=== z80_ret_seq ===
z80_ret_seq/placed.png
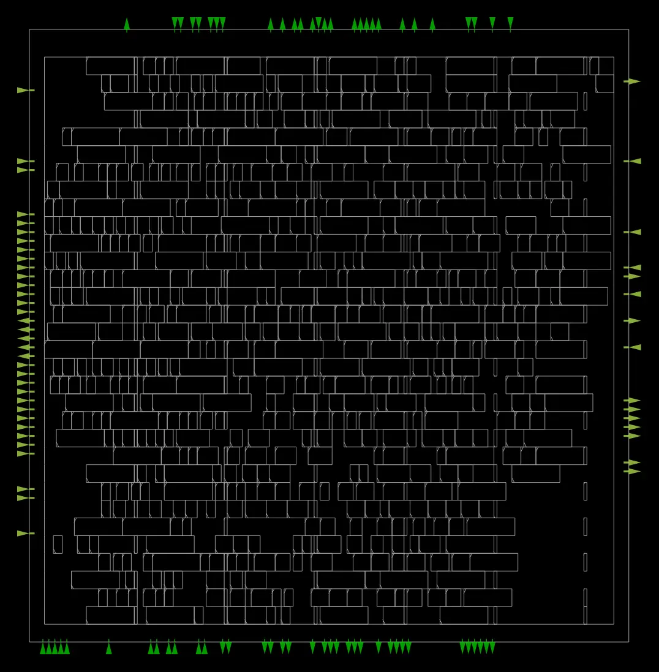
z80_ret_seq/sizing.png
Bar = 20 um.
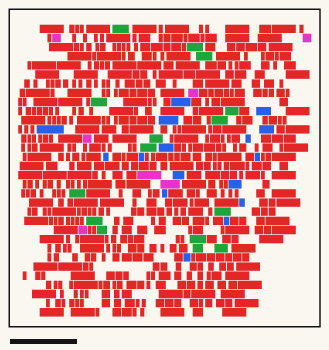
--- src/rtl/z80_ret_seq.sv ---
// Z80 RET / RET cc / RETI / RETN sequencer: checks the condition, pops the return PC over a byte-wide req/ack port.
// Optional macro Z80_RET_RETN_EN: RETN copies the captured IFF2 into IFF1 on completion.
module z80_ret_seq #(
    parameter int ADDR_WIDTH = 16
) (
    input  logic                  clk,
    input  logic                  reset,
    input  logic                  start,
    input  logic [1:0]            mode,
    input  logic [2:0]            cc,
    input  logic [7:0]            flags,
    input  logic [ADDR_WIDTH-1:0] sp_in,
    input  logic [ADDR_WIDTH-1:0] pc_next_in,
    input  logic                  iff2_in,
    output logic                  busy,
    output logic                  mem_req,
    output logic [ADDR_WIDTH-1:0] mem_addr,
    input  logic                  mem_ack,
    input  logic [7:0]            mem_rdata,
    output logic                  done,
    output logic                  taken,
    output logic [ADDR_WIDTH-1:0] pc_out,
    output logic [ADDR_WIDTH-1:0] sp_out,
    output logic                  reti_out,
    output logic                  iff_we,
    output logic                  iff1_out
);
    localparam int NB = ADDR_WIDTH / 8;
    localparam logic [2:0]            IDX_LAST = 3'(NB - 1);
    localparam logic [ADDR_WIDTH-1:0] NB_W     = ADDR_WIDTH'(NB);

    localparam logic [1:0] S_IDLE  = 2'd0;
    localparam logic [1:0] S_CHECK = 2'd1;
    localparam logic [1:0] S_READ  = 2'd2;
    localparam logic [1:0] S_DONE  = 2'd3;

    logic [1:0]            state_q, state_d;
    logic [1:0]            mode_q, mode_d;
    logic [2:0]            cc_q, cc_d;
    logic [3:0]            flg_q, flg_d;      // {S, Z, P/V, C}
    logic [ADDR_WIDTH-1:0] sp_q, sp_d;
    logic [ADDR_WIDTH-1:0] pcn_q, pcn_d;
    logic [2:0]            idx_q, idx_d;
    logic [ADDR_WIDTH-1:0] acc_q, acc_d;
    logic [ADDR_WIDTH-1:0] pc_out_q, pc_out_d;
    logic [ADDR_WIDTH-1:0] sp_out_q, sp_out_d;
    logic                  taken_q, taken_d;
`ifdef Z80_RET_RETN_EN
    logic                  iff2_q, iff2_d;
`endif

    logic flag_bit;
    logic cond;

    // cc[2:1] selects the flag, cc[0] selects the polarity (odd codes test for set)
    always_comb begin
        flag_bit = 1'b0;
        case (cc_q[2:1])
            2'd0:    flag_bit = flg_q[2];
            2'd1:    flag_bit = flg_q[0];
            2'd2:    flag_bit = flg_q[1];
            default: flag_bit = flg_q[3];
        endcase
        cond = (mode_q != 2'd1) || (cc_q[0] ? flag_bit : !flag_bit);
    end

    always_comb begin
        state_d  = state_q;
        mode_d   = mode_q;
        cc_d     = cc_q;
        flg_d    = flg_q;
        sp_d     = sp_q;
        pcn_d    = pcn_q;
        idx_d    = idx_q;
        acc_d    = acc_q;
        pc_out_d = pc_out_q;
        sp_out_d = sp_out_q;
        taken_d  = taken_q;
`ifdef Z80_RET_RETN_EN
        iff2_d   = iff2_q;
`endif
        case (state_q)
            S_IDLE: begin
                if (start) begin
                    mode_d  = mode;
                    cc_d    = cc;
                    flg_d   = {flags[7], flags[6], flags[2], flags[0]};
                    sp_d    = sp_in;
                    pcn_d   = pc_next_in;
`ifdef Z80_RET_RETN_EN
                    iff2_d  = iff2_in;
`endif
                    state_d = S_CHECK;
                end
            end
            S_CHECK: begin
                idx_d = 3'd0;
                if (cond) begin
                    state_d = S_READ;
                end else begin
                    state_d  = S_DONE;
                    taken_d  = 1'b0;
                    pc_out_d = pcn_q;
                    sp_out_d = sp_q;
                end
            end
            S_READ: begin
                if (mem_ack) begin
                    acc_d[8*idx_q +: 8] = mem_rdata;
                    if (idx_q == IDX_LAST) begin
                        state_d  = S_DONE;
                        taken_d  = 1'b1;
                        pc_out_d = acc_d;
                        sp_out_d = sp_q + NB_W;
                    end else begin
                        idx_d = idx_q + 3'd1;
                    end
                end
            end
            default: state_d = S_IDLE;
        endcase
    end

    always_ff @(posedge clk) begin
        if (reset) begin
            state_q  <= S_IDLE;
            mode_q   <= '0;
            cc_q     <= '0;
            flg_q    <= '0;
            sp_q     <= '0;
            pcn_q    <= '0;
            idx_q    <= '0;
            acc_q    <= '0;
            pc_out_q <= '0;
            sp_out_q <= '0;
            taken_q  <= 1'b0;
`ifdef Z80_RET_RETN_EN
            iff2_q   <= 1'b0;
`endif
        end else begin
            state_q  <= state_d;
            mode_q   <= mode_d;
            cc_q     <= cc_d;
            flg_q    <= flg_d;
            sp_q     <= sp_d;
            pcn_q    <= pcn_d;
            idx_q    <= idx_d;
            acc_q    <= acc_d;
            pc_out_q <= pc_out_d;
            sp_out_q <= sp_out_d;
            taken_q  <= taken_d;
`ifdef Z80_RET_RETN_EN
            iff2_q   <= iff2_d;
`endif
        end
    end

    assign busy     = (state_q != S_IDLE);
    assign mem_req  = (state_q == S_READ);
    assign mem_addr = mem_req ? (sp_q + ADDR_WIDTH'(idx_q)) : '0;
    assign done     = (state_q == S_DONE);
    assign taken    = taken_q;
    assign pc_out   = pc_out_q;
    assign sp_out   = sp_out_q;
    assign reti_out = done && taken_q && (mode_q == 2'd2);
`ifdef Z80_RET_RETN_EN
    assign iff_we   = done && taken_q && (mode_q == 2'd3);
    assign iff1_out = iff_we && iff2_q;
`else
    assign iff_we   = 1'b0;
    assign iff1_out = 1'b0;
`endif
endmodule
--- config.mk ---
export PLATFORM = sky130hd
export DESIGN_NAME = z80_ret_seq
export DESIGN_NICKNAME = d
export VERILOG_FILES = /design/src/rtl/z80_ret_seq.sv
export SDC_FILE = /design/constraint.sdc
export NUM_CORES = 1
export LEC_CHECK = 0
export CAP_MARGIN = 30
export CORE_AREA = 2 2 90 92
export DETAILED_ROUTE_END_ITERATION = 6
export DIE_AREA = 0 0 92 94
export DONT_BUFFER_PORTS = 1
export GPL_TIMING_DRIVEN = 0
export PLACE_DENSITY = 0.88
export SYNTH_ARGS = -nofsm -noshare
export SYNTH_HDL_FRONTEND = slang
export SYNTH_SLANG_ARGS = --single-unit
--- constraint.sdc ---
create_clock -name clk -period 4.17 [get_ports clk]
set_clock_uncertainty 0.05 [all_clocks]
set_input_delay 0.6255 -clock clk [delete_from_list [all_inputs] [get_ports clk]]
set_output_delay 0.6255 -clock clk [all_outputs]
set_load 0.03 [all_outputs]
==> run notes <==
The worst setup path is captured at an output port. Per the post-synthesis stats, the area per cell is 8.23 um2. The cell type group with the largest total delay on the critical path is buffers and inverters. The run gives 18 as the pin count of the biggest net entering global routing. The top flip-flop cell by instance count after synthesis was sky130_fd_sc_hd__dfxtp_1. The run gives 0.388 for the portion of synthesized cell area occupied by the leading cell type. The layout report lists the combined flip-flop and latch area as 1900 um2. Note that the worst hold path type here is in -> reg. From bottom edge to top edge, the die measures 94 um. Per the post-run analysis, buffers plus inverters along the critical path come to 4. Counting instances in the post-synthesis netlist gives the leading cell types as 103 x sky130_fd_sc_hd__nand2_1, 95 x sky130_fd_sc_hd__dfxtp_1, 55 x sky130_fd_sc_hd__a21oi_1. Count of input and output buffers: 0.

The worst register-to-register path ends at sp_out[13]. The pre-placement core utilization came out at 0.644. Global routing put the most usage on met2. The script logs the mean routed wire length per placed instance as 18.0 um.

The power report puts the net switching power at 0.00108 W. For the worst-skew pair, the clock arrives at the later sink with an insertion delay of 0.38 ns. The register share of total power is 0.431, and the critical path data required time is 3.49 ns. The number of flops mapped to enable cells by yosys works out to 0. The report lists the number of standard-cell rows as 32.

For the number of buffers created by CTS, the log shows 9. Parity-gate share of the synthesized area counting xor and xnor cells: 0.0375. The synthesized instance count is 595. The run gives 0.471 as the met2 layer usage reported by global route. The run gives 1.85 nW for the leakage component of the power. The run finished with clean final reports.

For the count of antenna-violating nets left after detailed routing, the log shows 0. The global-route wire length before repair is 20.6 mm, and the post-cts hold-fix buffer tally is 0. The placement-stage worst setup slack was 0.756 ns; the detailed placement HPWL was 9.77 mm. The clock buffer count was 10. The final timing report lists a hold violation count of 0. The synthesized netlist occupies a cell area of 4900 um2.

In this design, the stage delay of the slowest critical-path cell is 0.62 ns. The slowest stage of the critical path belongs to the cell sky130_fd_sc_hd__mux2i_1. The placement summary gives the final routability congestion estimate as 0.908.
Notes on z80_ret_seq/placed.png above:
number of well taps: 102
share of the final layout cell area in sequential cells: 0.364
FILL cells: 651
Seq cells: 95

Notes on z80_ret_seq/sizing.png above:
Key: magenta = x3 and x4 [cells 7, share 1.1%]; blue = x2 [cells 16, share 2.6%, most used buf_2]; green = x6 and larger [cells 15, share 2.5%, most used clkbuf_8]; red = x1 and smaller [cells 574, share 94%, most used nand2_1]
bufs w/o clock: 56
worst setup margin: 0.302 ns
synth-to-layout area growth: 6.56%

==> cells in the final DEF, fill, tap and decap left out, drive strengths merged, types with 3 or more instances in the layout <==
cell type / n
nand2: 103
dfxtp: 95
a21oi: 55
nor2: 46
clkbuf: 45
a211oi: 40
nor4: 21
buf: 21
mux2i: 20
nand4: 16
ha: 13
xnor2: 12
inv: 12
nor2b: 10
xor2: 9
a211o: 9
nor4b: 8
nor3: 8
o41ai: 8
o21a: 6
nand3: 5
nand2b: 4
o31ai: 4
or4: 4
and2: 4
o21ai: 3
or3: 3
o211ai: 3

=== rc4_engine ===
==> src/rtl/rc4_pkg.sv <==
// Shared definitions for the RC4 decryption engine: FSM state encoding,
// S-box size and the printable-text range used by the optional ASCII check
// (enabled with RC4_ASCII_CHECK_EN).
package rc4_pkg;

   localparam int         RC4_N    = 256;
   localparam logic [7:0] ASCII_LO = 8'h61;
   localparam logic [7:0] ASCII_HI = 8'h7A;
   localparam logic [7:0] ASCII_SP = 8'h20;

   // KSA and PRGA share the swap states; a phase flag in the engine tells them apart
   typedef enum logic [3:0] {
      ST_IDLE,
      ST_INIT,
      ST_RD_I,
      ST_GET_I,
      ST_RD_J,
      ST_GET_J,
      ST_WR_I,
      ST_WR_J,
      ST_RD_F,
      ST_GET_F,
      ST_WR_D,
      ST_DONE
   } rc4_state_e;

   // Lower-case letters and space count as valid plaintext
   function automatic logic is_text(input logic [7:0] b);
      return ((b >= ASCII_LO) && (b <= ASCII_HI)) || (b == ASCII_SP);
   endfunction

endpackage

==> src/rtl/rc4_key_mux.sv <==
// Selects the current key byte from the packed key register.
// Byte 0 of the key is the most significant byte of key_i.
module rc4_key_mux
   import rc4_pkg::*;
#(
   parameter  int KEY_BYTES = 3,
   localparam int KIW       = (KEY_BYTES > 1) ? $clog2(KEY_BYTES) : 1
) (
   input  logic [8*KEY_BYTES-1:0] key_i,
   input  logic [KIW-1:0]         idx_i,
   output logic [7:0]             byte_o
);

   // One-hot compare against every legal index; out-of-range indices yield 0
   always_comb begin
      byte_o = 8'h00;
      for (int b = 0; b < KEY_BYTES; b++) begin
         if (idx_i == KIW'(b)) begin
            byte_o = key_i[8*(KEY_BYTES-1-b) +: 8];
         end
      end
   end

endmodule

==> src/rtl/rc4_engine.sv <==
// RC4 decryption engine: S-box init, key scheduling and keystream/decrypt
// of MSG_LEN bytes from the encrypted ROM into the result RAM.
// Optional feature macro: RC4_ASCII_CHECK_EN (abort on non-text plaintext).
module rc4_engine
   import rc4_pkg::*;
#(
   parameter  int KEY_BYTES = 3,
   parameter  int MSG_LEN   = 32,
   localparam int AW        = (MSG_LEN > 1) ? $clog2(MSG_LEN) : 1,
   localparam int KIW       = (KEY_BYTES > 1) ? $clog2(KEY_BYTES) : 1
) (
   input  logic                   clk,
   input  logic                   reset_n,
   input  logic                   start,
   input  logic [8*KEY_BYTES-1:0] key,
   output logic                   busy,
   output logic                   done,
   output logic                   fail,
   output logic [7:0]             s_addr,
   output logic [7:0]             s_wdata,
   output logic                   s_wren,
   input  logic [7:0]             s_rdata,
   output logic [AW-1:0]          rom_addr,
   input  logic [7:0]             rom_rdata,
   output logic [AW-1:0]          d_addr,
   output logic [7:0]             d_wdata,
   output logic                   d_wren
);

   rc4_state_e             state_q, state_d;
   logic                   fail_q, fail_d;
   logic                   prga_q, prga_d;
   logic [8*KEY_BYTES-1:0] key_q, key_d;
   logic [7:0]             i_q, i_d;
   logic [7:0]             j_q, j_d;
   logic [7:0]             si_q, si_d;
   logic [7:0]             sj_q, sj_d;
   logic [7:0]             pt_q, pt_d;
   logic [AW-1:0]          k_q, k_d;
   logic [KIW-1:0]         kidx_q, kidx_d;
   logic [7:0]             key_byte;

   rc4_key_mux #(
      .KEY_BYTES (KEY_BYTES)
   ) u_key_mux (
      .key_i  (key_q),
      .idx_i  (kidx_q),
      .byte_o (key_byte)
   );

   // Control state: the only registers that reset clears
   always_ff @(posedge clk) begin
      if (!reset_n) begin
         state_q <= ST_IDLE;
         fail_q  <= 1'b0;
      end else begin
         state_q <= state_d;
         fail_q  <= fail_d;
      end
   end

   // Datapath registers; every run reinitialises them when start is accepted
   always_ff @(posedge clk) begin
      prga_q <= prga_d;
      key_q  <= key_d;
      i_q    <= i_d;
      j_q    <= j_d;
      si_q   <= si_d;
      sj_q   <= sj_d;
      pt_q   <= pt_d;
      k_q    <= k_d;
      kidx_q <= kidx_d;
   end

   // Next-state and memory-port decode; outputs are zero outside active states
   always_comb begin
      state_d  = state_q;
      fail_d   = fail_q;
      prga_d   = prga_q;
      key_d    = key_q;
      i_d      = i_q;
      j_d      = j_q;
      si_d     = si_q;
      sj_d     = sj_q;
      pt_d     = pt_q;
      k_d      = k_q;
      kidx_d   = kidx_q;
      busy     = 1'b1;
      s_addr   = 8'h00;
      s_wdata  = 8'h00;
      s_wren   = 1'b0;
      rom_addr = '0;
      d_addr   = '0;
      d_wdata  = 8'h00;
      d_wren   = 1'b0;

      unique case (state_q)
         ST_IDLE, ST_DONE: begin
            busy = 1'b0;
            if (start) begin
               key_d   = key;
               i_d     = 8'h00;
               j_d     = 8'h00;
               k_d     = '0;
               kidx_d  = '0;
               prga_d  = 1'b0;
               fail_d  = 1'b0;
               state_d = ST_INIT;
            end
         end

         ST_INIT: begin
            s_addr  = i_q;
            s_wdata = i_q;
            s_wren  = 1'b1;
            i_d     = i_q + 8'd1;
            if (i_q == 8'(RC4_N - 1)) begin
               state_d = ST_RD_I;
            end
         end

         ST_RD_I: begin
            // Keystream generation pre-increments i before reading S[i]
            if (prga_q) begin
               i_d    = i_q + 8'd1;
               s_addr = i_q + 8'd1;
            end else begin
               s_addr = i_q;
            end
            state_d = ST_GET_I;
         end

         ST_GET_I: begin
            si_d = s_rdata;
            if (prga_q) begin
               j_d = j_q + s_rdata;
            end else begin
               j_d    = j_q + s_rdata + key_byte;
               kidx_d = (kidx_q == KIW'(KEY_BYTES - 1)) ? '0 : kidx_q + KIW'(1);
            end
            state_d = ST_RD_J;
         end

         ST_RD_J: begin
            s_addr  = j_q;
            state_d = ST_GET_J;
         end

         ST_GET_J: begin
            sj_d    = s_rdata;
            state_d = ST_WR_I;
         end

         ST_WR_I: begin
            s_addr  = i_q;
            s_wdata = sj_q;
            s_wren  = 1'b1;
            state_d = ST_WR_J;
         end

         ST_WR_J: begin
            // When i==j both writes target one address with the same value
            s_addr  = j_q;
            s_wdata = si_q;
            s_wren  = 1'b1;
            if (prga_q) begin
               state_d = ST_RD_F;
            end else if (i_q == 8'(RC4_N - 1)) begin
               i_d     = 8'h00;
               j_d     = 8'h00;
               prga_d  = 1'b1;
               state_d = ST_RD_I;
            end else begin
               i_d     = i_q + 8'd1;
               state_d = ST_RD_I;
            end
         end

         ST_RD_F: begin
            s_addr   = si_q + sj_q;
            rom_addr = k_q;
            state_d  = ST_GET_F;
         end

         ST_GET_F: begin
            pt_d    = s_rdata ^ rom_rdata;
            state_d = ST_GET_F == state_q ? ST_WR_D : state_q;
         end

         ST_WR_D: begin
            d_addr  = k_q;
            d_wdata = pt_q;
            d_wren  = 1'b1;
`ifdef RC4_ASCII_CHECK_EN
            if (!is_text(pt_q)) begin
               d_wren  = 1'b0;
               fail_d  = 1'b1;
               state_d = ST_DONE;
            end else if (k_q == AW'(MSG_LEN - 1)) begin
               state_d = ST_DONE;
            end else begin
               k_d     = k_q + AW'(1);
               state_d = ST_RD_I;
            end
`else
            if (k_q == AW'(MSG_LEN - 1)) begin
               state_d = ST_DONE;
            end else begin
               k_d     = k_q + AW'(1);
               state_d = ST_RD_I;
            end
`endif
         end

         default: begin
            busy    = 1'b0;
            state_d = ST_IDLE;
         end
      endcase
   end

   assign done = (state_q == ST_DONE);
   assign fail = fail_q;

endmodule

==> config.mk <==
export PLATFORM = sky130hd
export DESIGN_NAME = rc4_engine
export DESIGN_NICKNAME = d
export VERILOG_FILES = /design/src/rtl/rc4_pkg.sv /design/src/rtl/rc4_key_mux.sv /design/src/rtl/rc4_engine.sv
export SDC_FILE = /design/constraint.sdc
export NUM_CORES = 1
export LEC_CHECK = 0
export CAP_MARGIN = 20
export CORE_ASPECT_RATIO = 0.5
export CORE_UTILIZATION = 46
export DETAILED_ROUTE_END_ITERATION = 10
export GPL_ROUTABILITY_DRIVEN = 0
export PLACE_DENSITY_LB_ADDON = 0.08
export SLEW_MARGIN = 5
export SYNTH_ARGS = -nofsm -noshare
export SYNTH_HDL_FRONTEND = slang
export SYNTH_HIERARCHICAL = 1
export SYNTH_SLANG_ARGS = --single-unit
==> constraint.sdc <==
create_clock -name clk -period 3 [get_ports clk]
set_input_delay 0.6 -clock clk [delete_from_list [all_inputs] [get_ports clk]]
set_output_delay 0.6 -clock clk [all_outputs]
set_load 0.05 [all_outputs]
rc4_engine/layers.png
Bar = 50 um.
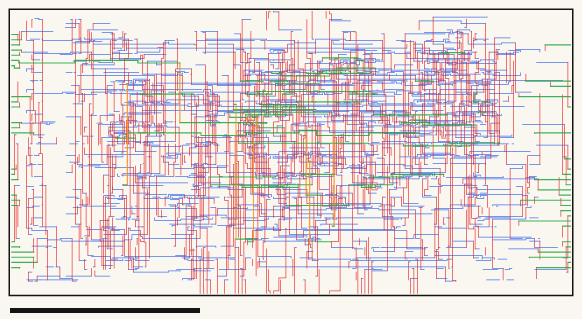
Key: green = M3 [wire length 877 um]; red = M2 [wire length 5890 um]; blue = M1 [wire length 5330 um]; orange = M4 [wire length 176 um]
routed wire length per instance: 16.9 um
global routing usage summed across all routing layers: 0.230
overall routed net length: 12.3 mm
number of vias after detailed routing: 4020

rc4_engine/m3.png
Bar = 50 um.
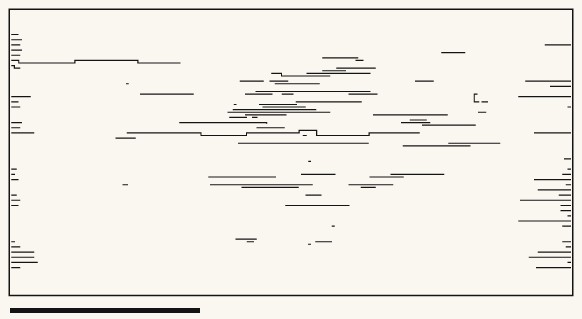
The wires run mostly horizontal. The layer carries 877 um of wire.
GR met3 Demand/Resource: 0.0515

rc4_engine/placed.png
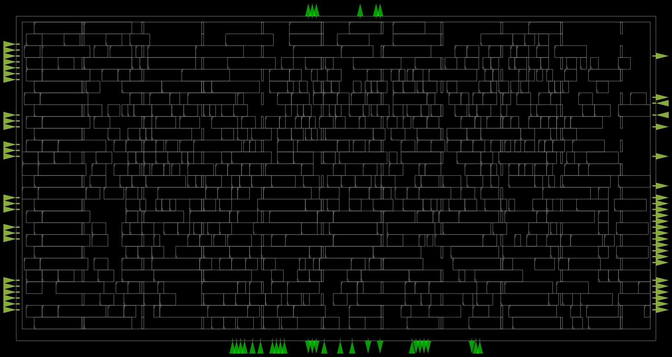
number of well taps: 140
number of non-filler instances in the completed layout: 725
share of the final layout cell area in sequential cells: 0.321

==> run notes <==
When the netlist entered floorplanning its net count stood at 520. The run gives 0.168 for the fraction of power consumed by the clock network. The first global-routing pass estimated 19.3 mm of wire. Maximum number of buffers from clock root to sink: 2.

In this run the VDD rail shows a maximum IR drop of 0.442 mV. The number of endpoints failing setup at the final stage is 3. Looking at hold timing, the worst path starts from s_rdata[0].

Per the OpenROAD floorplan log, the area of the core is 10200 um2. The launching instance or port of the critical path is sj_q[0]. The repair_antennas step left the layout with diodes totalling 0. For this design, the slowest cell found on the critical path is sky130_fd_sc_hd__edfxtp_1.

Yosys mapped a number of flops with a built-in enable equal to 72. For the length of routed met3 wiring, the log shows 876 um. TritonCTS built the clock tree. The tools report the worst path setup slack after routing as -0.0853 ns.

Among the stages of the critical path, the cell type that occurs most often is sky130_fd_sc_hd__a21o_1. The tightest hold path in the finished design has a slack of 0.610 ns. The checks that failed: setup timing. Summed over all combinational cells, the power is 0.00393 W.

Entering global routing, the biggest net connects 25 pins. The tools report the final net count as 652. Ranking logic cells in the layout by count gives the top entries 72 x sky130_fd_sc_hd__edfxtp_1, 67 x sky130_fd_sc_hd__buf_4, 39 x sky130_fd_sc_hd__clkdlybuf4s50_1. Biggest fanout along the worst timing path: 2. The run finished, with violations left.
## state kept, by name (all words and copies together) (netlist names), 4 cells and up
register	count
key_q	24
i_q	8
j_q	8
pt_q	8
si_q	8
sj_q	8
k_q	5
state_q	4
## metrics by stage
step	instance area (um2)	util
finish	6990	0.682
global route	6990	0.682
CTS	6920	0.675
detailed placement	6480	0.632
global placement	6480	0.632
floorplan	4890	-
## final cells by class
class	instances	area share
clock buffers	11	0.0333
well taps	140	0.0250
clock inverters	5	0.0122
flip-flops and latches	76	0.321
multi-input cells	331	0.368
inverters	18	0.00966
repair buffers	144	0.231

=== instruction_fetch ===
### src/rtl/instruction_fetch.sv
// Instruction fetch: owns fetch_pc, reads the async ROM, and queues {pc, instr} for decode. Optional: FETCH_MISALIGN_TRAP_EN.
// Latency: an instruction reaches the head one cycle after its address is presented; a redirect target arrives two cycles after the redirect.
// Backpressure: a full FIFO without a pop holds fetch_pc; redirect flushes the FIFO and restarts fetch.
package riscv_pkg;
  localparam int INSTRUCTION_WIDTH = 32;
  localparam int INSTRUCTION_BYTES = 4;
endpackage

module instruction_fetch
  import riscv_pkg::*;
#(
  parameter int              XLEN         = 32,
  parameter logic [XLEN-1:0] RESET_VECTOR = '0,
  parameter int              FIFO_DEPTH   = 4
) (
  input  logic                         clk,
  input  logic                         rst_n,
  output logic [XLEN-1:0]              imem_address,
  input  logic [INSTRUCTION_WIDTH-1:0] imem_instruction,
  input  logic                         redirect_valid,
  input  logic [XLEN-1:0]              redirect_pc,
  output logic                         out_valid,
  input  logic                         out_ready,
  output logic [INSTRUCTION_WIDTH-1:0] out_instruction,
  output logic [XLEN-1:0]              out_pc
`ifdef FETCH_MISALIGN_TRAP_EN
  ,
  output logic                         fetch_misaligned
`endif
);

  localparam int PTR_W = $clog2(FIFO_DEPTH);
  localparam int CNT_W = PTR_W + 1;

  typedef struct packed {
    logic [XLEN-1:0]              pc;
    logic [INSTRUCTION_WIDTH-1:0] instr;
  } entry_t;

  entry_t             fifo_mem [FIFO_DEPTH];
  logic [PTR_W-1:0]   wr_ptr;
  logic [PTR_W-1:0]   rd_ptr;
  logic [CNT_W-1:0]   count;
  logic [XLEN-1:0]    fetch_pc;
  logic [XLEN-1:0]    redirect_target;
  logic [XLEN-1:0]    aligned_target;
  logic               fetch_en;
  logic               push;
  logic               pop;

  assign aligned_target = redirect_pc & ~XLEN'(INSTRUCTION_BYTES - 1);

`ifdef FETCH_MISALIGN_TRAP_EN
  logic misaligned_q;
  logic redirect_misaligned;

  assign redirect_misaligned = (redirect_pc[1:0] != 2'b00);
  assign redirect_target     = redirect_misaligned ? redirect_pc : aligned_target;
  assign fetch_en            = !misaligned_q;
  assign fetch_misaligned    = misaligned_q;

  // Sticky until the next redirect; an aligned target clears it.
  always_ff @(posedge clk or negedge rst_n) begin
    if (!rst_n) begin
      misaligned_q <= 1'b0;
    end else if (redirect_valid) begin
      misaligned_q <= redirect_misaligned;
    end
  end
`else
  assign redirect_target = aligned_target;
  assign fetch_en        = 1'b1;
`endif

  assign imem_address    = fetch_pc;
  assign out_valid       = (count != '0);
  assign out_pc          = fifo_mem[rd_ptr].pc;
  assign out_instruction = fifo_mem[rd_ptr].instr;
  assign pop             = out_valid & out_ready;
  // Full FIFO with a pop still pushes: the slot under rd_ptr is read this cycle and overwritten at the edge.
  assign push            = !redirect_valid & fetch_en & ((count < CNT_W'(FIFO_DEPTH)) | pop);

  always_ff @(posedge clk or negedge rst_n) begin
    if (!rst_n) begin
      fetch_pc <= RESET_VECTOR;
      count    <= '0;
      wr_ptr   <= '0;
      rd_ptr   <= '0;
      for (int i = 0; i < FIFO_DEPTH; i++) begin
        fifo_mem[i] <= '0;
      end
    end else if (redirect_valid) begin
      fetch_pc <= redirect_target;
      count    <= '0;
      wr_ptr   <= '0;
      rd_ptr   <= '0;
    end else begin
      if (push) begin
        fifo_mem[wr_ptr] <= '{pc: fetch_pc, instr: imem_instruction};
        wr_ptr           <= wr_ptr + PTR_W'(1);
        fetch_pc         <= fetch_pc + XLEN'(INSTRUCTION_BYTES);
      end
      if (pop) begin
        rd_ptr <= rd_ptr + PTR_W'(1);
      end
      case ({push, pop})
        2'b10:   count <= count + CNT_W'(1);
        2'b01:   count <= count - CNT_W'(1);
        default: count <= count;
      endcase
    end
  end

endmodule

### config.mk
export PLATFORM = sky130hd
export DESIGN_NAME = instruction_fetch
export DESIGN_NICKNAME = d
export VERILOG_FILES = /design/src/rtl/instruction_fetch.sv
export SDC_FILE = /design/constraint.sdc
export NUM_CORES = 1
export LEC_CHECK = 0
export ABC_CLOCK_PERIOD_IN_PS = 2300
export CORE_MARGIN = 5
export CORE_UTILIZATION = 35
export CTS_CLUSTER_DIAMETER = 200
export DETAILED_ROUTE_END_ITERATION = 6
export SLEW_MARGIN = 20
export SYNTH_ARGS = -nofsm -noshare
export SYNTH_HDL_FRONTEND = slang
export SYNTH_SLANG_ARGS = --single-unit
export TNS_END_PERCENT = 50
### constraint.sdc
create_clock -name clk -period 2.3 [get_ports clk]
set_input_delay 0.575 -clock clk [delete_from_list [all_inputs] [get_ports clk]]
set_output_delay 0.575 -clock clk [all_outputs]
set_load 0.05 [all_outputs]
instruction_fetch/m4.png
Supply wires on this layer in grey.
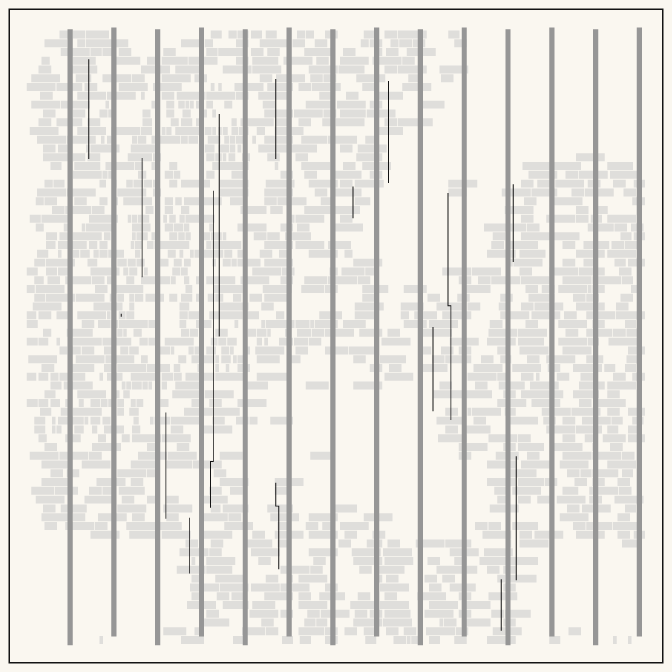
7 nets have wire on it. The layer holds 1.8% of the routed length. The longest straight run is 83.8 um.
overall routed net length: 31.5 mm
number of vias after detailed routing: 8103

instruction_fetch/layers.png
Bar = 50 um.
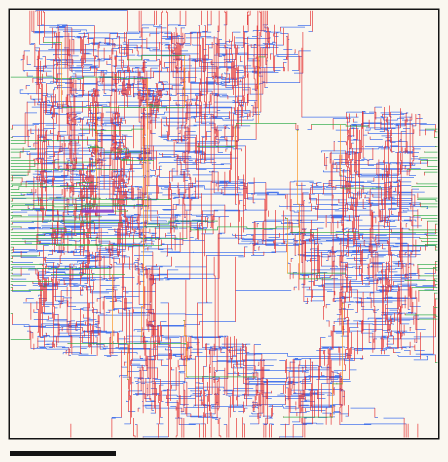
Key: orange = M4 [wire length 552 um]; green = M3 [wire length 2040 um]; blue = M1 [wire length 14400 um]; purple = M5 [wire length 13.8 um]; red = M2 [wire length 14500 um]
routed wire length per instance: 20.0 um
global routing usage summed across all routing layers: 0.156

==> run notes <==
The flow ran to the end, but the final reports show violations. The final reports fail on setup timing. End of the worst hold path: fifo_mem[64]. After detailed placement, the total cell area comes to 15600 um2.

Looking at the max-slew report, the worst-margin pin has a slew of 0.764 ns. The remaining routing DRC violations is 0. The data-path buffer share of cell area in the final layout is 0.154, and the floorplan die width is 202 um. With the maximum vdd drop at 0.967 mV, the worst clock skew is 0.0294 ns. The adder and majority cell fraction of the synthesized area is 0.00640. Timing analysis after detailed placement gives a worst setup slack of -0.376 ns.

In this run the maximum-capacitance check reported violations numbering 0. The post-synth count of flops with an enable pin is 0. The layout multi-input combinational cell count is 516, and the number of endpoints failing setup at the final stage is 62. The design has 285 sequential cells.

The register share of total power was 0.325. In this run the critical register-to-register path is launched from count[2]. The remaining max-slew budget at the tightest pin is 0.489. The run gives -0.327 ns for the worst path setup slack after routing. The worst path buffer plus inverter count is 2. In this run the cell area of the synthesized design comes to 12900 um2.
-- how the worst max path moves through the flow --
stage                           startpoint                to
after floorplan           imem_address[20]  imem_address[26]
after global placement           out_ready     fifo_mem[241]
after detailed placement         out_ready      fifo_mem[84]
after CTS                        rd_ptr[0]         out_pc[4]
after global routing             rd_ptr[0]         out_pc[4]
final                            rd_ptr[0]        out_pc[16]
-- timing repair --
item | CTS | global route
hold buffers | 1 | 0
gates resized | 57 | 5
buffers inserted | 0 | 2
endpoints found under the hold margin | 43 | 0
setup endpoints to repair | 73 | 62
pin swaps | 0 | 0
gates cloned | 0 | 3

=== game_round_scheduler ===
--- src/rtl/game_round_scheduler_pkg.sv ---
// Shared game types: players, board cell kinds and scheduler phases.
// Used by the scheduler, the game player and the renderer.
package game_round_scheduler_pkg;

    localparam int PLAYER_W = 3;

    typedef enum logic [PLAYER_W-1:0] {
        NPC,
        RED,
        BLUE
    } player_t;

    typedef enum logic [1:0] {
        TERRITORY,
        MOUNTAIN,
        CROWN,
        CITY
    } cell_t;

    typedef enum logic [2:0] {
        IDLE,
        TURN,
        SWITCH,
        GROW,
        OVER
    } phase_t;

endpackage

--- src/rtl/game_round_scheduler_turn_timer.sv ---
// Loadable down-counter giving each player a bounded time to move.
// Counting stops at zero so the FSM can see the timeout edge.
module turn_timer #(
    parameter int WIDTH = 25,
    parameter int TICKS = 25_000_000
) (
    input  logic             clock,
    input  logic             reset,
    input  logic             load,
    input  logic             enable,
    output logic [WIDTH-1:0] count,
    output logic             zero
);

    localparam logic [WIDTH-1:0] RELOAD = WIDTH'(TICKS - 1);

    assign zero = (count == '0);

    always_ff @(posedge clock) begin
        if (reset || load) begin
            count <= RELOAD;
        end else if (enable && !zero) begin
            count <= count - 1'b1;
        end
    end

endmodule

--- src/rtl/game_round_scheduler.sv ---
// Round sequencer: RED/BLUE turns with timeout, round counter and
// an end-of-round growth sweep over the board via a scan handshake.
module game_round_scheduler
    import game_round_scheduler_pkg::*;
#(
    parameter int BOARD_WIDTH      = 10,
    parameter int LOG2_BOARD_WIDTH = 4,
    parameter int LOG2_PLAYER_CNT  = PLAYER_W,
    parameter int LOG2_MAX_ROUND   = 12,
    parameter int TURN_TICKS       = 25_000_000,
    parameter int LOG2_TURN_TICKS  = 25,
    parameter int GROWTH_PERIOD    = 25
) (
    input  logic                        clock,
    input  logic                        reset,
    input  logic                        start,
    input  logic                        move_req,
    output logic                        move_ack,
    input  logic                        game_over,
    output logic                        scan_valid,
    input  logic                        scan_ready,
    output logic [LOG2_BOARD_WIDTH-1:0] scan_h,
    output logic [LOG2_BOARD_WIDTH-1:0] scan_v,
    output logic                        scan_all,
    output logic [LOG2_PLAYER_CNT-1:0]  current_player,
    output logic [LOG2_MAX_ROUND:0]     round,
    output logic [LOG2_TURN_TICKS-1:0]  turn_ticks_left,
    output logic [2:0]                  phase
);

    localparam int RW = LOG2_MAX_ROUND + 1;
    localparam int GW = $clog2(GROWTH_PERIOD + 1);
    localparam logic [LOG2_BOARD_WIDTH-1:0] EDGE =
        LOG2_BOARD_WIDTH'(BOARD_WIDTH - 1);
    localparam logic [GW-1:0] GROW_LAST = GW'(GROWTH_PERIOD - 1);
    localparam logic [GW-1:0] GROW_INIT = GW'(1 % GROWTH_PERIOD);

    phase_t        state;
    player_t       player;
    logic [GW-1:0] grow_cnt;
    logic [GW-1:0] grow_nxt;
    logic          round_max;
    logic          last_cell;
    logic          handshake;
    logic          timer_load;
    logic          timer_en;
    logic          timer_zero;

    assign phase          = state;
    assign current_player = LOG2_PLAYER_CNT'(player);

    // grow_cnt tracks round mod GROWTH_PERIOD without a divider
    assign grow_nxt  = (grow_cnt == GROW_LAST) ? '0 : grow_cnt + 1'b1;
    assign round_max = &round;
    assign last_cell = (scan_h == EDGE) && (scan_v == EDGE);
    assign handshake = scan_valid && scan_ready;

    assign timer_load = (state == IDLE && start) ||
                        (!game_over && state == SWITCH && player == RED) ||
                        (!game_over && state == GROW && handshake && last_cell);
    assign timer_en   = (state == TURN) && !move_req && !game_over;

    turn_timer #(
        .WIDTH (LOG2_TURN_TICKS),
        .TICKS (TURN_TICKS)
    ) u_timer (
        .clock  (clock),
        .reset  (reset),
        .load   (timer_load),
        .enable (timer_en),
        .count  (turn_ticks_left),
        .zero   (timer_zero)
    );

    always_ff @(posedge clock) begin
        if (reset) begin
            state      <= IDLE;
            player     <= NPC;
            round      <= RW'(1);
            grow_cnt   <= GROW_INIT;
            move_ack   <= 1'b0;
            scan_valid <= 1'b0;
            scan_h     <= '0;
            scan_v     <= '0;
            scan_all   <= 1'b0;
        end else if (game_over && state != IDLE) begin
            state      <= OVER;
            move_ack   <= 1'b0;
            scan_valid <= 1'b0;
        end else begin
            move_ack <= 1'b0;
            unique case (state)
                IDLE: begin
                    if (start) begin
                        state  <= TURN;
                        player <= RED;
                    end
                end
                TURN: begin
                    if (move_req) begin
                        move_ack <= 1'b1;
                        state    <= SWITCH;
                    end else if (timer_zero) begin
                        state <= SWITCH;
                    end
                end
                SWITCH: begin
                    scan_h <= '0;
                    scan_v <= '0;
                    if (player == RED) begin
                        player <= BLUE;
                        state  <= TURN;
                    end else begin
                        state      <= GROW;
                        scan_valid <= 1'b1;
                        if (!round_max) begin
                            round    <= round + 1'b1;
                            grow_cnt <= grow_nxt;
                            scan_all <= (grow_nxt == '0);
                        end else begin
                            scan_all <= (grow_cnt == '0);
                        end
                    end
                end
                GROW: begin
                    if (handshake) begin
                        if (last_cell) begin
                            scan_valid <= 1'b0;
                            player     <= RED;
                            state      <= TURN;
                        end else if (scan_h == EDGE) begin
                            scan_h <= '0;
                            scan_v <= scan_v + 1'b1;
                        end else begin
                            scan_h <= scan_h + 1'b1;
                        end
                    end
                end
                OVER: begin
                    state <= OVER;
                end
                default: begin
                    state <= IDLE;
                end
            endcase
        end
    end

endmodule

--- config.mk ---
export PLATFORM = sky130hd
export DESIGN_NAME = game_round_scheduler
export DESIGN_NICKNAME = d
export VERILOG_FILES = /design/src/rtl/game_round_scheduler_pkg.sv /design/src/rtl/game_round_scheduler_turn_timer.sv /design/src/rtl/game_round_scheduler.sv
export SDC_FILE = /design/constraint.sdc
export NUM_CORES = 1
export LEC_CHECK = 0
export ABC_AREA = 0
export CORE_MARGIN = 2
export CORE_UTILIZATION = 35
export CTS_CLUSTER_SIZE = 30
export DETAILED_ROUTE_END_ITERATION = 10
export SLEW_MARGIN = 15
export SYNTH_ARGS = -nofsm -noshare
export SYNTH_HDL_FRONTEND = slang
export SYNTH_SLANG_ARGS = --single-unit
--- constraint.sdc ---
create_clock -name clock -period 2.6 [get_ports clock]
set_input_delay 0.65 -clock clock [delete_from_list [all_inputs] [get_ports clock]]
set_output_delay 0.65 -clock clock [all_outputs]
set_load 0.01 [all_outputs]
game_round_scheduler/layers.png
Bar = 20 um.
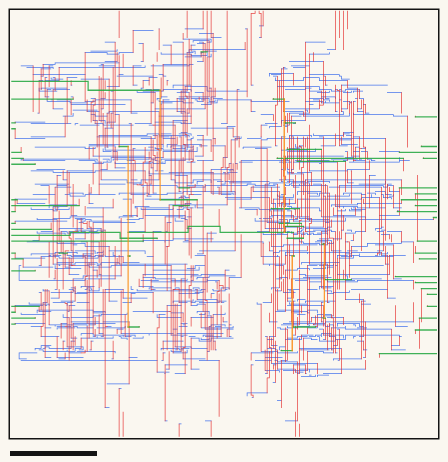
Key: green = M3 [wire length 437 um]; red = M2 [wire length 3490 um]; blue = M1 [wire length 3730 um]; orange = M4 [wire length 136 um]
overall routed net length: 7.80 mm
global routing usage summed across all routing layers: 0.168
routed wire length per instance: 14.1 um
number of vias after detailed routing: 2932

game_round_scheduler/placed.png
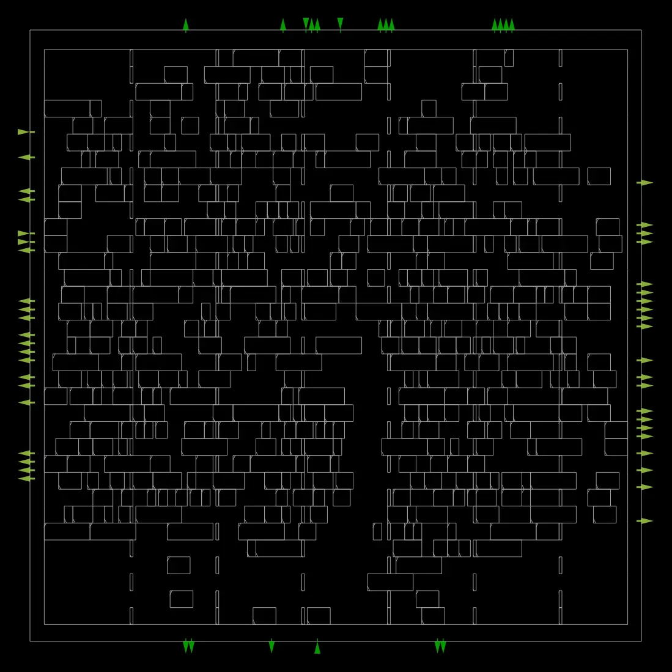
Rows: 34
share of the final layout cell area in sequential cells: 0.290
post-layout util: 0.469

game_round_scheduler/m3.png
Bar = 20 um.
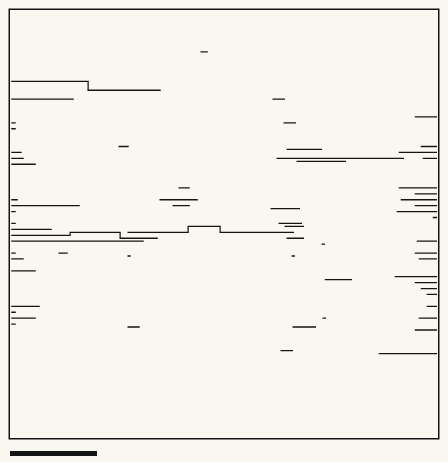
56 nets have wire on it. The layer holds 5.6% of the routed length. The layer carries 437 um of wire. The longest straight run is 30.1 um. The wires run mostly horizontal.
GR met3 Demand/Resource: 0.0429

[Yosys cell counts, drive strengths merged, types with 5 or more instances]
library cell	n
nand2	31
a21oi	15
dfxtp	59
a211oi	6
nor4b	6
ha	8
buf	9
o211ai	13
nand4	5
nor2	34
or3	12
nand3	20
xnor2	18
xor2	12
nor3	18
and3	5
nor4	13
clkbuf	9
o21ai	18
inv	12
nand2b	5
[stage by stage]
step	hold WS, ns	util	power (W)
after floorplan	0.484	-	0.00103
after global placement	0.461	0.451	0.00109
after detailed placement	0.470	0.451	0.00110
after CTS	0.478	0.469	0.00180
after global routing	0.500	0.469	0.00185
final	0.473	0.469	0.00178
==> run notes <==
The placement stage leaves a total instance area of 3920 um2. The worst setup slack for register-to-register paths came out at 0.33 ns. The biggest fanout along the worst timing path came out at 6. The fraction of final layout cells with drive strength greater than 1 was 0.101. The logs give 0.613 for the remaining max-slew budget at the tightest pin and 0.843 for the weighted congestion reported at the end of routability-driven placement. The tools report the count of antenna-violating nets left after detailed routing as 0.

With the die outline height at 98.3 um, the area of the die is 9670 um2. After detailed routing, no signal wire sits above met4. The capture point of the worst register-to-register path is recorded as u_timer.count[17]. Recorded from the global router log, the overflow total was 0.

The run finished with clean final reports. The final layout reports a setup TNS of 0 ns. The run gives 6 for the number of cells on the critical path. The registers reported with the highest flop counts are u_timer.count: 25 flops, round: 13 flops, grow_cnt: 5 flops. The proportion of cell area spent on the clock network came out at 0.0381. The storage element area was 1180 um2; the met2 layer usage reported by global route was 0.263. The fraction of power consumed by the clock network is 0.395.

The final net count came out at 459. The cell with the largest stage delay on the worst path was sky130_fd_sc_hd__clkdlybuf4s50_1. The detailed placement HPWL is 5.78 mm, and the count of input and output buffers is 59.

The launch instance of the worst min-delay path was u_timer.count[24]. The run gives 0.379 for the portion of synthesized cell area occupied by the leading cell type. The combinational share of power was 0.078; the number of flip-flops and latches was 59.

Counting flops per register, the top entry is u_timer.count. The die is 98.3 um wide. With the insertion delay to the later sink of the worst-skew pair at 0.33 ns, the worst reg2reg path depth is 8.

=== des_round_ctrl_flat ===
$ cat src/rtl/des_pkg.sv
// rtl/des_pkg.sv - shared state codes, round count and key-schedule shift tables
package des_pkg;

    typedef enum logic [2:0] {
        S_IDLE  = 3'd0,
        S_LOAD  = 3'd1,
        S_ROUND = 3'd2,
        S_FINAL = 3'd3,
        S_DONE  = 3'd4
    } state_t;

    localparam int         ROUNDS     = 16;
    localparam logic [3:0] LAST_ROUND = 4'(ROUNDS - 1);

    typedef logic [15:0][1:0] shift_tab_t;

    // Entries listed from round 15 down to round 0.
    localparam shift_tab_t ENC_SHIFT = {2'd1, 2'd2, 2'd2, 2'd2, 2'd2, 2'd2, 2'd2, 2'd1,
                                        2'd2, 2'd2, 2'd2, 2'd2, 2'd2, 2'd2, 2'd1, 2'd1};
    // Decrypt starts from C16/D16 == C0/D0, so round 0 uses K16 without rotating.
    localparam shift_tab_t DEC_SHIFT = {2'd1, 2'd2, 2'd2, 2'd2, 2'd2, 2'd2, 2'd2, 2'd1,
                                        2'd2, 2'd2, 2'd2, 2'd2, 2'd2, 2'd2, 2'd1, 2'd0};

    function automatic logic [3:0] key_index(input logic [3:0] round_idx, input logic decrypt);
        return decrypt ? (LAST_ROUND - round_idx) : round_idx;
    endfunction

endpackage

$ cat src/rtl/des_round_ctrl_if.sv
// rtl/des_round_ctrl_if.sv - request and datapath-strobe bundle of the DES round sequencer
interface des_round_ctrl_if;

    logic       start;
    logic       decrypt;
    logic       abort;
    logic       busy;
    logic       load_en;
    logic       round_en;
    logic [1:0] shift_amt;
    logic       shift_right;
    logic       out_en;
    logic       done;
    logic [3:0] round_idx;
    logic [3:0] key_idx;
    logic       mode_q;

    modport master (
        output start, decrypt, abort,
        input  busy, load_en, round_en, shift_amt, shift_right,
               out_en, done, round_idx, key_idx, mode_q
    );

    modport slave (
        input  start, decrypt, abort,
        output busy, load_en, round_en, shift_amt, shift_right,
               out_en, done, round_idx, key_idx, mode_q
    );

endinterface

$ cat src/rtl/des_shift_sched.sv
// rtl/des_shift_sched.sv - per-round C/D rotate amount and direction lookup
module des_shift_sched
    import des_pkg::*;
(
    input  logic       i_en,
    input  logic [3:0] i_round_idx,
    input  logic       i_decrypt,
    output logic [1:0] o_shift_amt,
    output logic       o_shift_right
);

    // Table lookup, forced to no-rotate when no round is being executed
    always_comb begin
        o_shift_amt   = 2'd0;
        o_shift_right = 1'b0;
        if (i_en) begin
            o_shift_right = i_decrypt;
            o_shift_amt   = i_decrypt ? DEC_SHIFT[i_round_idx] : ENC_SHIFT[i_round_idx];
        end
    end

endmodule

$ cat src/rtl/des_round_ctrl.sv
// rtl/des_round_ctrl.sv - load / 16-round / final-permutation sequencer for the DES datapath
module des_round_ctrl
    import des_pkg::*;
(
    input  logic            clk,
    input  logic            rst,
    des_round_ctrl_if.slave bus
);

    state_t     r_state;
    state_t     w_next_state;
    logic       r_start_q;
    logic       r_mode_q;
    logic [3:0] r_round_idx;
    logic       w_start_edge;
    logic       w_accept;
    logic       w_in_round;

    assign w_start_edge = bus.start & ~r_start_q;
    assign w_accept     = (r_state == S_IDLE) && w_start_edge && !bus.abort;
    assign w_in_round   = (r_state == S_ROUND);

    // State register
    always_ff @(posedge clk or negedge rst) begin
        if (!rst) r_state <= S_IDLE;
        else      r_state <= w_next_state;
    end

    // Next-state decode; abort overrides every transition
    always_comb begin
        w_next_state = r_state;
        case (r_state)
            S_IDLE:  if (w_accept) w_next_state = S_LOAD;
            S_LOAD:  w_next_state = S_ROUND;
            S_ROUND: if (r_round_idx == LAST_ROUND) w_next_state = S_FINAL;
            S_FINAL: w_next_state = S_DONE;
            S_DONE:  w_next_state = S_IDLE;
            default: w_next_state = S_IDLE;
        endcase
        if (bus.abort) w_next_state = S_IDLE;
    end

    // Start edge detector, latched mode and round counter (wraps to 0 after the last round)
    always_ff @(posedge clk or negedge rst) begin
        if (!rst) begin
            r_start_q   <= 1'b0;
            r_mode_q    <= 1'b0;
            r_round_idx <= 4'd0;
        end else begin
            r_start_q <= bus.start;
            if (bus.abort) begin
                r_round_idx <= 4'd0;
            end else if (w_accept) begin
                r_mode_q    <= bus.decrypt;
                r_round_idx <= 4'd0;
            end else if (w_in_round) begin
                r_round_idx <= r_round_idx + 4'd1;
            end
        end
    end

    des_shift_sched u_shift_sched (
        .i_en          (w_in_round),
        .i_round_idx   (r_round_idx),
        .i_decrypt     (r_mode_q),
        .o_shift_amt   (bus.shift_amt),
        .o_shift_right (bus.shift_right)
    );

    assign bus.busy      = (r_state != S_IDLE);
    assign bus.load_en   = (r_state == S_LOAD);
    assign bus.round_en  = w_in_round;
    assign bus.out_en    = (r_state == S_FINAL);
    assign bus.done      = (r_state == S_DONE);
    assign bus.round_idx = r_round_idx;
    assign bus.key_idx   = key_index(r_round_idx, r_mode_q);
    assign bus.mode_q    = r_mode_q;

endmodule

$ cat src/flat_wrapper.sv
// flat-port wrapper written by rule: the top's interface ports become plain ports
module des_round_ctrl_flat import des_pkg::*;
  (clk, rst, bus_start, bus_decrypt, bus_abort, bus_busy, bus_load_en, bus_round_en, bus_shift_amt, bus_shift_right, bus_out_en, bus_done, bus_round_idx, bus_key_idx, bus_mode_q);
  des_round_ctrl_if bus_i ();
  input  logic clk;
  input  logic rst;
  input wire logic [$bits(bus_i.start)-1:0] bus_start;
  input wire logic [$bits(bus_i.decrypt)-1:0] bus_decrypt;
  input wire logic [$bits(bus_i.abort)-1:0] bus_abort;
  output wire logic [$bits(bus_i.busy)-1:0] bus_busy;
  output wire logic [$bits(bus_i.load_en)-1:0] bus_load_en;
  output wire logic [$bits(bus_i.round_en)-1:0] bus_round_en;
  output wire logic [$bits(bus_i.shift_amt)-1:0] bus_shift_amt;
  output wire logic [$bits(bus_i.shift_right)-1:0] bus_shift_right;
  output wire logic [$bits(bus_i.out_en)-1:0] bus_out_en;
  output wire logic [$bits(bus_i.done)-1:0] bus_done;
  output wire logic [$bits(bus_i.round_idx)-1:0] bus_round_idx;
  output wire logic [$bits(bus_i.key_idx)-1:0] bus_key_idx;
  output wire logic [$bits(bus_i.mode_q)-1:0] bus_mode_q;
  assign bus_i.start = bus_start;
  assign bus_i.decrypt = bus_decrypt;
  assign bus_i.abort = bus_abort;
  assign bus_busy = bus_i.busy;
  assign bus_load_en = bus_i.load_en;
  assign bus_round_en = bus_i.round_en;
  assign bus_shift_amt = bus_i.shift_amt;
  assign bus_shift_right = bus_i.shift_right;
  assign bus_out_en = bus_i.out_en;
  assign bus_done = bus_i.done;
  assign bus_round_idx = bus_i.round_idx;
  assign bus_key_idx = bus_i.key_idx;
  assign bus_mode_q = bus_i.mode_q;
  des_round_ctrl u_core (.clk(clk), .rst(rst), .bus(bus_i));
endmodule
$ cat config.mk
export PLATFORM = sky130hd
export DESIGN_NAME = des_round_ctrl_flat
export DESIGN_NICKNAME = d
export VERILOG_FILES = /design/src/rtl/des_pkg.sv /design/src/rtl/des_round_ctrl_if.sv /design/src/rtl/des_shift_sched.sv /design/src/rtl/des_round_ctrl.sv /design/src/flat_wrapper.sv
export SDC_FILE = /design/constraint.sdc
export NUM_CORES = 1
export LEC_CHECK = 0
export CORE_MARGIN = 4
export CORE_UTILIZATION = 46
export DETAILED_ROUTE_END_ITERATION = 8
export PLACE_DENSITY = 0.9
export RECOVER_POWER = 100
export SYNTH_ARGS = -nofsm -noshare
export SYNTH_HDL_FRONTEND = slang
export SYNTH_SLANG_ARGS = --single-unit
$ cat constraint.sdc
create_clock -name clk -period 3.5 [get_ports clk]
set_clock_uncertainty 0.2 [all_clocks]
set_input_delay 0.875 -clock clk [delete_from_list [all_inputs] [get_ports clk]]
set_output_delay 0.875 -clock clk [all_outputs]
set_load 0.05 [all_outputs]
des_round_ctrl_flat/placed.png
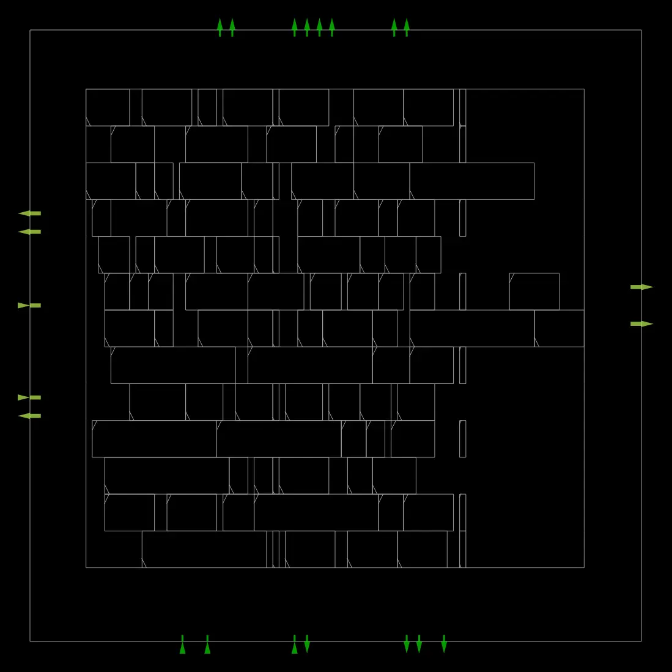
share of the final layout cell area in sequential cells: 0.269
Placeable Area: 1300 um2

## cells by family (layout without fill, tap and decap cells)
family / after synthesis / in the layout
buf+inv: 12 / 30
mux: 4 / 4
compound gates: 10 / 10
flops: 9 / 9
fa+ha+maj: 5 / 5
xor+xnor: 5 / 5
simple gates: 25 / 25
## report_power, final
group	internal (W)	total, W	switching [W]	leakage [nW]
Combinational	0.0000418	0.000132	0.0000902	0.252
Sequential	0.000109	0.000122	0.0000126	0.120
Clock	0.0000423	0.0000819	0.0000396	0.0177
Total	0.000193	0.000335	0.000142	0.390
==> run notes <==
The cell count of the worst hold path is 1. Non-clock inverters in the final layout number 5. The met2 layer usage reported by global route came out at 0.226. By instance count after routing, the leading logic cell types are 16 x sky130_fd_sc_hd__dlygate4sd3_1, 9 x sky130_fd_sc_hd__dfrtp_1, 7 x sky130_fd_sc_hd__nand2_1. The final design utilization came out at 0.644.

The register with the most flip-flops in the layout has 4 of them. The number of setup buffers added after CTS is 0. In the synthesis report, Yosys lists the chip area as 636 um2. 49 cells are multi-input combinational gates. The die is 45.2 um tall. Grouping non-sequential cells by family puts the most area in simple AND/OR/NAND/NOR gates.

The flow ran to the end, and the final reports show no timing, DRC or antenna violations. The average detailed-routed wire length per instance was 12.1 um. The tools report the timing endpoint of the critical path as bus_shift_amt[0].

With the area share of and/or/nand/nor cells after synthesis at 0.217, the power density over cell area is 400 nW/um2. The fraction of final layout cells with drive strength greater than 1 is 0.0909, and the number of cells on the critical path is 3. The tree is rooted in a sky130_fd_sc_hd__clkbuf_4. The critical path in this run is classified as reg -> out. The final cell area excluding filler cells came out at 838 um2. For the count of TritonRoute iterations in the first routing pass, the log shows 4.

=== led_sequencer ===
led_sequencer/pinout.png
Bar = 20 um. Pins as bars across the die edge, other pins in grey.
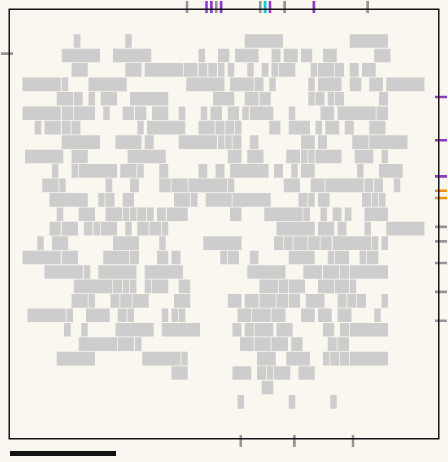
led_sequencer/layers.png
Bar = 20 um.
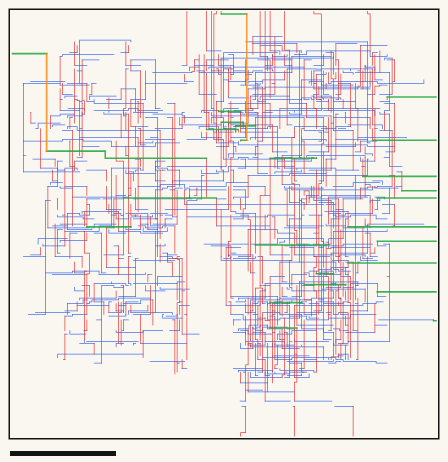
### src/rtl/led_sequencer.sv
// led_sequencer: command-driven 8-LED pattern engine (count/scan/blink/off) with a prescaled step tick.
module led_sequencer #(
    parameter int TICK_DIV   = 8388608,
    parameter bit ACTIVE_LOW = 1'b1
) (
    input  logic       clk,
    input  logic       rst,
    input  logic       cmd_valid,
    output logic       cmd_ready,
    input  logic [1:0] cmd_mode,
    input  logic [7:0] cmd_steps,
    output logic [7:0] led_out,
    output logic       busy,
    output logic       done,
    output logic       tick_out
);
    localparam int PW = $clog2(TICK_DIV);
    localparam logic [PW-1:0] LAST = PW'(TICK_DIV - 1);
    typedef enum logic {IDLE, RUN} state_t;
    typedef enum logic [1:0] {M_COUNT, M_SCAN, M_BLINK, M_OFF} mode_t;
    state_t        state, state_n;
    mode_t         mode, mode_n;
    logic [7:0]    pattern, pattern_n, scan_next, adv;
    logic [PW-1:0] pre, pre_n;
    logic [7:0]    steps_left, steps_n;
    logic          dir_right, dir_n, done_n, tick, accept;
    assign tick      = (state == RUN) && (pre == LAST);
    assign cmd_ready = !rst && ((state == IDLE) || (steps_left == 8'd0));
    assign accept    = cmd_valid && cmd_ready;
    assign busy      = state == RUN;
    assign tick_out  = tick;
    assign led_out   = pattern ^ {8{ACTIVE_LOW}};
    assign scan_next = dir_right ? pattern >> 1 : pattern << 1;
    assign adv       = mode == M_COUNT ? pattern + 8'd1 : mode == M_SCAN ? scan_next : ~pattern;
    // accept has priority over a coincident tick: the tick is dropped and the prescaler restarts
    always_comb begin
        state_n   = state;
        mode_n    = mode;
        pattern_n = pattern;
        pre_n     = (state == RUN && !tick) ? pre + PW'(1) : '0;
        steps_n   = steps_left;
        dir_n     = dir_right;
        done_n    = 1'b0;
        if (accept) begin
            mode_n    = mode_t'(cmd_mode);
            pre_n     = '0;
            dir_n     = 1'b0;
            steps_n   = mode_t'(cmd_mode) == M_OFF ? 8'd0 : cmd_steps;
            state_n   = mode_t'(cmd_mode) == M_OFF ? IDLE : RUN;
            done_n    = mode_t'(cmd_mode) == M_OFF;
            pattern_n = mode_t'(cmd_mode) == M_BLINK ? 8'hFF : mode_t'(cmd_mode) == M_SCAN ? 8'h01 : 8'h00;
        end else if (tick) begin
            pattern_n = adv;
            if (mode == M_SCAN && scan_next == (dir_right ? 8'h01 : 8'h80))
                dir_n = !dir_right;
            if (steps_left != 8'd0)
                steps_n = steps_left - 8'd1;
            if (steps_left == 8'd1) begin
                state_n = IDLE;
                done_n  = 1'b1;
            end
        end
    end
    always_ff @(posedge clk) begin
        if (rst) begin
            state      <= IDLE;
            mode       <= M_COUNT;
            pattern    <= 8'h00;
            pre        <= '0;
            steps_left <= 8'd0;
            dir_right  <= 1'b0;
            done       <= 1'b0;
        end else begin
            state      <= state_n;
            mode       <= mode_n;
            pattern    <= pattern_n;
            pre        <= pre_n;
            steps_left <= steps_n;
            dir_right  <= dir_n;
            done       <= done_n;
        end
    end
endmodule
### config.mk
export PLATFORM = sky130hd
export DESIGN_NAME = led_sequencer
export DESIGN_NICKNAME = d
export VERILOG_FILES = /design/src/rtl/led_sequencer.sv
export SDC_FILE = /design/constraint.sdc
export NUM_CORES = 1
export LEC_CHECK = 0
export CORE_MARGIN = 2
export CORE_UTILIZATION = 42
export DETAILED_ROUTE_END_ITERATION = 10
export DONT_BUFFER_PORTS = 1
export PLACE_DENSITY_LB_ADDON = 0.15
export RECOVER_POWER = 50
export REMOVE_ABC_BUFFERS = 1
export SETUP_SLACK_MARGIN = 0.5
export SLEW_MARGIN = 10
export SYNTH_ARGS = -nofsm -noshare
export SYNTH_HDL_FRONTEND = slang
export SYNTH_SLANG_ARGS = --single-unit
export TNS_END_PERCENT = 5
### constraint.sdc
create_clock -name clk -period 3 [get_ports clk]
set_input_delay 0.3 -clock clk [delete_from_list [all_inputs] [get_ports clk]]
set_output_delay 0.3 -clock clk [all_outputs]
set_load 0.01 [all_outputs]
==> run notes <==
The flow ran to the end, and the final reports show no timing, DRC or antenna violations. Data arrives at the worst endpoint at 2.61 ns. The critical path crosses 7 cells after its start point. The insertion delay to the later sink of the worst-skew pair came out at 0.30 ns.

The number of buffers created by CTS was 5. The final layout reports a setup TNS of 0 ns. The leakage power in the latest report is 0.844 nW. Per the CTS log, the buffer count on the longest clock path is 2.

For this design the total switching power over the nets is 0.000332 W. With the combinational share of power at 0.119, the weighted congestion reported at the end of routability-driven placement is 0.886. For the worst reg-to-reg path, the startpoint reported by OpenROAD is pre[0].

In this run, synthesis inferred 0 flip-flops with an integrated enable. The worst clock skew was 0.00676 ns. Post-synth the commonest register cell is sky130_fd_sc_hd__dfxtp_1. The share of cell area taken by muxes after synthesis is 0.0289, and the final cell count without fillers is 375.

The worst setup slack for register-to-register paths was 0.60 ns. TritonCTS built the clock tree. The run gives 0.283 for the switching share of total power. Listed in order, past its start point the critical path passes ha_1, nand4_1, nor2_1, and4_4, nand2_4, or4_1, a311oi_1. The sequential-to-total area share from yosys stat is 0.357.

In the final layout, excluding clock inverters the inverter count is 17. For the logic area, the log shows 1450 um2.
About led_sequencer/pinout.png:
Key: purple = cmd_steps [pins 8, direction input, edge 5 top, 3 right]; cyan = busy [pins 1, direction output, edge top]; orange = cmd_mode [pins 2, direction input, edge right]
vertical die dimension: 80.6 um
port bufs: 0
die width: 80.6 um

About led_sequencer/layers.png:
Key: orange = M4 [wire length 42.2 um]; red = M2 [wire length 2610 um]; green = M3 [wire length 240 um]; blue = M1 [wire length 2680 um]
global routing usage summed across all routing layers: 0.185
number of vias after detailed routing: 2151

-- power by group through the flow --
stage | sequential (W) | combinational, W | clock, W
after floorplan | 0.000640 | 0.000109 | 0
after global placement | 0.000650 | 0.000140 | 0
after detailed placement | 0.000648 | 0.000139 | 0
after CTS | 0.000635 | 0.000141 | 0.000411
after global routing | 0.000641 | 0.000159 | 0.000435
final | 0.000637 | 0.000140 | 0.000396
-- timing repair --
item / 4_1_cts / 5_1_grt
setup buffers: 0 / 0
hold buffers: 0 / 0
resized: 1 / 2
setup endpoints to repair: 3 / 10

=== hssl_pkt_framer_flat ===
hssl_pkt_framer_flat/layers.png
Bar = 20 um.
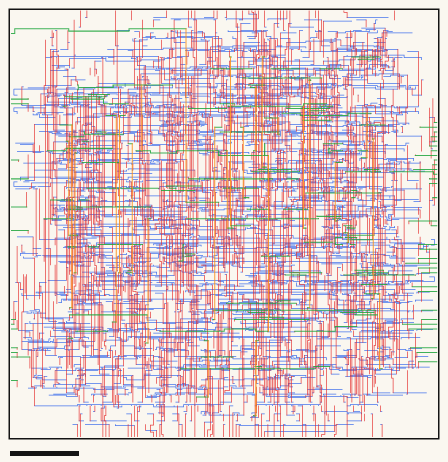
hssl_pkt_framer_flat/m4.png
Supply wires on this layer in grey.
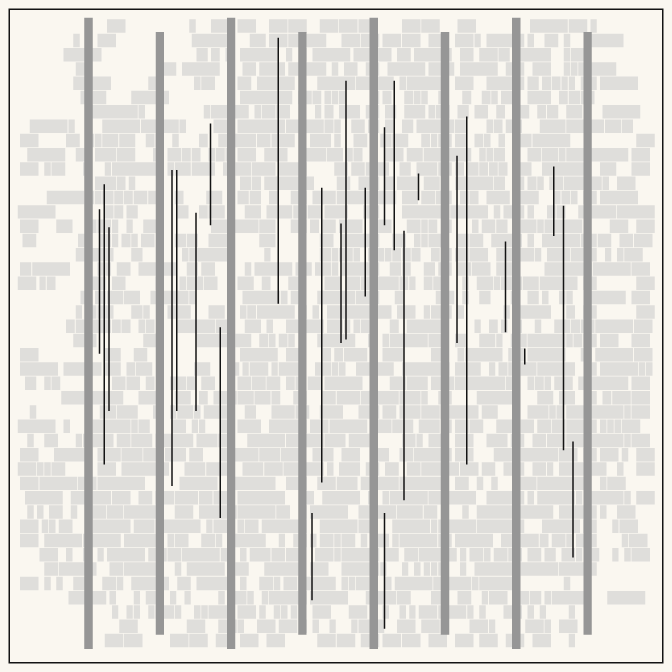
`src/rtl/hssl_pkt_framer_if.sv`:
```
// ----------------------------------------------------------------------------
// hssl_pkt_framer_if
// Bundles the event-path packet handshake and the transceiver TX word port of
// the HSSL packet framer.
//
// Handshake semantics: a packet transfers on a clock edge where
// pkt_vld & pkt_rdy are both high. pkt_vld may be raised at any time and the
// data must stay stable until it is taken. pkt_rdy never looks at pkt_vld.
// tx_rdy is the transceiver word strobe: one TX word is loaded per tx_rdy=1
// cycle, and nothing moves on tx_rdy=0 cycles.
//
// Signals
//   pkt_data   [71:0] [7:0] hdr, [39:8] key, [71:40] payload (valid iff hdr[1])
//   pkt_vld           packet valid (source -> framer)
//   pkt_rdy           packet ready (framer -> source)
//   tx_rdy            transceiver word strobe (GT -> framer)
//   tx_data    [31:0] registered TX word (framer -> GT)
//   tx_charisk [3:0]  registered K-char flags (framer -> GT)
//   frame_sent        registered pulse when an EOF word is loaded
// Modports: master = packet source / TX sink side, slave = framer.
// ----------------------------------------------------------------------------
interface hssl_pkt_framer_if;
   logic [71:0] pkt_data;
   logic        pkt_vld;
   logic        pkt_rdy;
   logic        tx_rdy;
   logic [31:0] tx_data;
   logic [3:0]  tx_charisk;
   logic        frame_sent;

   modport master (
      output pkt_data, pkt_vld, tx_rdy,
      input  pkt_rdy, tx_data, tx_charisk, frame_sent
   );

   modport slave (
      input  pkt_data, pkt_vld, tx_rdy,
      output pkt_rdy, tx_data, tx_charisk, frame_sent
   );
endinterface

```
`src/rtl/hssl_pkt_framer.sv`:
```
// ----------------------------------------------------------------------------
// hssl_pkt_framer
// Packs SpiNNaker multicast packets (40/72-bit) into framed 32-bit words for
// the HSSL transceiver TX data port. A frame is SOF, then HDR/KEY[/PLD] words
// per packet, then an EOF carrying a 16-bit checksum and the packet count.
// Frames close when FRAME_PKTS packets are in, or after TIMEOUT idle words in
// an open frame. Every unused transceiver slot carries IDLE_WORD (K28.5).
//
// Ports
//   clk        GT TX user clock
//   reset      synchronous, active-high
//   bus        hssl_pkt_framer_if.slave (packet handshake + TX word port)
//   dbg_state  current FSM state, for observation only
// ----------------------------------------------------------------------------
module hssl_pkt_framer #(
   parameter int          FRAME_PKTS = 16,
   parameter int          TIMEOUT    = 64,
   parameter logic [31:0] IDLE_WORD  = 32'h4A4A_4ABC
) (
   input  logic                   clk,
   input  logic                   reset,
   hssl_pkt_framer_if.slave       bus,
   output logic [2:0]             dbg_state
);

   localparam int TW = (TIMEOUT > 1) ? $clog2(TIMEOUT) : 1;

   typedef enum logic [2:0] {
      S_IDLE = 3'd0,
      S_HDR  = 3'd1,
      S_KEY  = 3'd2,
      S_PLD  = 3'd3,
      S_WAIT = 3'd4,
      S_EOF  = 3'd5
   } state_t;

   state_t        state_q, state_d;
   logic [71:0]   hold_q, hold_d;
   logic [7:0]    count_q, count_d;
   logic [15:0]   csum_q, csum_d;
   logic [TW-1:0] tmo_q, tmo_d;
   logic [31:0]   tx_data_q, tx_data_d;
   logic [3:0]    tx_charisk_q, tx_charisk_d;
   logic          frame_sent_q, frame_sent_d;

   logic          last_word;
   logic          accept;

   function automatic logic [15:0] csum_add(input logic [15:0] c, input logic [31:0] w);
      return c + w[15:0] + w[31:16];
   endfunction

   // The word being loaded this cycle is the last of its packet: the PLD
   // word, or the KEY word of a packet without payload.
   assign last_word = (state_q == S_PLD) || ((state_q == S_KEY) && !hold_q[1]);

   assign bus.pkt_rdy = bus.tx_rdy && !reset &&
                        ((state_q == S_IDLE) || (state_q == S_WAIT) ||
                         (last_word && (count_q < 8'(FRAME_PKTS))));
   assign accept      = bus.pkt_rdy && bus.pkt_vld;

   always_comb begin
      state_d      = state_q;
      hold_d       = hold_q;
      count_d      = count_q;
      csum_d       = csum_q;
      tmo_d        = tmo_q;
      tx_data_d    = tx_data_q;
      tx_charisk_d = tx_charisk_q;
      frame_sent_d = frame_sent_q;

      if (bus.tx_rdy) begin
         tx_charisk_d = 4'b0000;
         frame_sent_d = 1'b0;
         if (accept) begin
            hold_d  = bus.pkt_data;
            count_d = count_q + 8'd1;
         end

         case (state_q)
            S_IDLE: begin
               if (accept) begin
                  tx_data_d    = {24'h0, 8'hFB};
                  tx_charisk_d = 4'b0001;
                  count_d      = 8'd1;  // new frame: this packet is the first
                  csum_d       = 16'h0;
                  state_d      = S_HDR;
               end else begin
                  tx_data_d    = IDLE_WORD;
                  tx_charisk_d = 4'b0001;
               end
            end
            S_HDR: begin
               tx_data_d = {24'h0, hold_q[7:0]};
               csum_d    = csum_add(csum_q, {24'h0, hold_q[7:0]});
               state_d   = S_KEY;
            end
            S_KEY, S_PLD: begin
               tx_data_d = (state_q == S_PLD) ? hold_q[71:40] : hold_q[39:8];
               csum_d    = csum_add(csum_q, tx_data_d);
               if (!last_word) begin
                  state_d = S_PLD;
               end else if (count_q == 8'(FRAME_PKTS)) begin
                  state_d = S_EOF;
               end else if (accept) begin
                  state_d = S_HDR;
               end else begin
                  tmo_d   = '0;
                  state_d = S_WAIT;
               end
            end
            S_WAIT: begin
               if (accept) begin
                  // HDR comes straight from the input: the hold register is
                  // only being written this cycle.
                  tx_data_d = {24'h0, bus.pkt_data[7:0]};
                  csum_d    = csum_add(csum_q, {24'h0, bus.pkt_data[7:0]});
                  state_d   = S_KEY;
               end else begin
                  tx_data_d    = IDLE_WORD;
                  tx_charisk_d = 4'b0001;
                  if (tmo_q == TW'(TIMEOUT - 1)) begin
                     state_d = S_EOF;
                  end else begin
                     tmo_d = tmo_q + 1'b1;
                  end
               end
            end
            S_EOF: begin
               tx_data_d    = {csum_q, count_q, 8'hFD};
               tx_charisk_d = 4'b0001;
               frame_sent_d = 1'b1;
               state_d      = S_IDLE;
            end
            default: begin
               tx_data_d    = IDLE_WORD;
               tx_charisk_d = 4'b0001;
               state_d      = S_IDLE;
            end
         endcase
      end
   end

   always_ff @(posedge clk) begin
      if (reset) begin
         state_q      <= S_IDLE;
         hold_q       <= '0;
         count_q      <= '0;
         csum_q       <= '0;
         tmo_q        <= '0;
         tx_data_q    <= IDLE_WORD;
         tx_charisk_q <= 4'b0001;
         frame_sent_q <= 1'b0;
      end else begin
         state_q      <= state_d;
         hold_q       <= hold_d;
         count_q      <= count_d;
         csum_q       <= csum_d;
         tmo_q        <= tmo_d;
         tx_data_q    <= tx_data_d;
         tx_charisk_q <= tx_charisk_d;
         frame_sent_q <= frame_sent_d;
      end
   end

   assign bus.tx_data    = tx_data_q;
   assign bus.tx_charisk = tx_charisk_q;
   assign bus.frame_sent = frame_sent_q;
   assign dbg_state      = state_q;

endmodule
```
`src/flat_wrapper.sv`:
```
// flat-port wrapper written by rule: the top's interface ports become plain ports
module hssl_pkt_framer_flat 
#(
   parameter int          FRAME_PKTS = 16,
   parameter int          TIMEOUT    = 64,
   parameter logic [31:0] IDLE_WORD  = 32'h4A4A_4ABC
)
  (clk, reset, dbg_state, bus_pkt_data, bus_pkt_vld, bus_tx_rdy, bus_pkt_rdy, bus_tx_data, bus_tx_charisk, bus_frame_sent);
  hssl_pkt_framer_if bus_i ();
  input  logic clk;
  input  logic reset;
  output logic [2:0] dbg_state;
  input wire logic [$bits(bus_i.pkt_data)-1:0] bus_pkt_data;
  input wire logic [$bits(bus_i.pkt_vld)-1:0] bus_pkt_vld;
  input wire logic [$bits(bus_i.tx_rdy)-1:0] bus_tx_rdy;
  output wire logic [$bits(bus_i.pkt_rdy)-1:0] bus_pkt_rdy;
  output wire logic [$bits(bus_i.tx_data)-1:0] bus_tx_data;
  output wire logic [$bits(bus_i.tx_charisk)-1:0] bus_tx_charisk;
  output wire logic [$bits(bus_i.frame_sent)-1:0] bus_frame_sent;
  assign bus_i.pkt_data = bus_pkt_data;
  assign bus_i.pkt_vld = bus_pkt_vld;
  assign bus_i.tx_rdy = bus_tx_rdy;
  assign bus_pkt_rdy = bus_i.pkt_rdy;
  assign bus_tx_data = bus_i.tx_data;
  assign bus_tx_charisk = bus_i.tx_charisk;
  assign bus_frame_sent = bus_i.frame_sent;
  hssl_pkt_framer #(.FRAME_PKTS(FRAME_PKTS), .TIMEOUT(TIMEOUT), .IDLE_WORD(IDLE_WORD)) u_core (.clk(clk), .reset(reset), .bus(bus_i), .dbg_state(dbg_state));
endmodule
```
`config.mk`:
```
export PLATFORM = sky130hd
export DESIGN_NAME = hssl_pkt_framer_flat
export DESIGN_NICKNAME = d
export VERILOG_FILES = /design/src/rtl/hssl_pkt_framer_if.sv /design/src/rtl/hssl_pkt_framer.sv /design/src/flat_wrapper.sv
export SDC_FILE = /design/constraint.sdc
export NUM_CORES = 1
export LEC_CHECK = 0
export CAP_MARGIN = 20
export CORE_UTILIZATION = 55
export CTS_CLUSTER_DIAMETER = 100
export DETAILED_ROUTE_END_ITERATION = 7
export PLACE_DENSITY = 0.8
export SETUP_SLACK_MARGIN = 0.05
export SLEW_MARGIN = 20
export SYNTH_ARGS = -nofsm -noshare
export SYNTH_HDL_FRONTEND = slang
export SYNTH_SLANG_ARGS = --single-unit
```
`constraint.sdc`:
```
create_clock -name clk -period 4.62 [get_ports clk]
set_clock_uncertainty 0.1 [all_clocks]
set_input_delay 0.693 -clock clk [delete_from_list [all_inputs] [get_ports clk]]
set_output_delay 0.693 -clock clk [all_outputs]
set_load 0.05 [all_outputs]
```
==> run notes <==
The flow ran to the end, and the final reports show no timing, DRC or antenna violations. Entering global routing, the biggest net connects 91 pins. The most common logic cells in the final layout are 180 x sky130_fd_sc_hd__nand2_1, 137 x sky130_fd_sc_hd__dfxtp_1, 111 x sky130_fd_sc_hd__clkdlybuf4s50_1. The area share of and/or/nand/nor cells after synthesis was 0.232. The via count of the first global-routing pass is 7154.

The total of flip-flops plus latches after synthesis works out to 139. The startpoint-to-endpoint class of the critical path was reg -> reg. The flow measured a signed area growth from synthesis to layout of 21.7%.

For this run, the detailed router reports a per-instance via density of 6.07. The register share of total power is 0.417. Sorting the synthesized cells by area gives the leading types as sky130_fd_sc_hd__dfxtp_1 34%, sky130_fd_sc_hd__nand2_1 8.2%, sky130_fd_sc_hd__nand3b_1 5.6%. The overall overflow remaining after global route was 0; the peak per-stage delay on the critical path was 0.49 ns. The weighted congestion reported at the end of routability-driven placement was 0.906; the insertion delay to the later sink of the worst-skew pair was 0.43 ns. In this run, placement finished with an instance count of 1231.

The run gives 65 as the distinct cell type count of the synthesized netlist. Grouping non-sequential cells by family puts the most area in simple AND/OR/NAND/NOR gates. The post-cts hold-fix buffer tally was 0. The most common cell in the synthesized netlist is sky130_fd_sc_hd__nand2_1. In the final routing, the length of wire on met1 measures 9.87 mm. The global-route met1 utilization came out at 0.397. The run gives 0.369 ns for the worst hold slack across all endpoints. The combinational share of power was 0.155; the worst path setup slack after routing was 0.636 ns.

The startpoint identified for the worst hold timing path is u_core.bus.tx_data[2]. For reference, the critical path cell chain is nor2b_1, nand2_1, buf_4, mux2_2, fa_1, fa_1, a21o_1, a221oi_1, a2111oi_0, a211oi_1, mux2i_1, nand2_1. After routing the design area is 9980 um2. Per the OpenROAD power report, leakage power amounts to 4.13 nW. Overall power consumption after layout is estimated at 0.00312 W. For the clock group, total power comes out at 0.00134 W. The power report lists cell-internal power as 0.00220 W. The worst setup slack for register-to-register paths is 0.64 ns, and the total sequential power is 0.00130 W. Setup repair after global routing left no endpoint under its margin. The sequential-to-total area share from yosys stat was 0.339; the clock transition at the register clock pins on the worst setup and hold paths after CTS was 0.07 ns.

Per the STA report, the cell with the highest stage delay on the worst path is sky130_fd_sc_hd__fa_1. For the combinational group, total power comes out at 0.000485 W. Final design utilization: 0.687.

STA puts the critical path data required time at 4.84 ns. The net count of the finished layout is 1185. Derived from the worst setup path, the maximum achievable clock frequency is 251 MHz.
About hssl_pkt_framer_flat/layers.png:
Key: blue = M1 [wire length 9870 um]; green = M3 [wire length 1320 um]; red = M2 [wire length 11600 um]; orange = M4 [wire length 857 um]
routed wire length per instance: 18.7 um
number of vias after detailed routing: 7670
global routing usage summed across all routing layers: 0.320
overall routed net length: 23.7 mm

About hssl_pkt_framer_flat/m4.png:
The wires run mostly vertical. 24 nets have wire on it. The layer holds 3.6% of the routed length. The longest straight run is 66.0 um. The layer carries 857 um of wire.

final cells by class:
cell class / instances / area share
clock buffers: 19 / 0.0454
clock inverters: 13 / 0.0119
inverters: 23 / 0.00865
well taps: 184 / 0.0231
multi-input cells: 755 / 0.505
flip-flops and latches: 139 / 0.279
repair buffers: 130 / 0.127
registers in the layout, indices dropped and copies added (netlist names), named ones only:
signal and count:
u_core.tmo_q 6, u_core.bus.tx_charisk 1, u_core.csum_q 16, u_core.dbg_state 3, u_core.hold_q 72, u_core.bus.tx_data 32
u_core.count_q 1, u_core.bus.frame_sent 1

=== spi_frame_ctrl ===
spi_frame_ctrl/placed.png
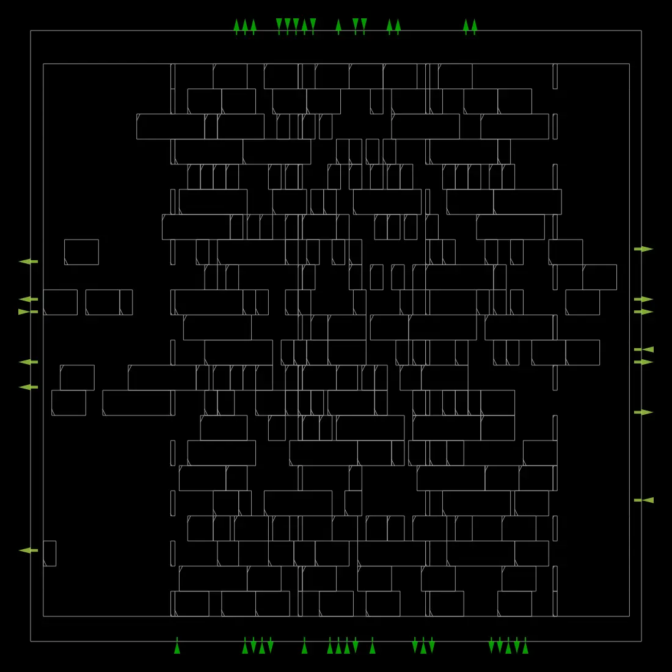
==> src/rtl/spi_frame_pkg.sv <==
// Shared types, constants and the CRC-8 byte step for the SPI frame controller.
package spi_frame_pkg;

  localparam int unsigned BYTE_W     = 8;
  localparam int unsigned CMD_WR_BIT = 7;
  localparam logic [BYTE_W-1:0] CRC_POLY = 8'h07;

  typedef enum logic [2:0] {
    IDLE,
    WDATA,
    WCRC,
    RDATA,
    RCRC,
    DONE
  } frame_state_e;

  // CRC-8, MSB first, no reflection, no final XOR; one whole byte per call.
  function automatic logic [BYTE_W-1:0] crc8_byte(input logic [BYTE_W-1:0] crc,
                                                 input logic [BYTE_W-1:0] data);
    logic [BYTE_W-1:0] c;
    c = crc ^ data;
    for (int i = 0; i < int'(BYTE_W); i++) begin
      c = c[BYTE_W-1] ? (BYTE_W'(c << 1) ^ CRC_POLY) : BYTE_W'(c << 1);
    end
    return c;
  endfunction

endpackage

==> src/rtl/spi_frame_ctrl_crc8_byte_step.sv <==
// Combinational next-CRC for one byte; used by spi_frame_ctrl when
// SPI_FRAME_CRC_EN is defined.
module crc8_byte_step
  import spi_frame_pkg::*;
(
  input  logic [BYTE_W-1:0] crc,
  input  logic [BYTE_W-1:0] data,
  output logic [BYTE_W-1:0] crc_next_c
);

  assign crc_next_c = crc8_byte(crc, data);

endmodule

==> src/rtl/spi_frame_ctrl.sv <==
// SPI command-frame decoder driving single-cycle register reads/writes.
// Build option: SPI_FRAME_CRC_EN adds a trailing CRC-8 byte to every frame.
module spi_frame_ctrl
  import spi_frame_pkg::*;
#(
  parameter int unsigned       ADDR_W    = 7,
  parameter logic [BYTE_W-1:0] SYNC_BYTE = 8'hA5
) (
  input  logic              clk,
  input  logic              rst,
  input  logic              spi_ss,
  input  logic              rx_strobe,
  input  logic [BYTE_W-1:0] rx_data,
  output logic [BYTE_W-1:0] tx_data,
  output logic [ADDR_W-1:0] reg_addr,
  output logic [BYTE_W-1:0] reg_wdata,
  output logic              reg_we,
  output logic              reg_re,
  input  logic [BYTE_W-1:0] reg_rdata,
  output logic              frame_ok,
  output logic              frame_err
);

  frame_state_e state;
  logic         rd_capture;

`ifdef SPI_FRAME_CRC_EN
  logic [BYTE_W-1:0] crc;
  logic [BYTE_W-1:0] crc_byte_c;
  logic [BYTE_W-1:0] crc_next_c;

  // Read data and received bytes never arrive in the same cycle, so one step suffices.
  assign crc_byte_c = rd_capture ? reg_rdata : rx_data;

  crc8_byte_step u_crc8_byte_step (
    .crc        (crc),
    .data       (crc_byte_c),
    .crc_next_c (crc_next_c)
  );
`else
  assign frame_err = 1'b0;
`endif

  always_ff @(posedge clk) begin
    if (!rst) begin
      state      <= IDLE;
      tx_data    <= SYNC_BYTE;
      reg_addr   <= '0;
      reg_wdata  <= '0;
      reg_we     <= 1'b0;
      reg_re     <= 1'b0;
      frame_ok   <= 1'b0;
      rd_capture <= 1'b0;
`ifdef SPI_FRAME_CRC_EN
      crc        <= '0;
      frame_err  <= 1'b0;
`endif
    end else begin
      reg_we     <= 1'b0;
      reg_re     <= 1'b0;
      frame_ok   <= 1'b0;
      rd_capture <= reg_re;
`ifdef SPI_FRAME_CRC_EN
      frame_err  <= 1'b0;
`endif
      if (spi_ss) begin
        state      <= IDLE;
        tx_data    <= SYNC_BYTE;
        rd_capture <= 1'b0;
`ifdef SPI_FRAME_CRC_EN
        crc        <= '0;
`endif
      end else begin
        // Register file answers one cycle after reg_re.
        if (rd_capture) begin
          tx_data <= reg_rdata;
`ifdef SPI_FRAME_CRC_EN
          crc     <= crc_next_c;
`endif
        end
        if (rx_strobe) begin
          case (state)
            IDLE: begin
              reg_addr <= rx_data[ADDR_W-1:0];
`ifdef SPI_FRAME_CRC_EN
              crc      <= crc_next_c;
`endif
              if (rx_data[CMD_WR_BIT]) begin
                state <= WDATA;
              end else begin
                reg_re <= 1'b1;
                state  <= RDATA;
              end
            end
            WDATA: begin
              reg_wdata <= rx_data;
`ifdef SPI_FRAME_CRC_EN
              crc       <= crc_next_c;
              state     <= WCRC;
`else
              reg_we    <= 1'b1;
              frame_ok  <= 1'b1;
              state     <= DONE;
`endif
            end
`ifdef SPI_FRAME_CRC_EN
            WCRC: begin
              if (rx_data == crc) begin
                reg_we   <= 1'b1;
                frame_ok <= 1'b1;
              end else begin
                frame_err <= 1'b1;
              end
              state <= DONE;
            end
            RDATA: begin
              tx_data <= crc;
              state   <= RCRC;
            end
            RCRC: begin
              frame_ok <= 1'b1;
              tx_data  <= SYNC_BYTE;
              state    <= DONE;
            end
`else
            RDATA: begin
              frame_ok <= 1'b1;
              tx_data  <= SYNC_BYTE;
              state    <= DONE;
            end
`endif
            DONE: begin
              tx_data <= SYNC_BYTE;
            end
            default: begin
              state <= IDLE;
            end
          endcase
        end
      end
    end
  end

endmodule

==> config.mk <==
export PLATFORM = sky130hd
export DESIGN_NAME = spi_frame_ctrl
export DESIGN_NICKNAME = d
export VERILOG_FILES = /design/src/rtl/spi_frame_pkg.sv /design/src/rtl/spi_frame_ctrl_crc8_byte_step.sv /design/src/rtl/spi_frame_ctrl.sv
export SDC_FILE = /design/constraint.sdc
export NUM_CORES = 1
export LEC_CHECK = 0
export ABC_AREA = 1
export CAP_MARGIN = 20
export CORE_UTILIZATION = 30
export DETAILED_ROUTE_END_ITERATION = 10
export PLACE_DENSITY = 0.68
export SETUP_SLACK_MARGIN = 0.5
export SLEW_MARGIN = 20
export SYNTH_ARGS = -nofsm -noshare
export SYNTH_HDL_FRONTEND = slang
export SYNTH_SLANG_ARGS = --single-unit
==> constraint.sdc <==
create_clock -name clk -period 3.7 [get_ports clk]
set_clock_uncertainty 0.15 [all_clocks]
set_input_delay 0.925 -clock clk [delete_from_list [all_inputs] [get_ports clk]]
set_output_delay 0.925 -clock clk [all_outputs]
set_load 0.02 [all_outputs]
==> run notes <==
Signal nets in the final route climb as high as met4. Across all stage logs, warnings added up to 26. The repair_antennas step left the layout with diodes totalling 0. For this block, the routed nets add up to 2.67 mm of wire.

The run gives 22 for the number of standard-cell rows in the floorplan. The run gives 2 for the cell count of the worst hold path. For this design, the CTS-stage hold fixing added 0 buffers.

The top cell type by instance count after synthesis was sky130_fd_sc_hd__nor2_1. OpenSTA lists the critical path startpoint as rst. The detailed router placed 1062 vias in this run. The switching share of total power came out at 0.239.

The wire length on met1 is 1.33 mm. Of all power groups, the one with the highest power is sequential cells. Register share of total power: 0.490.

The portion of synthesized cell area occupied by the leading cell type is 0.486. The run finished with clean final reports. Adding up every negative setup slack in the final design gives 0 ns. Of all nets on the critical path, the largest fanout is 16. The fraction of final layout cells with drive strength greater than 1 is 0.101, and the global-route wire length before repair is 4.28 mm.
Notes on spi_frame_ctrl/placed.png above:
FILL cells: 400
post-layout util: 0.467
number of non-filler instances in the completed layout: 255

## registers in the layout (all words and copies together) (netlist names)
| register | flops |
|---|---|
| frame_ok | 1 |
| rd_capture | 1 |
| reg_addr | 7 |
| reg_re | 1 |
| reg_wdata | 8 |
| reg_we | 1 |
| state | 3 |
| tx_data | 8 |
## cell type report
class                      count  area, um2  share of cell area
sequential                    30        601               0.338
multi-input combinational    109        517               0.291
timing repair buffer          45        450               0.254
clock buffer                   7       86.3              0.0486
tap                           48       60.1              0.0338
inverter                      15       56.3              0.0317
clock inverter                 1       5.00             0.00282

=== trace_emitter ===
$ cat src/rtl/continuous_monitoring_system_pkg.sv
// Shared types and constants for the trace emitter: beat layout, FIFO entry and FSM states.
package continuous_monitoring_system_pkg;

  localparam int RISC_V_INSTRUCTION_WIDTH = 32;
  localparam int TRACE_BEAT_WIDTH         = 128;
  localparam logic [31:0] FLUSH_MARKER_INSTR = 32'h0;

  typedef struct packed {
    logic [31:0] skip_cnt;
    logic [31:0] instr;
    logic [63:0] pc;
  } trace_beat_t;

  typedef struct packed {
    logic        last;
    trace_beat_t beat;
  } fifo_entry_t;

  typedef enum logic {
    IDLE,
    FLUSH_PEND
  } emitter_state_t;

  function automatic logic [31:0] sat_inc32(input logic [31:0] v);
    return (v == 32'hFFFF_FFFF) ? v : v + 32'd1;
  endfunction

endpackage

$ cat src/rtl/trace_fifo.sv
// Synchronous FIFO with first-word-fall-through head; push on a full FIFO succeeds when a pop happens in the same cycle.
module trace_fifo #(
  parameter int WIDTH = 129,
  parameter int DEPTH = 16
) (
  input  logic             clk,
  input  logic             rst_n,
  input  logic             push,
  input  logic [WIDTH-1:0] din,
  input  logic             pop,
  output logic [WIDTH-1:0] dout,
  output logic             valid,
  output logic             full
);

  localparam int AW = $clog2(DEPTH);

  logic [AW:0]      wr_ptr, rd_ptr;
  logic [WIDTH-1:0] mem [DEPTH];
  logic             empty, do_push, do_pop;

  assign empty   = (wr_ptr == rd_ptr);
  assign full    = (wr_ptr[AW] != rd_ptr[AW]) && (wr_ptr[AW-1:0] == rd_ptr[AW-1:0]);
  assign do_pop  = pop && !empty;
  assign do_push = push && (!full || do_pop);
  assign valid   = !empty;
  // Head is gated so the stream data reads zero whenever nothing is buffered.
  assign dout    = empty ? '0 : mem[rd_ptr[AW-1:0]];

  always_ff @(posedge clk or negedge rst_n) begin
    if (!rst_n) begin
      wr_ptr <= '0;
      rd_ptr <= '0;
    end else begin
      if (do_push) wr_ptr <= wr_ptr + 1'b1;
      if (do_pop)  rd_ptr <= rd_ptr + 1'b1;
    end
  end

  always_ff @(posedge clk) begin
    if (do_push) mem[wr_ptr[AW-1:0]] <= din;
  end

endmodule

$ cat src/rtl/trace_emitter.sv
// Packs kept trace items into 128-bit stream beats with skip counts, packet limits and flush markers.
// state      | meaning
// IDLE       | normal capture; flush markers enqueued immediately when there is room
// FLUSH_PEND | a flush marker is owed but the FIFO was full; kept items are lost until it is written
module trace_emitter
  import continuous_monitoring_system_pkg::*;
#(
  parameter int FIFO_DEPTH   = 16,
  parameter int PACKET_ITEMS = 32,
  parameter int SKIP_WIDTH   = 32
) (
  input  logic                                clk,
  input  logic                                rst_n,
  input  logic                                en,
  input  logic                                item_valid,
  input  logic [63:0]                         item_pc,
  input  logic [RISC_V_INSTRUCTION_WIDTH-1:0] item_instr,
  input  logic                                drop_instr,
  input  logic                                flush,
  output logic                                m_tvalid,
  input  logic                                m_tready,
  output logic [TRACE_BEAT_WIDTH-1:0]         m_tdata,
  output logic                                m_tlast,
  output logic                                overflow,
  output logic [31:0]                         lost_cnt
);

  localparam logic [15:0] PKT_LAST = 16'(PACKET_ITEMS - 1);

  emitter_state_t          state, state_nxt;
  logic [SKIP_WIDTH-1:0]   skip_cnt, skip_nxt, skip_plus;
  logic [15:0]             pkt_cnt, pkt_nxt;
  logic [31:0]             lost_nxt;
  logic                    ovf_nxt;
  logic                    accept, kept, flush_eff, pop, fifo_ok, fifo_full, item_last;
  logic                    push;
  fifo_entry_t             push_entry, head;

  assign accept    = en && item_valid;
  assign kept      = accept && !drop_instr;
  assign flush_eff = en && flush;
  assign pop       = m_tvalid && m_tready;
  assign fifo_ok   = !fifo_full || pop;
  assign skip_plus = (skip_cnt == '1) ? skip_cnt : skip_cnt + 1'b1;
  assign item_last = (pkt_cnt == PKT_LAST) || flush_eff;

  always_comb begin
    state_nxt  = state;
    skip_nxt   = skip_cnt;
    pkt_nxt    = pkt_cnt;
    lost_nxt   = lost_cnt;
    ovf_nxt    = overflow;
    push       = 1'b0;
    push_entry = '0;
    case (state)
      IDLE: begin
        if (kept && fifo_ok) begin
          push       = 1'b1;
          push_entry = '{last: item_last,
                         beat: '{skip_cnt: 32'(skip_cnt), instr: item_instr, pc: item_pc}};
          skip_nxt   = '0;
          pkt_nxt    = item_last ? 16'd0 : pkt_cnt + 16'd1;
        end else begin
          // A lost kept item also bumps skip so the gap shows up in the next beat.
          if (accept) skip_nxt = skip_plus;
          if (kept) begin
            lost_nxt = sat_inc32(lost_cnt);
            ovf_nxt  = 1'b1;
          end
          if (flush_eff && (pkt_cnt != 16'd0 || skip_nxt != '0)) begin
            if (fifo_ok) begin
              push       = 1'b1;
              push_entry = '{last: 1'b1,
                             beat: '{skip_cnt: 32'(skip_nxt), instr: FLUSH_MARKER_INSTR, pc: 64'h0}};
              skip_nxt   = '0;
              pkt_nxt    = 16'd0;
            end else begin
              state_nxt = FLUSH_PEND;
            end
          end
        end
      end
      FLUSH_PEND: begin
        if (accept) skip_nxt = skip_plus;
        if (kept) begin
          lost_nxt = sat_inc32(lost_cnt);
          ovf_nxt  = 1'b1;
        end
        if (fifo_ok) begin
          push       = 1'b1;
          push_entry = '{last: 1'b1,
                         beat: '{skip_cnt: 32'(skip_nxt), instr: FLUSH_MARKER_INSTR, pc: 64'h0}};
          skip_nxt   = '0;
          pkt_nxt    = 16'd0;
          state_nxt  = IDLE;
        end
      end
      default: state_nxt = IDLE;
    endcase
  end

  always_ff @(posedge clk or negedge rst_n) begin
    if (!rst_n) begin
      state    <= IDLE;
      skip_cnt <= '0;
      pkt_cnt  <= '0;
      lost_cnt <= '0;
      overflow <= 1'b0;
    end else begin
      state    <= state_nxt;
      skip_cnt <= skip_nxt;
      pkt_cnt  <= pkt_nxt;
      lost_cnt <= lost_nxt;
      overflow <= ovf_nxt;
    end
  end

  trace_fifo #(
    .WIDTH ($bits(fifo_entry_t)),
    .DEPTH (FIFO_DEPTH)
  ) u_fifo (
    .clk   (clk),
    .rst_n (rst_n),
    .push  (push),
    .din   (push_entry),
    .pop   (pop),
    .dout  (head),
    .valid (m_tvalid),
    .full  (fifo_full)
  );

  assign m_tdata = head.beat;
  assign m_tlast = head.last;

endmodule

$ cat config.mk
export PLATFORM = sky130hd
export DESIGN_NAME = trace_emitter
export DESIGN_NICKNAME = d
export VERILOG_FILES = /design/src/rtl/continuous_monitoring_system_pkg.sv /design/src/rtl/trace_fifo.sv /design/src/rtl/trace_emitter.sv
export SDC_FILE = /design/constraint.sdc
export NUM_CORES = 2
export LEC_CHECK = 0
export CORE_ASPECT_RATIO = 1.4
export CORE_MARGIN = 1
export CORE_UTILIZATION = 30
export DETAILED_ROUTE_END_ITERATION = 16
export GPL_ROUTABILITY_DRIVEN = 0
export GPL_TIMING_DRIVEN = 0
export SYNTH_ARGS = -nofsm -noshare
export SYNTH_HDL_FRONTEND = slang
export SYNTH_SLANG_ARGS = --single-unit
$ cat constraint.sdc
create_clock -name clk -period 34 [get_ports clk]
set_input_delay 5.1 -clock clk [delete_from_list [all_inputs] [get_ports clk]]
set_output_delay 5.1 -clock clk [all_outputs]
set_load 0.02 [all_outputs]
trace_emitter/layers.png
Bar = 100 um.
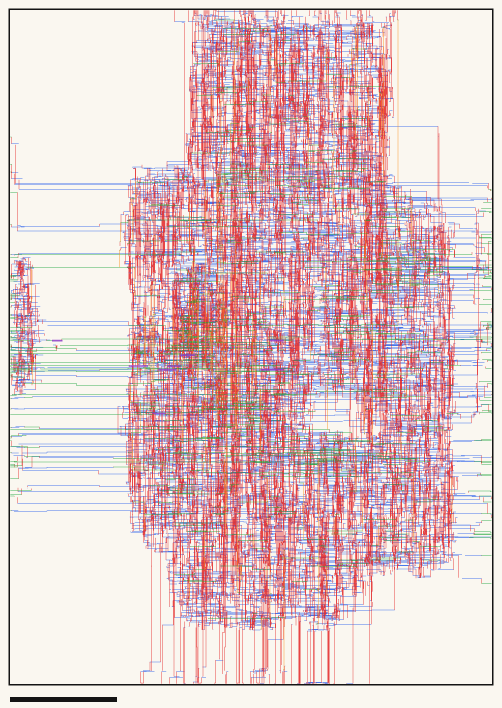
Key: purple = M5 [wire length 108 um]; red = M2 [wire length 120 mm]; blue = M1 [wire length 90.0 mm]; green = M3 [wire length 15600 um]; orange = M4 [wire length 6510 um]
overall routed net length: 233 mm
number of vias after detailed routing: 42330
global routing usage summed across all routing layers: 0.161
routed wire length per instance: 27.8 um

## metrics by stage
step           worst slack, ns  hold slack [ns]  utilization  instances
6_report                 22.81            0.470        0.362       8359
2_1_floorplan            17.33            0.466            -       3827
4_1_cts                  22.67            0.476        0.361       8346
5_1_grt                  22.54            0.504        0.362       8347
3_3_place_gp              2.40            0.451        0.328       7804
3_5_place_dp             22.95            0.452        0.338       7975
## critical path, delay by kind of cell, from the launching register on
family	cells	cell delay (ns)
buffers and inverters	5	3.45
flip-flops	1	0.38
multiplexers	2	1.13
AND/OR/NAND/NOR	1	0.25
==> run notes <==
For the final database, setup skew stands at 0.0791 ns. The cell count of the worst hold path came out at 1. The checks that failed: DRC, capacitance limit, slew limit. The proportion of cell area spent on the clock network is 0.0645. On the worst path, the slowest cell contributes a delay of 0.96 ns.

For this run, the number of Yosys warnings is 0. The number of buffers other than clock buffers in the final layout works out to 656. The post-synthesis instance area is 84700 um2, and the overall overflow remaining after global route is 0. After detailed routing, the wire length on met1 is 90.0 mm.

The fraction of final layout cells with drive strength greater than 1 is 0.256, and the area share of and/or/nand/nor cells after synthesis is 0.0366. With the pre-placement core utilization at 0.302, the final count of pins violating max slew is 11. The parity-gate share of the synthesized area counting xor and xnor cells is 0.00807. By area the synthesized netlist is led by sky130_fd_sc_hd__edfxtp_1 73%, sky130_fd_sc_hd__mux4_2 17%, sky130_fd_sc_hd__dfrtp_1 2.7%. The share of async-settable or async-resettable flops after synthesis is 0.0427. The run gives 42 for the remaining routing DRC violations. For reference, the critical path cell chain is clkbuf_1, clkbuf_2, clkbuf_1, buf_1, mux4_2, mux4_2, nor2b_1, clkdlybuf4s50_1. Setup repair after global routing left no endpoint under its margin. For the distinct cell type count of the synthesized netlist, the log shows 69. Detailed routing placed a total of 120 mm of wire on met2. The total chip power was 0.00836 W. With the I/O pin count at 266, the power spent charging and discharging nets is 0.00269 W. The adder and majority cell fraction of the synthesized area is 0.00133, and the register share of total power is 0.372. STA classifies the critical path startpoint as a flop. Counting flops and latches in the post-synthesis netlist gives 2156. The number of max-cap violations is 1.

With the maximum number of buffers from clock root to sink at 4, the post-synthesis net count is 3939. According to the floorplan report, the total die area is 284000 um2. The routed design uses 15.6 mm of met3 wire.

The share of cell area taken by muxes after synthesis works out to 0.173. The run finished, with violations left.

=== sequenced_instruction_decoder ===
sequenced_instruction_decoder/m3.png
Bar = 20 um.
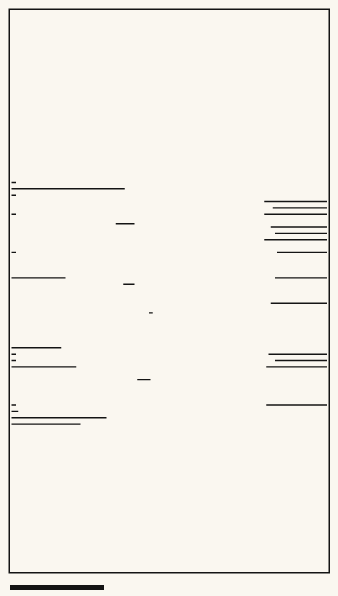
## src/rtl/seq_decoder_pkg.sv

```systemverilog
// seq_decoder_pkg: shared state encoding, opcode nibbles and ctrl bit indices for the sequenced instruction decoder
package seq_decoder_pkg;
  localparam int N_CTRL = 11;
  typedef enum logic [2:0] {S_FETCH, S_DECODE, S_EXECUTE, S_INCREMENT, S_HALT} state_t;
  localparam logic [3:0] OP_OP = 4'h5;
  localparam logic [3:0] OP_ILL6 = 4'h6;
  localparam logic [3:0] OP_ILL7 = 4'h7;
  localparam logic [3:0] OP_JUMP = 4'h8;
  localparam logic [3:0] OP_JUMPNC = 4'hC;
  localparam logic [3:0] OP_ILLD = 4'hD;
  localparam logic [3:0] OP_HALT = 4'hF;
  localparam int C_JUMP = 6;
  localparam int C_JUMPZ = 7;
  localparam int C_JUMPNZ = 8;
  localparam int C_JUMPC = 9;
  localparam int C_JUMPNC = 10;
endpackage

```

## src/rtl/opcode_decoder.sv

```systemverilog
// opcode_decoder: opcode nibble -> one-hot ctrl (opcodes 0-5 map to bits 0-5, 8-C to bits 6-10), is_halt, is_illegal
module opcode_decoder
  import seq_decoder_pkg::*;
(
  input  logic [3:0]        opcode,
  output logic [N_CTRL-1:0] ctrl,
  output logic              is_halt,
  output logic              is_illegal
);
  assign ctrl = (opcode <= OP_OP) ? N_CTRL'(1) << opcode :
                (opcode >= OP_JUMP && opcode <= OP_JUMPNC) ? N_CTRL'(1) << (opcode - 4'd2) : '0;
  assign is_halt = opcode == OP_HALT;
  assign is_illegal = opcode == OP_ILL6 || opcode == OP_ILL7 || opcode == OP_ILLD;
endmodule

```

## src/rtl/sequenced_instruction_decoder.sv

```systemverilog
// sequenced_instruction_decoder: fetch/decode/execute/increment/halt sequencer driving one-hot ctrl, phase strobes, pc_load, halted, sticky illegal
module sequenced_instruction_decoder #(
  parameter int DATA_W = 8,
  parameter int EXEC_CYCLES = 1,
  parameter int N_CTRL = 11
) (
  input  logic              clock,
  input  logic              clear_n,
  input  logic              clock_enable,
  input  logic [DATA_W-1:0] instr,
  input  logic              mem_ready,
  input  logic              flag_z,
  input  logic              flag_c,
  input  logic              resume,
  output logic              fetch,
  output logic              decode,
  output logic              execute,
  output logic              increment,
  output logic [N_CTRL-1:0] ctrl,
  output logic [DATA_W-5:0] operand,
  output logic              pc_load,
  output logic              halted,
  output logic              illegal
);
  import seq_decoder_pkg::*;
  localparam int CW = EXEC_CYCLES > 1 ? $clog2(EXEC_CYCLES) : 1;
  state_t state, state_nx;
  logic [DATA_W-1:0] ir;
  logic [CW-1:0] cnt;
  logic [N_CTRL-1:0] dec_ctrl;
  logic dec_halt, dec_ill, last;
  opcode_decoder u_dec (
    .opcode    (ir[DATA_W-1 -: 4]),
    .ctrl      (dec_ctrl),
    .is_halt   (dec_halt),
    .is_illegal(dec_ill)
  );
  assign last = state == S_EXECUTE && cnt == '0;
  assign fetch = state == S_FETCH;
  assign decode = state == S_DECODE;
  assign execute = state == S_EXECUTE;
  assign increment = state == S_INCREMENT;
  assign halted = state == S_HALT;
  assign operand = ir[DATA_W-5:0];
  assign pc_load = last & (ctrl[C_JUMP] | (ctrl[C_JUMPZ] & flag_z) | (ctrl[C_JUMPNZ] & ~flag_z) |
                           (ctrl[C_JUMPC] & flag_c) | (ctrl[C_JUMPNC] & ~flag_c));
  always_comb begin
    state_nx = state;
    state_nx = (state == S_FETCH) ? (mem_ready ? S_DECODE : S_FETCH) :
               (state == S_DECODE) ? S_EXECUTE :
               (state == S_EXECUTE) ? (cnt != '0 ? S_EXECUTE : dec_halt ? S_HALT : S_INCREMENT) :
               (state == S_HALT) ? (resume ? S_INCREMENT : S_HALT) : S_FETCH;
  end
  always_ff @(posedge clock) begin
    if (!clear_n) begin
      state <= S_FETCH;
      ir <= '0;
      cnt <= '0;
      ctrl <= '0;
      illegal <= 1'b0;
    end else if (clock_enable) begin
      state <= state_nx;
      if (state == S_FETCH && mem_ready) ir <= instr;
      cnt <= (state == S_DECODE) ? CW'(EXEC_CYCLES - 1) : (state == S_EXECUTE && cnt != '0) ? cnt - CW'(1) : cnt;
      ctrl <= (state == S_DECODE) ? dec_ctrl : last ? '0 : ctrl;
      if (state == S_DECODE && dec_ill) illegal <= 1'b1;
    end
  end
endmodule

```

## config.mk

```make
export PLATFORM = sky130hd
export DESIGN_NAME = sequenced_instruction_decoder
export DESIGN_NICKNAME = d
export VERILOG_FILES = /design/src/rtl/seq_decoder_pkg.sv /design/src/rtl/opcode_decoder.sv /design/src/rtl/sequenced_instruction_decoder.sv
export SDC_FILE = /design/constraint.sdc
export NUM_CORES = 1
export LEC_CHECK = 0
export CELL_PAD_IN_SITES_DETAIL_PLACEMENT = 0
export CELL_PAD_IN_SITES_GLOBAL_PLACEMENT = 2
export CORE_ASPECT_RATIO = 2
export CORE_MARGIN = 8
export CORE_UTILIZATION = 24
export DETAILED_ROUTE_END_ITERATION = 7
export PLACE_DENSITY = 0.84
export SETUP_SLACK_MARGIN = 0.3
export SYNTH_ARGS = -nofsm -noshare
export SYNTH_HDL_FRONTEND = slang
export SYNTH_SLANG_ARGS = --single-unit
```

## constraint.sdc

```tcl
create_clock -name clock -period 1.8 [get_ports clock]
set_input_delay 0.54 -clock clock [delete_from_list [all_inputs] [get_ports clock]]
set_output_delay 0.54 -clock clock [all_outputs]
set_load 0.02 [all_outputs]
```

==> run notes <==
After detailed routing, the number of remaining DRC violations is 0. The run finished, with violations left. The final reports fail on setup timing. Insertion delay to the later sink of the worst-skew pair: 0.26 ns. The area reported by Yosys stat was 1300 um2. Top flip-flop cell by instance count after synthesis: sky130_fd_sc_hd__dfxtp_1. Per the CTS log, the buffer count on the longest clock path is 2.

The registers reported with the highest flop counts are ctrl: 11 flops, ir: 8 flops, state: 3 flops. For this block, the initial DRC count from the detailed router was 26. The finished design was reported to have a net count of 238.

The run gives -0.136 ns for the worst path setup slack after routing. The adder and majority cell fraction of the synthesized area came out at 0.00961. The number of flip-flops and latches was 24. The final cell area excluding filler cells came out at 2130 um2. The launch point of the worst register-to-register path is recorded as state[1]. The count of input and output buffers came out at 36. The placed instance count came out at 267. Counting flops per register, the top entry is ctrl. Counting cells, the worst reg-to-reg path comes to 7. Row generation in the floorplan step produced 38 rows. The fraction of final layout cells with drive strength greater than 1 was 0.430; the count of antenna-violating nets left after detailed routing was 0. The level count of the clock H-tree is 1. The run gives 1 for the number of endpoints failing setup at the final stage. The cell with the largest stage delay on the worst path is sky130_fd_sc_hd__mux2_4.

The proportion of cell area spent on the clock network works out to 0.0258. The floorplan step set the die width to 68.1 um. Entering global routing, the biggest net connects 20 pins.

The run gives 7 as the post-CTS setup repair buffer count. In this run the critical path is formed by buf_6, mux2_4, a2111oi_4, nor4_4, buf_4. The report puts the hold buffer count at CTS at 0.

For this design, Yosys synthesis ends with a cell count of 162. The logs give 0.451 ns for the worst hold slack across all endpoints and 2.74 mm for the detailed placement HPWL. The worst path buffer plus inverter count was 2; the clock sink count was 24. The flip-flop count of the largest register, all copies and words added is 11.
About sequenced_instruction_decoder/m3.png:
The longest straight run is 23.9 um. 29 nets have wire on it. The layer carries 262 um of wire.
GR met3 Demand/Resource: 0.0250
overall routed net length: 3.81 mm
number of vias after detailed routing: 1356

## stage by stage
step / power, W / setup TNS [ns]
floorplan: 0.000764 / 0
global placement: 0.000899 / -3.16
detailed placement: 0.000903 / -3.47
CTS: 0.00133 / -0.273
global route: 0.00142 / -0.168
finish: 0.00134 / -0.136
## power breakdown
part           switching (W)  internal (W)
Sequential         0.0000141      0.000549
Clock               0.000170      0.000195
Combinational       0.000196      0.000211
## per-layer routing
layer	up-vias	routed length, um
met5	-	0
met4	0	34
met3	4	262
met2	31	1920
met1	627	1600
li1	694	-

=== pri_encoder_8to3_seq_flat ===
pri_encoder_8to3_seq_flat/pinout.png
Bar = 10 um. Pins as bars across the die edge, other pins in grey.
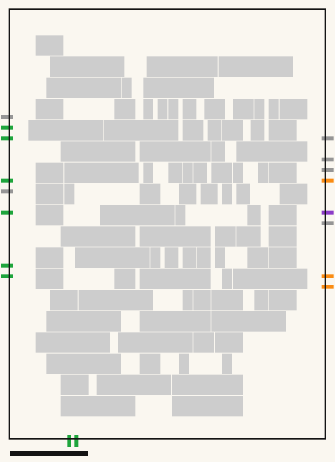
pri_encoder_8to3_seq_flat/sizing.png
Bar = 10 um.
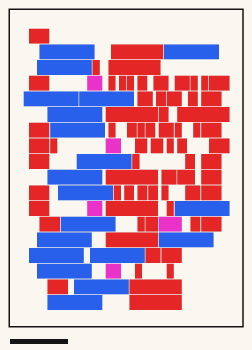
**config.mk**
```make
export PLATFORM = sky130hd
export DESIGN_NAME = pri_encoder_8to3_seq_flat
export DESIGN_NICKNAME = d
export VERILOG_FILES = /design/src/rtl/pri_enc_pkg.sv /design/src/rtl/pri_enc_if.sv /design/src/rtl/pri_enc_sync.sv /design/src/rtl/pri_encoder_8to3_seq.sv /design/src/flat_wrapper.sv
export SDC_FILE = /design/constraint.sdc
export NUM_CORES = 1
export LEC_CHECK = 0
export CAP_MARGIN = 20
export CORE_ASPECT_RATIO = 1.4
export CORE_MARGIN = 2
export CORE_UTILIZATION = 52
export CTS_CLUSTER_SIZE = 24
export DETAILED_ROUTE_END_ITERATION = 8
export PLACE_DENSITY = 0.77
export SLEW_MARGIN = 20
export SYNTH_ARGS = -nofsm -noshare
export SYNTH_HDL_FRONTEND = slang
export SYNTH_SLANG_ARGS = --single-unit
export TNS_END_PERCENT = 5
```
**constraint.sdc**
```tcl
create_clock -name clk -period 2.8 [get_ports clk]
set_clock_uncertainty 0.2 [all_clocks]
set_input_delay 0.42 -clock clk [delete_from_list [all_inputs] [get_ports clk]]
set_output_delay 0.42 -clock clk [all_outputs]
set_load 0.005 [all_outputs]
```
**src/rtl/pri_enc_pkg.sv**
```systemverilog
// pri_enc_pkg: shared FSM state type and priority-pick helper for the 8-to-3 encoder.
package pri_enc_pkg;

    typedef enum logic {ST_IDLE, ST_HOLD} state_t;

    localparam int MAX_IN = 16;
    localparam int MAX_W  = 4;

    // Descending search from start, wrapping modulo n; returns start when nothing is set.
    function automatic logic [MAX_W-1:0] pri_pick(input logic [MAX_IN-1:0] pend,
                                                  input logic [MAX_W-1:0]  start,
                                                  input int                n);
        logic [MAX_W-1:0] r;
        logic             found;
        int               idx;
        r     = start;
        found = 1'b0;
        for (int i = 0; i < MAX_IN; i++) begin
            if (i < n) begin
                idx = (int'(start) + n - i) % n;
                if (!found && pend[idx]) begin
                    r     = MAX_W'(idx);
                    found = 1'b1;
                end
            end
        end
        return r;
    endfunction

endpackage

```
**src/rtl/pri_enc_if.sv**
```systemverilog
// pri_enc_if: active-low code output with valid/ready handshake (master = encoder).
interface pri_enc_if #(parameter int CODE_W = 3);

    logic [CODE_W-1:0] A_n;
    logic              GS_n;
    logic              out_valid;
    logic              out_ready;

    modport master (output A_n, GS_n, out_valid, input out_ready);
    modport slave  (input A_n, GS_n, out_valid, output out_ready);

endinterface

```
**src/rtl/pri_enc_sync.sv**
```systemverilog
// pri_enc_sync: per-line synchroniser chain resetting to inactive (1); STAGES=0 passes through.
module pri_enc_sync #(
    parameter int N_IN   = 8,
    parameter int STAGES = 2
) (
    input  logic            clk,
    input  logic            rst,
    input  logic [N_IN-1:0] d,
    output logic [N_IN-1:0] q
);

    generate
        if (STAGES == 0) begin : g_pass
            assign q = d;
        end else begin : g_sync
            logic [N_IN-1:0] st [STAGES];
            always_ff @(posedge clk or posedge rst) begin
                if (rst) begin
                    for (int i = 0; i < STAGES; i++) st[i] <= '1;
                end else begin
                    st[0] <= d;
                    for (int i = 1; i < STAGES; i++) st[i] <= st[i-1];
                end
            end
            assign q = st[STAGES-1];
        end
    endgenerate

endmodule

```
**src/rtl/pri_encoder_8to3_seq.sv**
```systemverilog
// pri_encoder_8to3_seq: registered 74LS148-style priority encoder with sticky pending and valid/ready output.
// Define PRI_ENC_ROTATE_EN for round-robin priority (last_grant register); fixed priority otherwise.
module pri_encoder_8to3_seq
    import pri_enc_pkg::*;
#(
    parameter  int N_IN        = 8,
    parameter  int SYNC_STAGES = 2,
    localparam int CODE_W      = $clog2(N_IN)
) (
    input  logic            clk,
    input  logic            rst,
    input  logic [N_IN-1:0] I_n,
    input  logic            EI_n,
    output logic            EO_n,
    pri_enc_if.master       bus
);

    logic [N_IN-1:0]   i_sync;
    logic [N_IN-1:0]   pending;
    logic [N_IN-1:0]   clr_mask;
    logic [CODE_W-1:0] a_q, a_nxt, win, start;
    logic              valid_q, valid_nxt, accept, grant;
    state_t            state, state_nxt;

    pri_enc_sync #(.N_IN(N_IN), .STAGES(SYNC_STAGES)) u_sync (
        .clk (clk),
        .rst (rst),
        .d   (I_n),
        .q   (i_sync)
    );

`ifdef PRI_ENC_ROTATE_EN
    logic [CODE_W-1:0] last_grant;
    always_ff @(posedge clk or posedge rst) begin
        if (rst) last_grant <= '0;
        else if (accept) last_grant <= ~a_q;
    end
    assign start = last_grant - 1'b1;
`else
    assign start = CODE_W'(N_IN - 1);
`endif

    assign win      = CODE_W'(pri_pick(MAX_IN'(pending), MAX_W'(start), N_IN));
    assign accept   = valid_q & bus.out_ready;
    assign grant    = (state == ST_IDLE) & ~EI_n & (|pending);
    // The granted index is recovered from the held code, so no separate index register is needed.
    assign clr_mask = accept ? (N_IN'(1) << ~a_q) : '0;

    always_comb begin
        state_nxt = grant ? ST_HOLD : accept ? ST_IDLE : state;
        a_nxt     = grant ? ~win : accept ? '1 : a_q;
        valid_nxt = grant ? 1'b1 : accept ? 1'b0 : valid_q;
    end

    always_ff @(posedge clk or posedge rst) begin
        if (rst) begin
            state   <= ST_IDLE;
            a_q     <= '1;
            valid_q <= 1'b0;
            pending <= '0;
        end else begin
            state   <= state_nxt;
            a_q     <= a_nxt;
            valid_q <= valid_nxt;
            pending <= (pending & ~clr_mask) | ~i_sync;
        end
    end

    assign bus.A_n       = a_q;
    assign bus.out_valid = valid_q;
    assign bus.GS_n      = ~valid_q;
    assign EO_n          = ~(~EI_n & ~(|pending) & (state == ST_IDLE));

endmodule
```
**src/flat_wrapper.sv**
```systemverilog
// flat-port wrapper written by rule: the top's interface ports become plain ports
module pri_encoder_8to3_seq_flat import pri_enc_pkg::*;
#(
    parameter  int N_IN        = 8,
    parameter  int SYNC_STAGES = 2,
    localparam int CODE_W      = $clog2(N_IN)
)
  (clk, rst, I_n, EI_n, EO_n, bus_A_n, bus_GS_n, bus_out_valid, bus_out_ready);
  pri_enc_if bus_i ();
  input  logic clk;
  input  logic rst;
  input  logic [N_IN-1:0] I_n;
  input  logic EI_n;
  output logic EO_n;
  output wire logic [$bits(bus_i.A_n)-1:0] bus_A_n;
  output wire logic [$bits(bus_i.GS_n)-1:0] bus_GS_n;
  output wire logic [$bits(bus_i.out_valid)-1:0] bus_out_valid;
  input wire logic [$bits(bus_i.out_ready)-1:0] bus_out_ready;
  assign bus_A_n = bus_i.A_n;
  assign bus_GS_n = bus_i.GS_n;
  assign bus_out_valid = bus_i.out_valid;
  assign bus_i.out_ready = bus_out_ready;
  pri_encoder_8to3_seq #(.N_IN(N_IN), .SYNC_STAGES(SYNC_STAGES)) u_core (.clk(clk), .rst(rst), .I_n(I_n), .EI_n(EI_n), .EO_n(EO_n), .bus(bus_i));
endmodule
```
==> run notes <==
The run finished with clean final reports. The final number of hold-violating endpoints was 0. The overall routing resource usage was 0.198. The proportion of cell area spent on the clock network was 0.0221.

For this run, the script counts the antenna cells in the layout as 0. TritonCTS built the clock tree. Entering global routing, the biggest net connects 23 pins.

By startpoint and endpoint, the worst setup path is classified as reg -> out. The logs give 2.84 mm for the global-route wire length before repair and 0.31 ns for the insertion delay to the later sink of the worst-skew pair. Path class of the lowest-slack min-delay path: reg -> reg. For the area reported by Yosys stat, the log shows 961 um2.

Among cell families on the critical path, the largest total delay comes from simple AND/OR/NAND/NOR gates. With the worst hold slack across all endpoints at 0.165 ns, the overall overflow remaining after global route is 0. The run gives 72 as the count of mapped cells out of synthesis. The share of cell area taken by muxes after synthesis works out to 0. Excluding fillers, the count of instances in the completed layout stands at 114. The count of antenna-violating nets left after detailed routing was 0.

End of the worst register-to-register path: u_core.bus.A_n[0]. Looking at the critical path, the highest net fanout was 5. Across all layers, the routed design uses 641 vias. Setup repair after global routing left no endpoint under its margin. The clock passes through at most 2 buffers. The sequential portion of the cell area works out to 0.609. The library cell with the largest summed area after synthesis was sky130_fd_sc_hd__dfstp_2. Root buffer cell: sky130_fd_sc_hd__clkbuf_4.

The compound-cell area share of the yosys netlist was 0.116. Tracing the worst setup path back leads to its startpoint at u_core.pending[6]. The logs give 0.677 for the final design utilization and 107 for the final net count.
Notes on pri_encoder_8to3_seq_flat/pinout.png above:
Key: green = I_n [pins 8, direction input, edge 6 left, 2 bottom]; purple = bus_out_valid [pins 1, direction output, edge right]; orange = bus_A_n [pins 3, direction output, edge right]
All pins by edge: 8 right, 8 left, 2 bottom.
port bufs: 17
die width: 40.3 um
vertical die dimension: 54.9 um

Notes on pri_encoder_8to3_seq_flat/sizing.png above:
Key: magenta = x3 and x4 [cells 5, share 5.3%, most used clkbuf_4]; blue = x2 [cells 19, share 20%, most used dfstp_2]; red = x1 and smaller [cells 70, share 74%, most used clkdlybuf4s50_1]
synth-to-layout area growth: 23.8%
Final Instance Area: 1190 um2
worst setup margin: 0.236 ns

[power breakdown]
group	switching [W]	internal (W)	total [W]
Sequential	0.0000295	0.000450	0.000479
Clock	0.000104	0.0000557	0.000160
Combinational	0.0000389	0.0000539	0.0000928
[sequential cells by signal, indices dropped and copies added, names as in the netlist]
signal and cells:
u_core.bus.A_n 3, u_core.bus.out_valid 1, u_core.pending 8, u_core.u_sync.g_sync.st 8, u_core.u_sync.q 8


## Gallery

Cell placement.
image #1
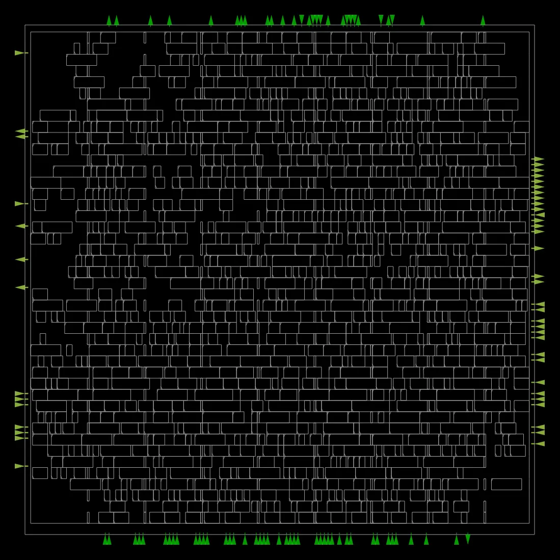
image #2
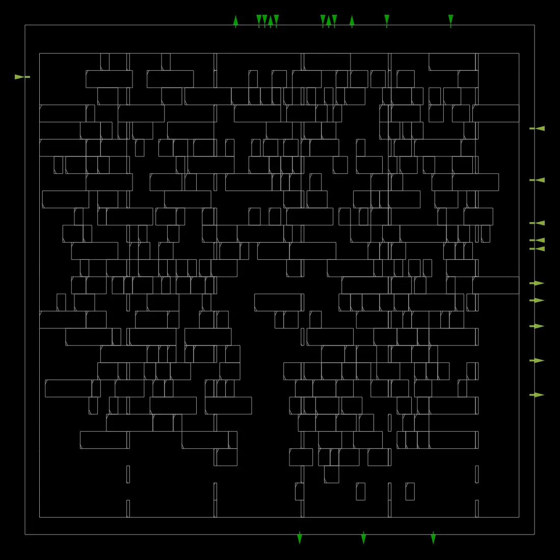
image #3
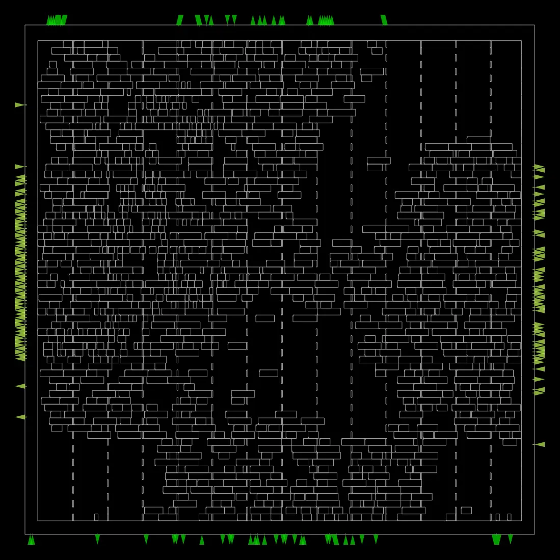
image #4
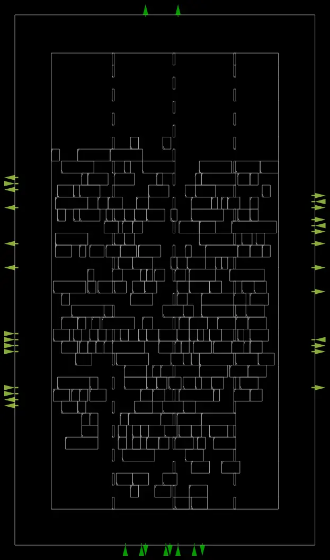
image #5
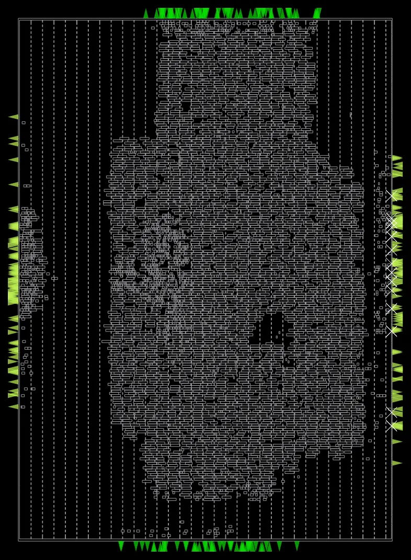
Image #4 is sequenced_instruction_decoder.
Image #2 is led_sequencer.
Image #5 is trace_emitter.
Image #3 is instruction_fetch.
Image #1 is hssl_pkt_framer_flat.
- fewest cells: image #4


==> layout pictures side by side <==
Pin placement.
Plate I
Bar = 10 um. Pins as bars across the die edge, other pins in grey.
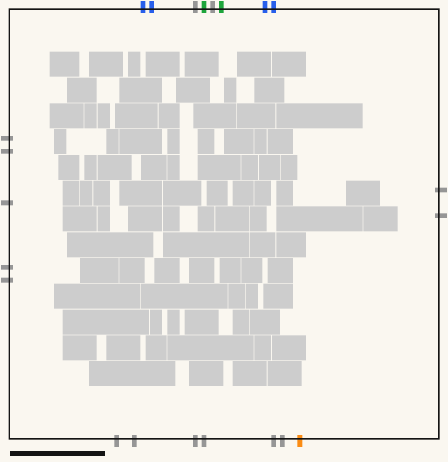
Plate II
Bar = 20 um. Pins as bars across the die edge, other pins in grey.
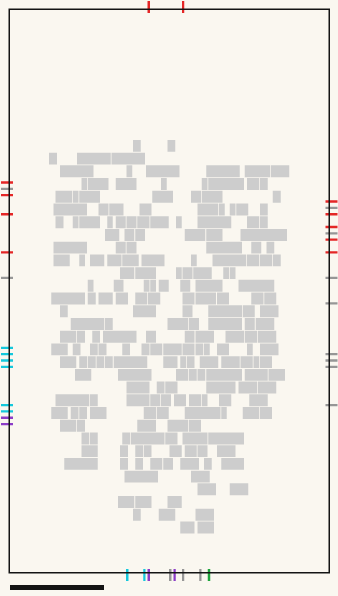
Plate III
Bar = 20 um. Pins as bars across the die edge, other pins in grey.
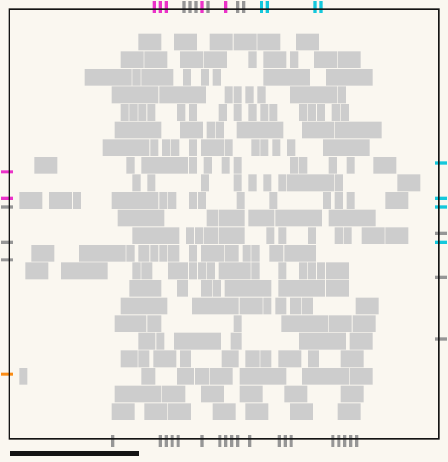
- fewest pins: Plate I
- smallest die: Plate I
Plate II is sequenced_instruction_decoder.
Plate III is spi_frame_ctrl.
Plate I is des_round_ctrl_flat.

Key to Plate I:
Key: orange = bus_out_en [pins 1, direction output, edge bottom]; green = bus_shift_amt [pins 2, direction output, edge top]; blue = bus_key_idx [pins 4, direction output, edge top]
All pins by edge: 8 top, 7 bottom, 5 left, 2 right.

Power figures rest on the tool's default switching activity, not on a simulated workload.
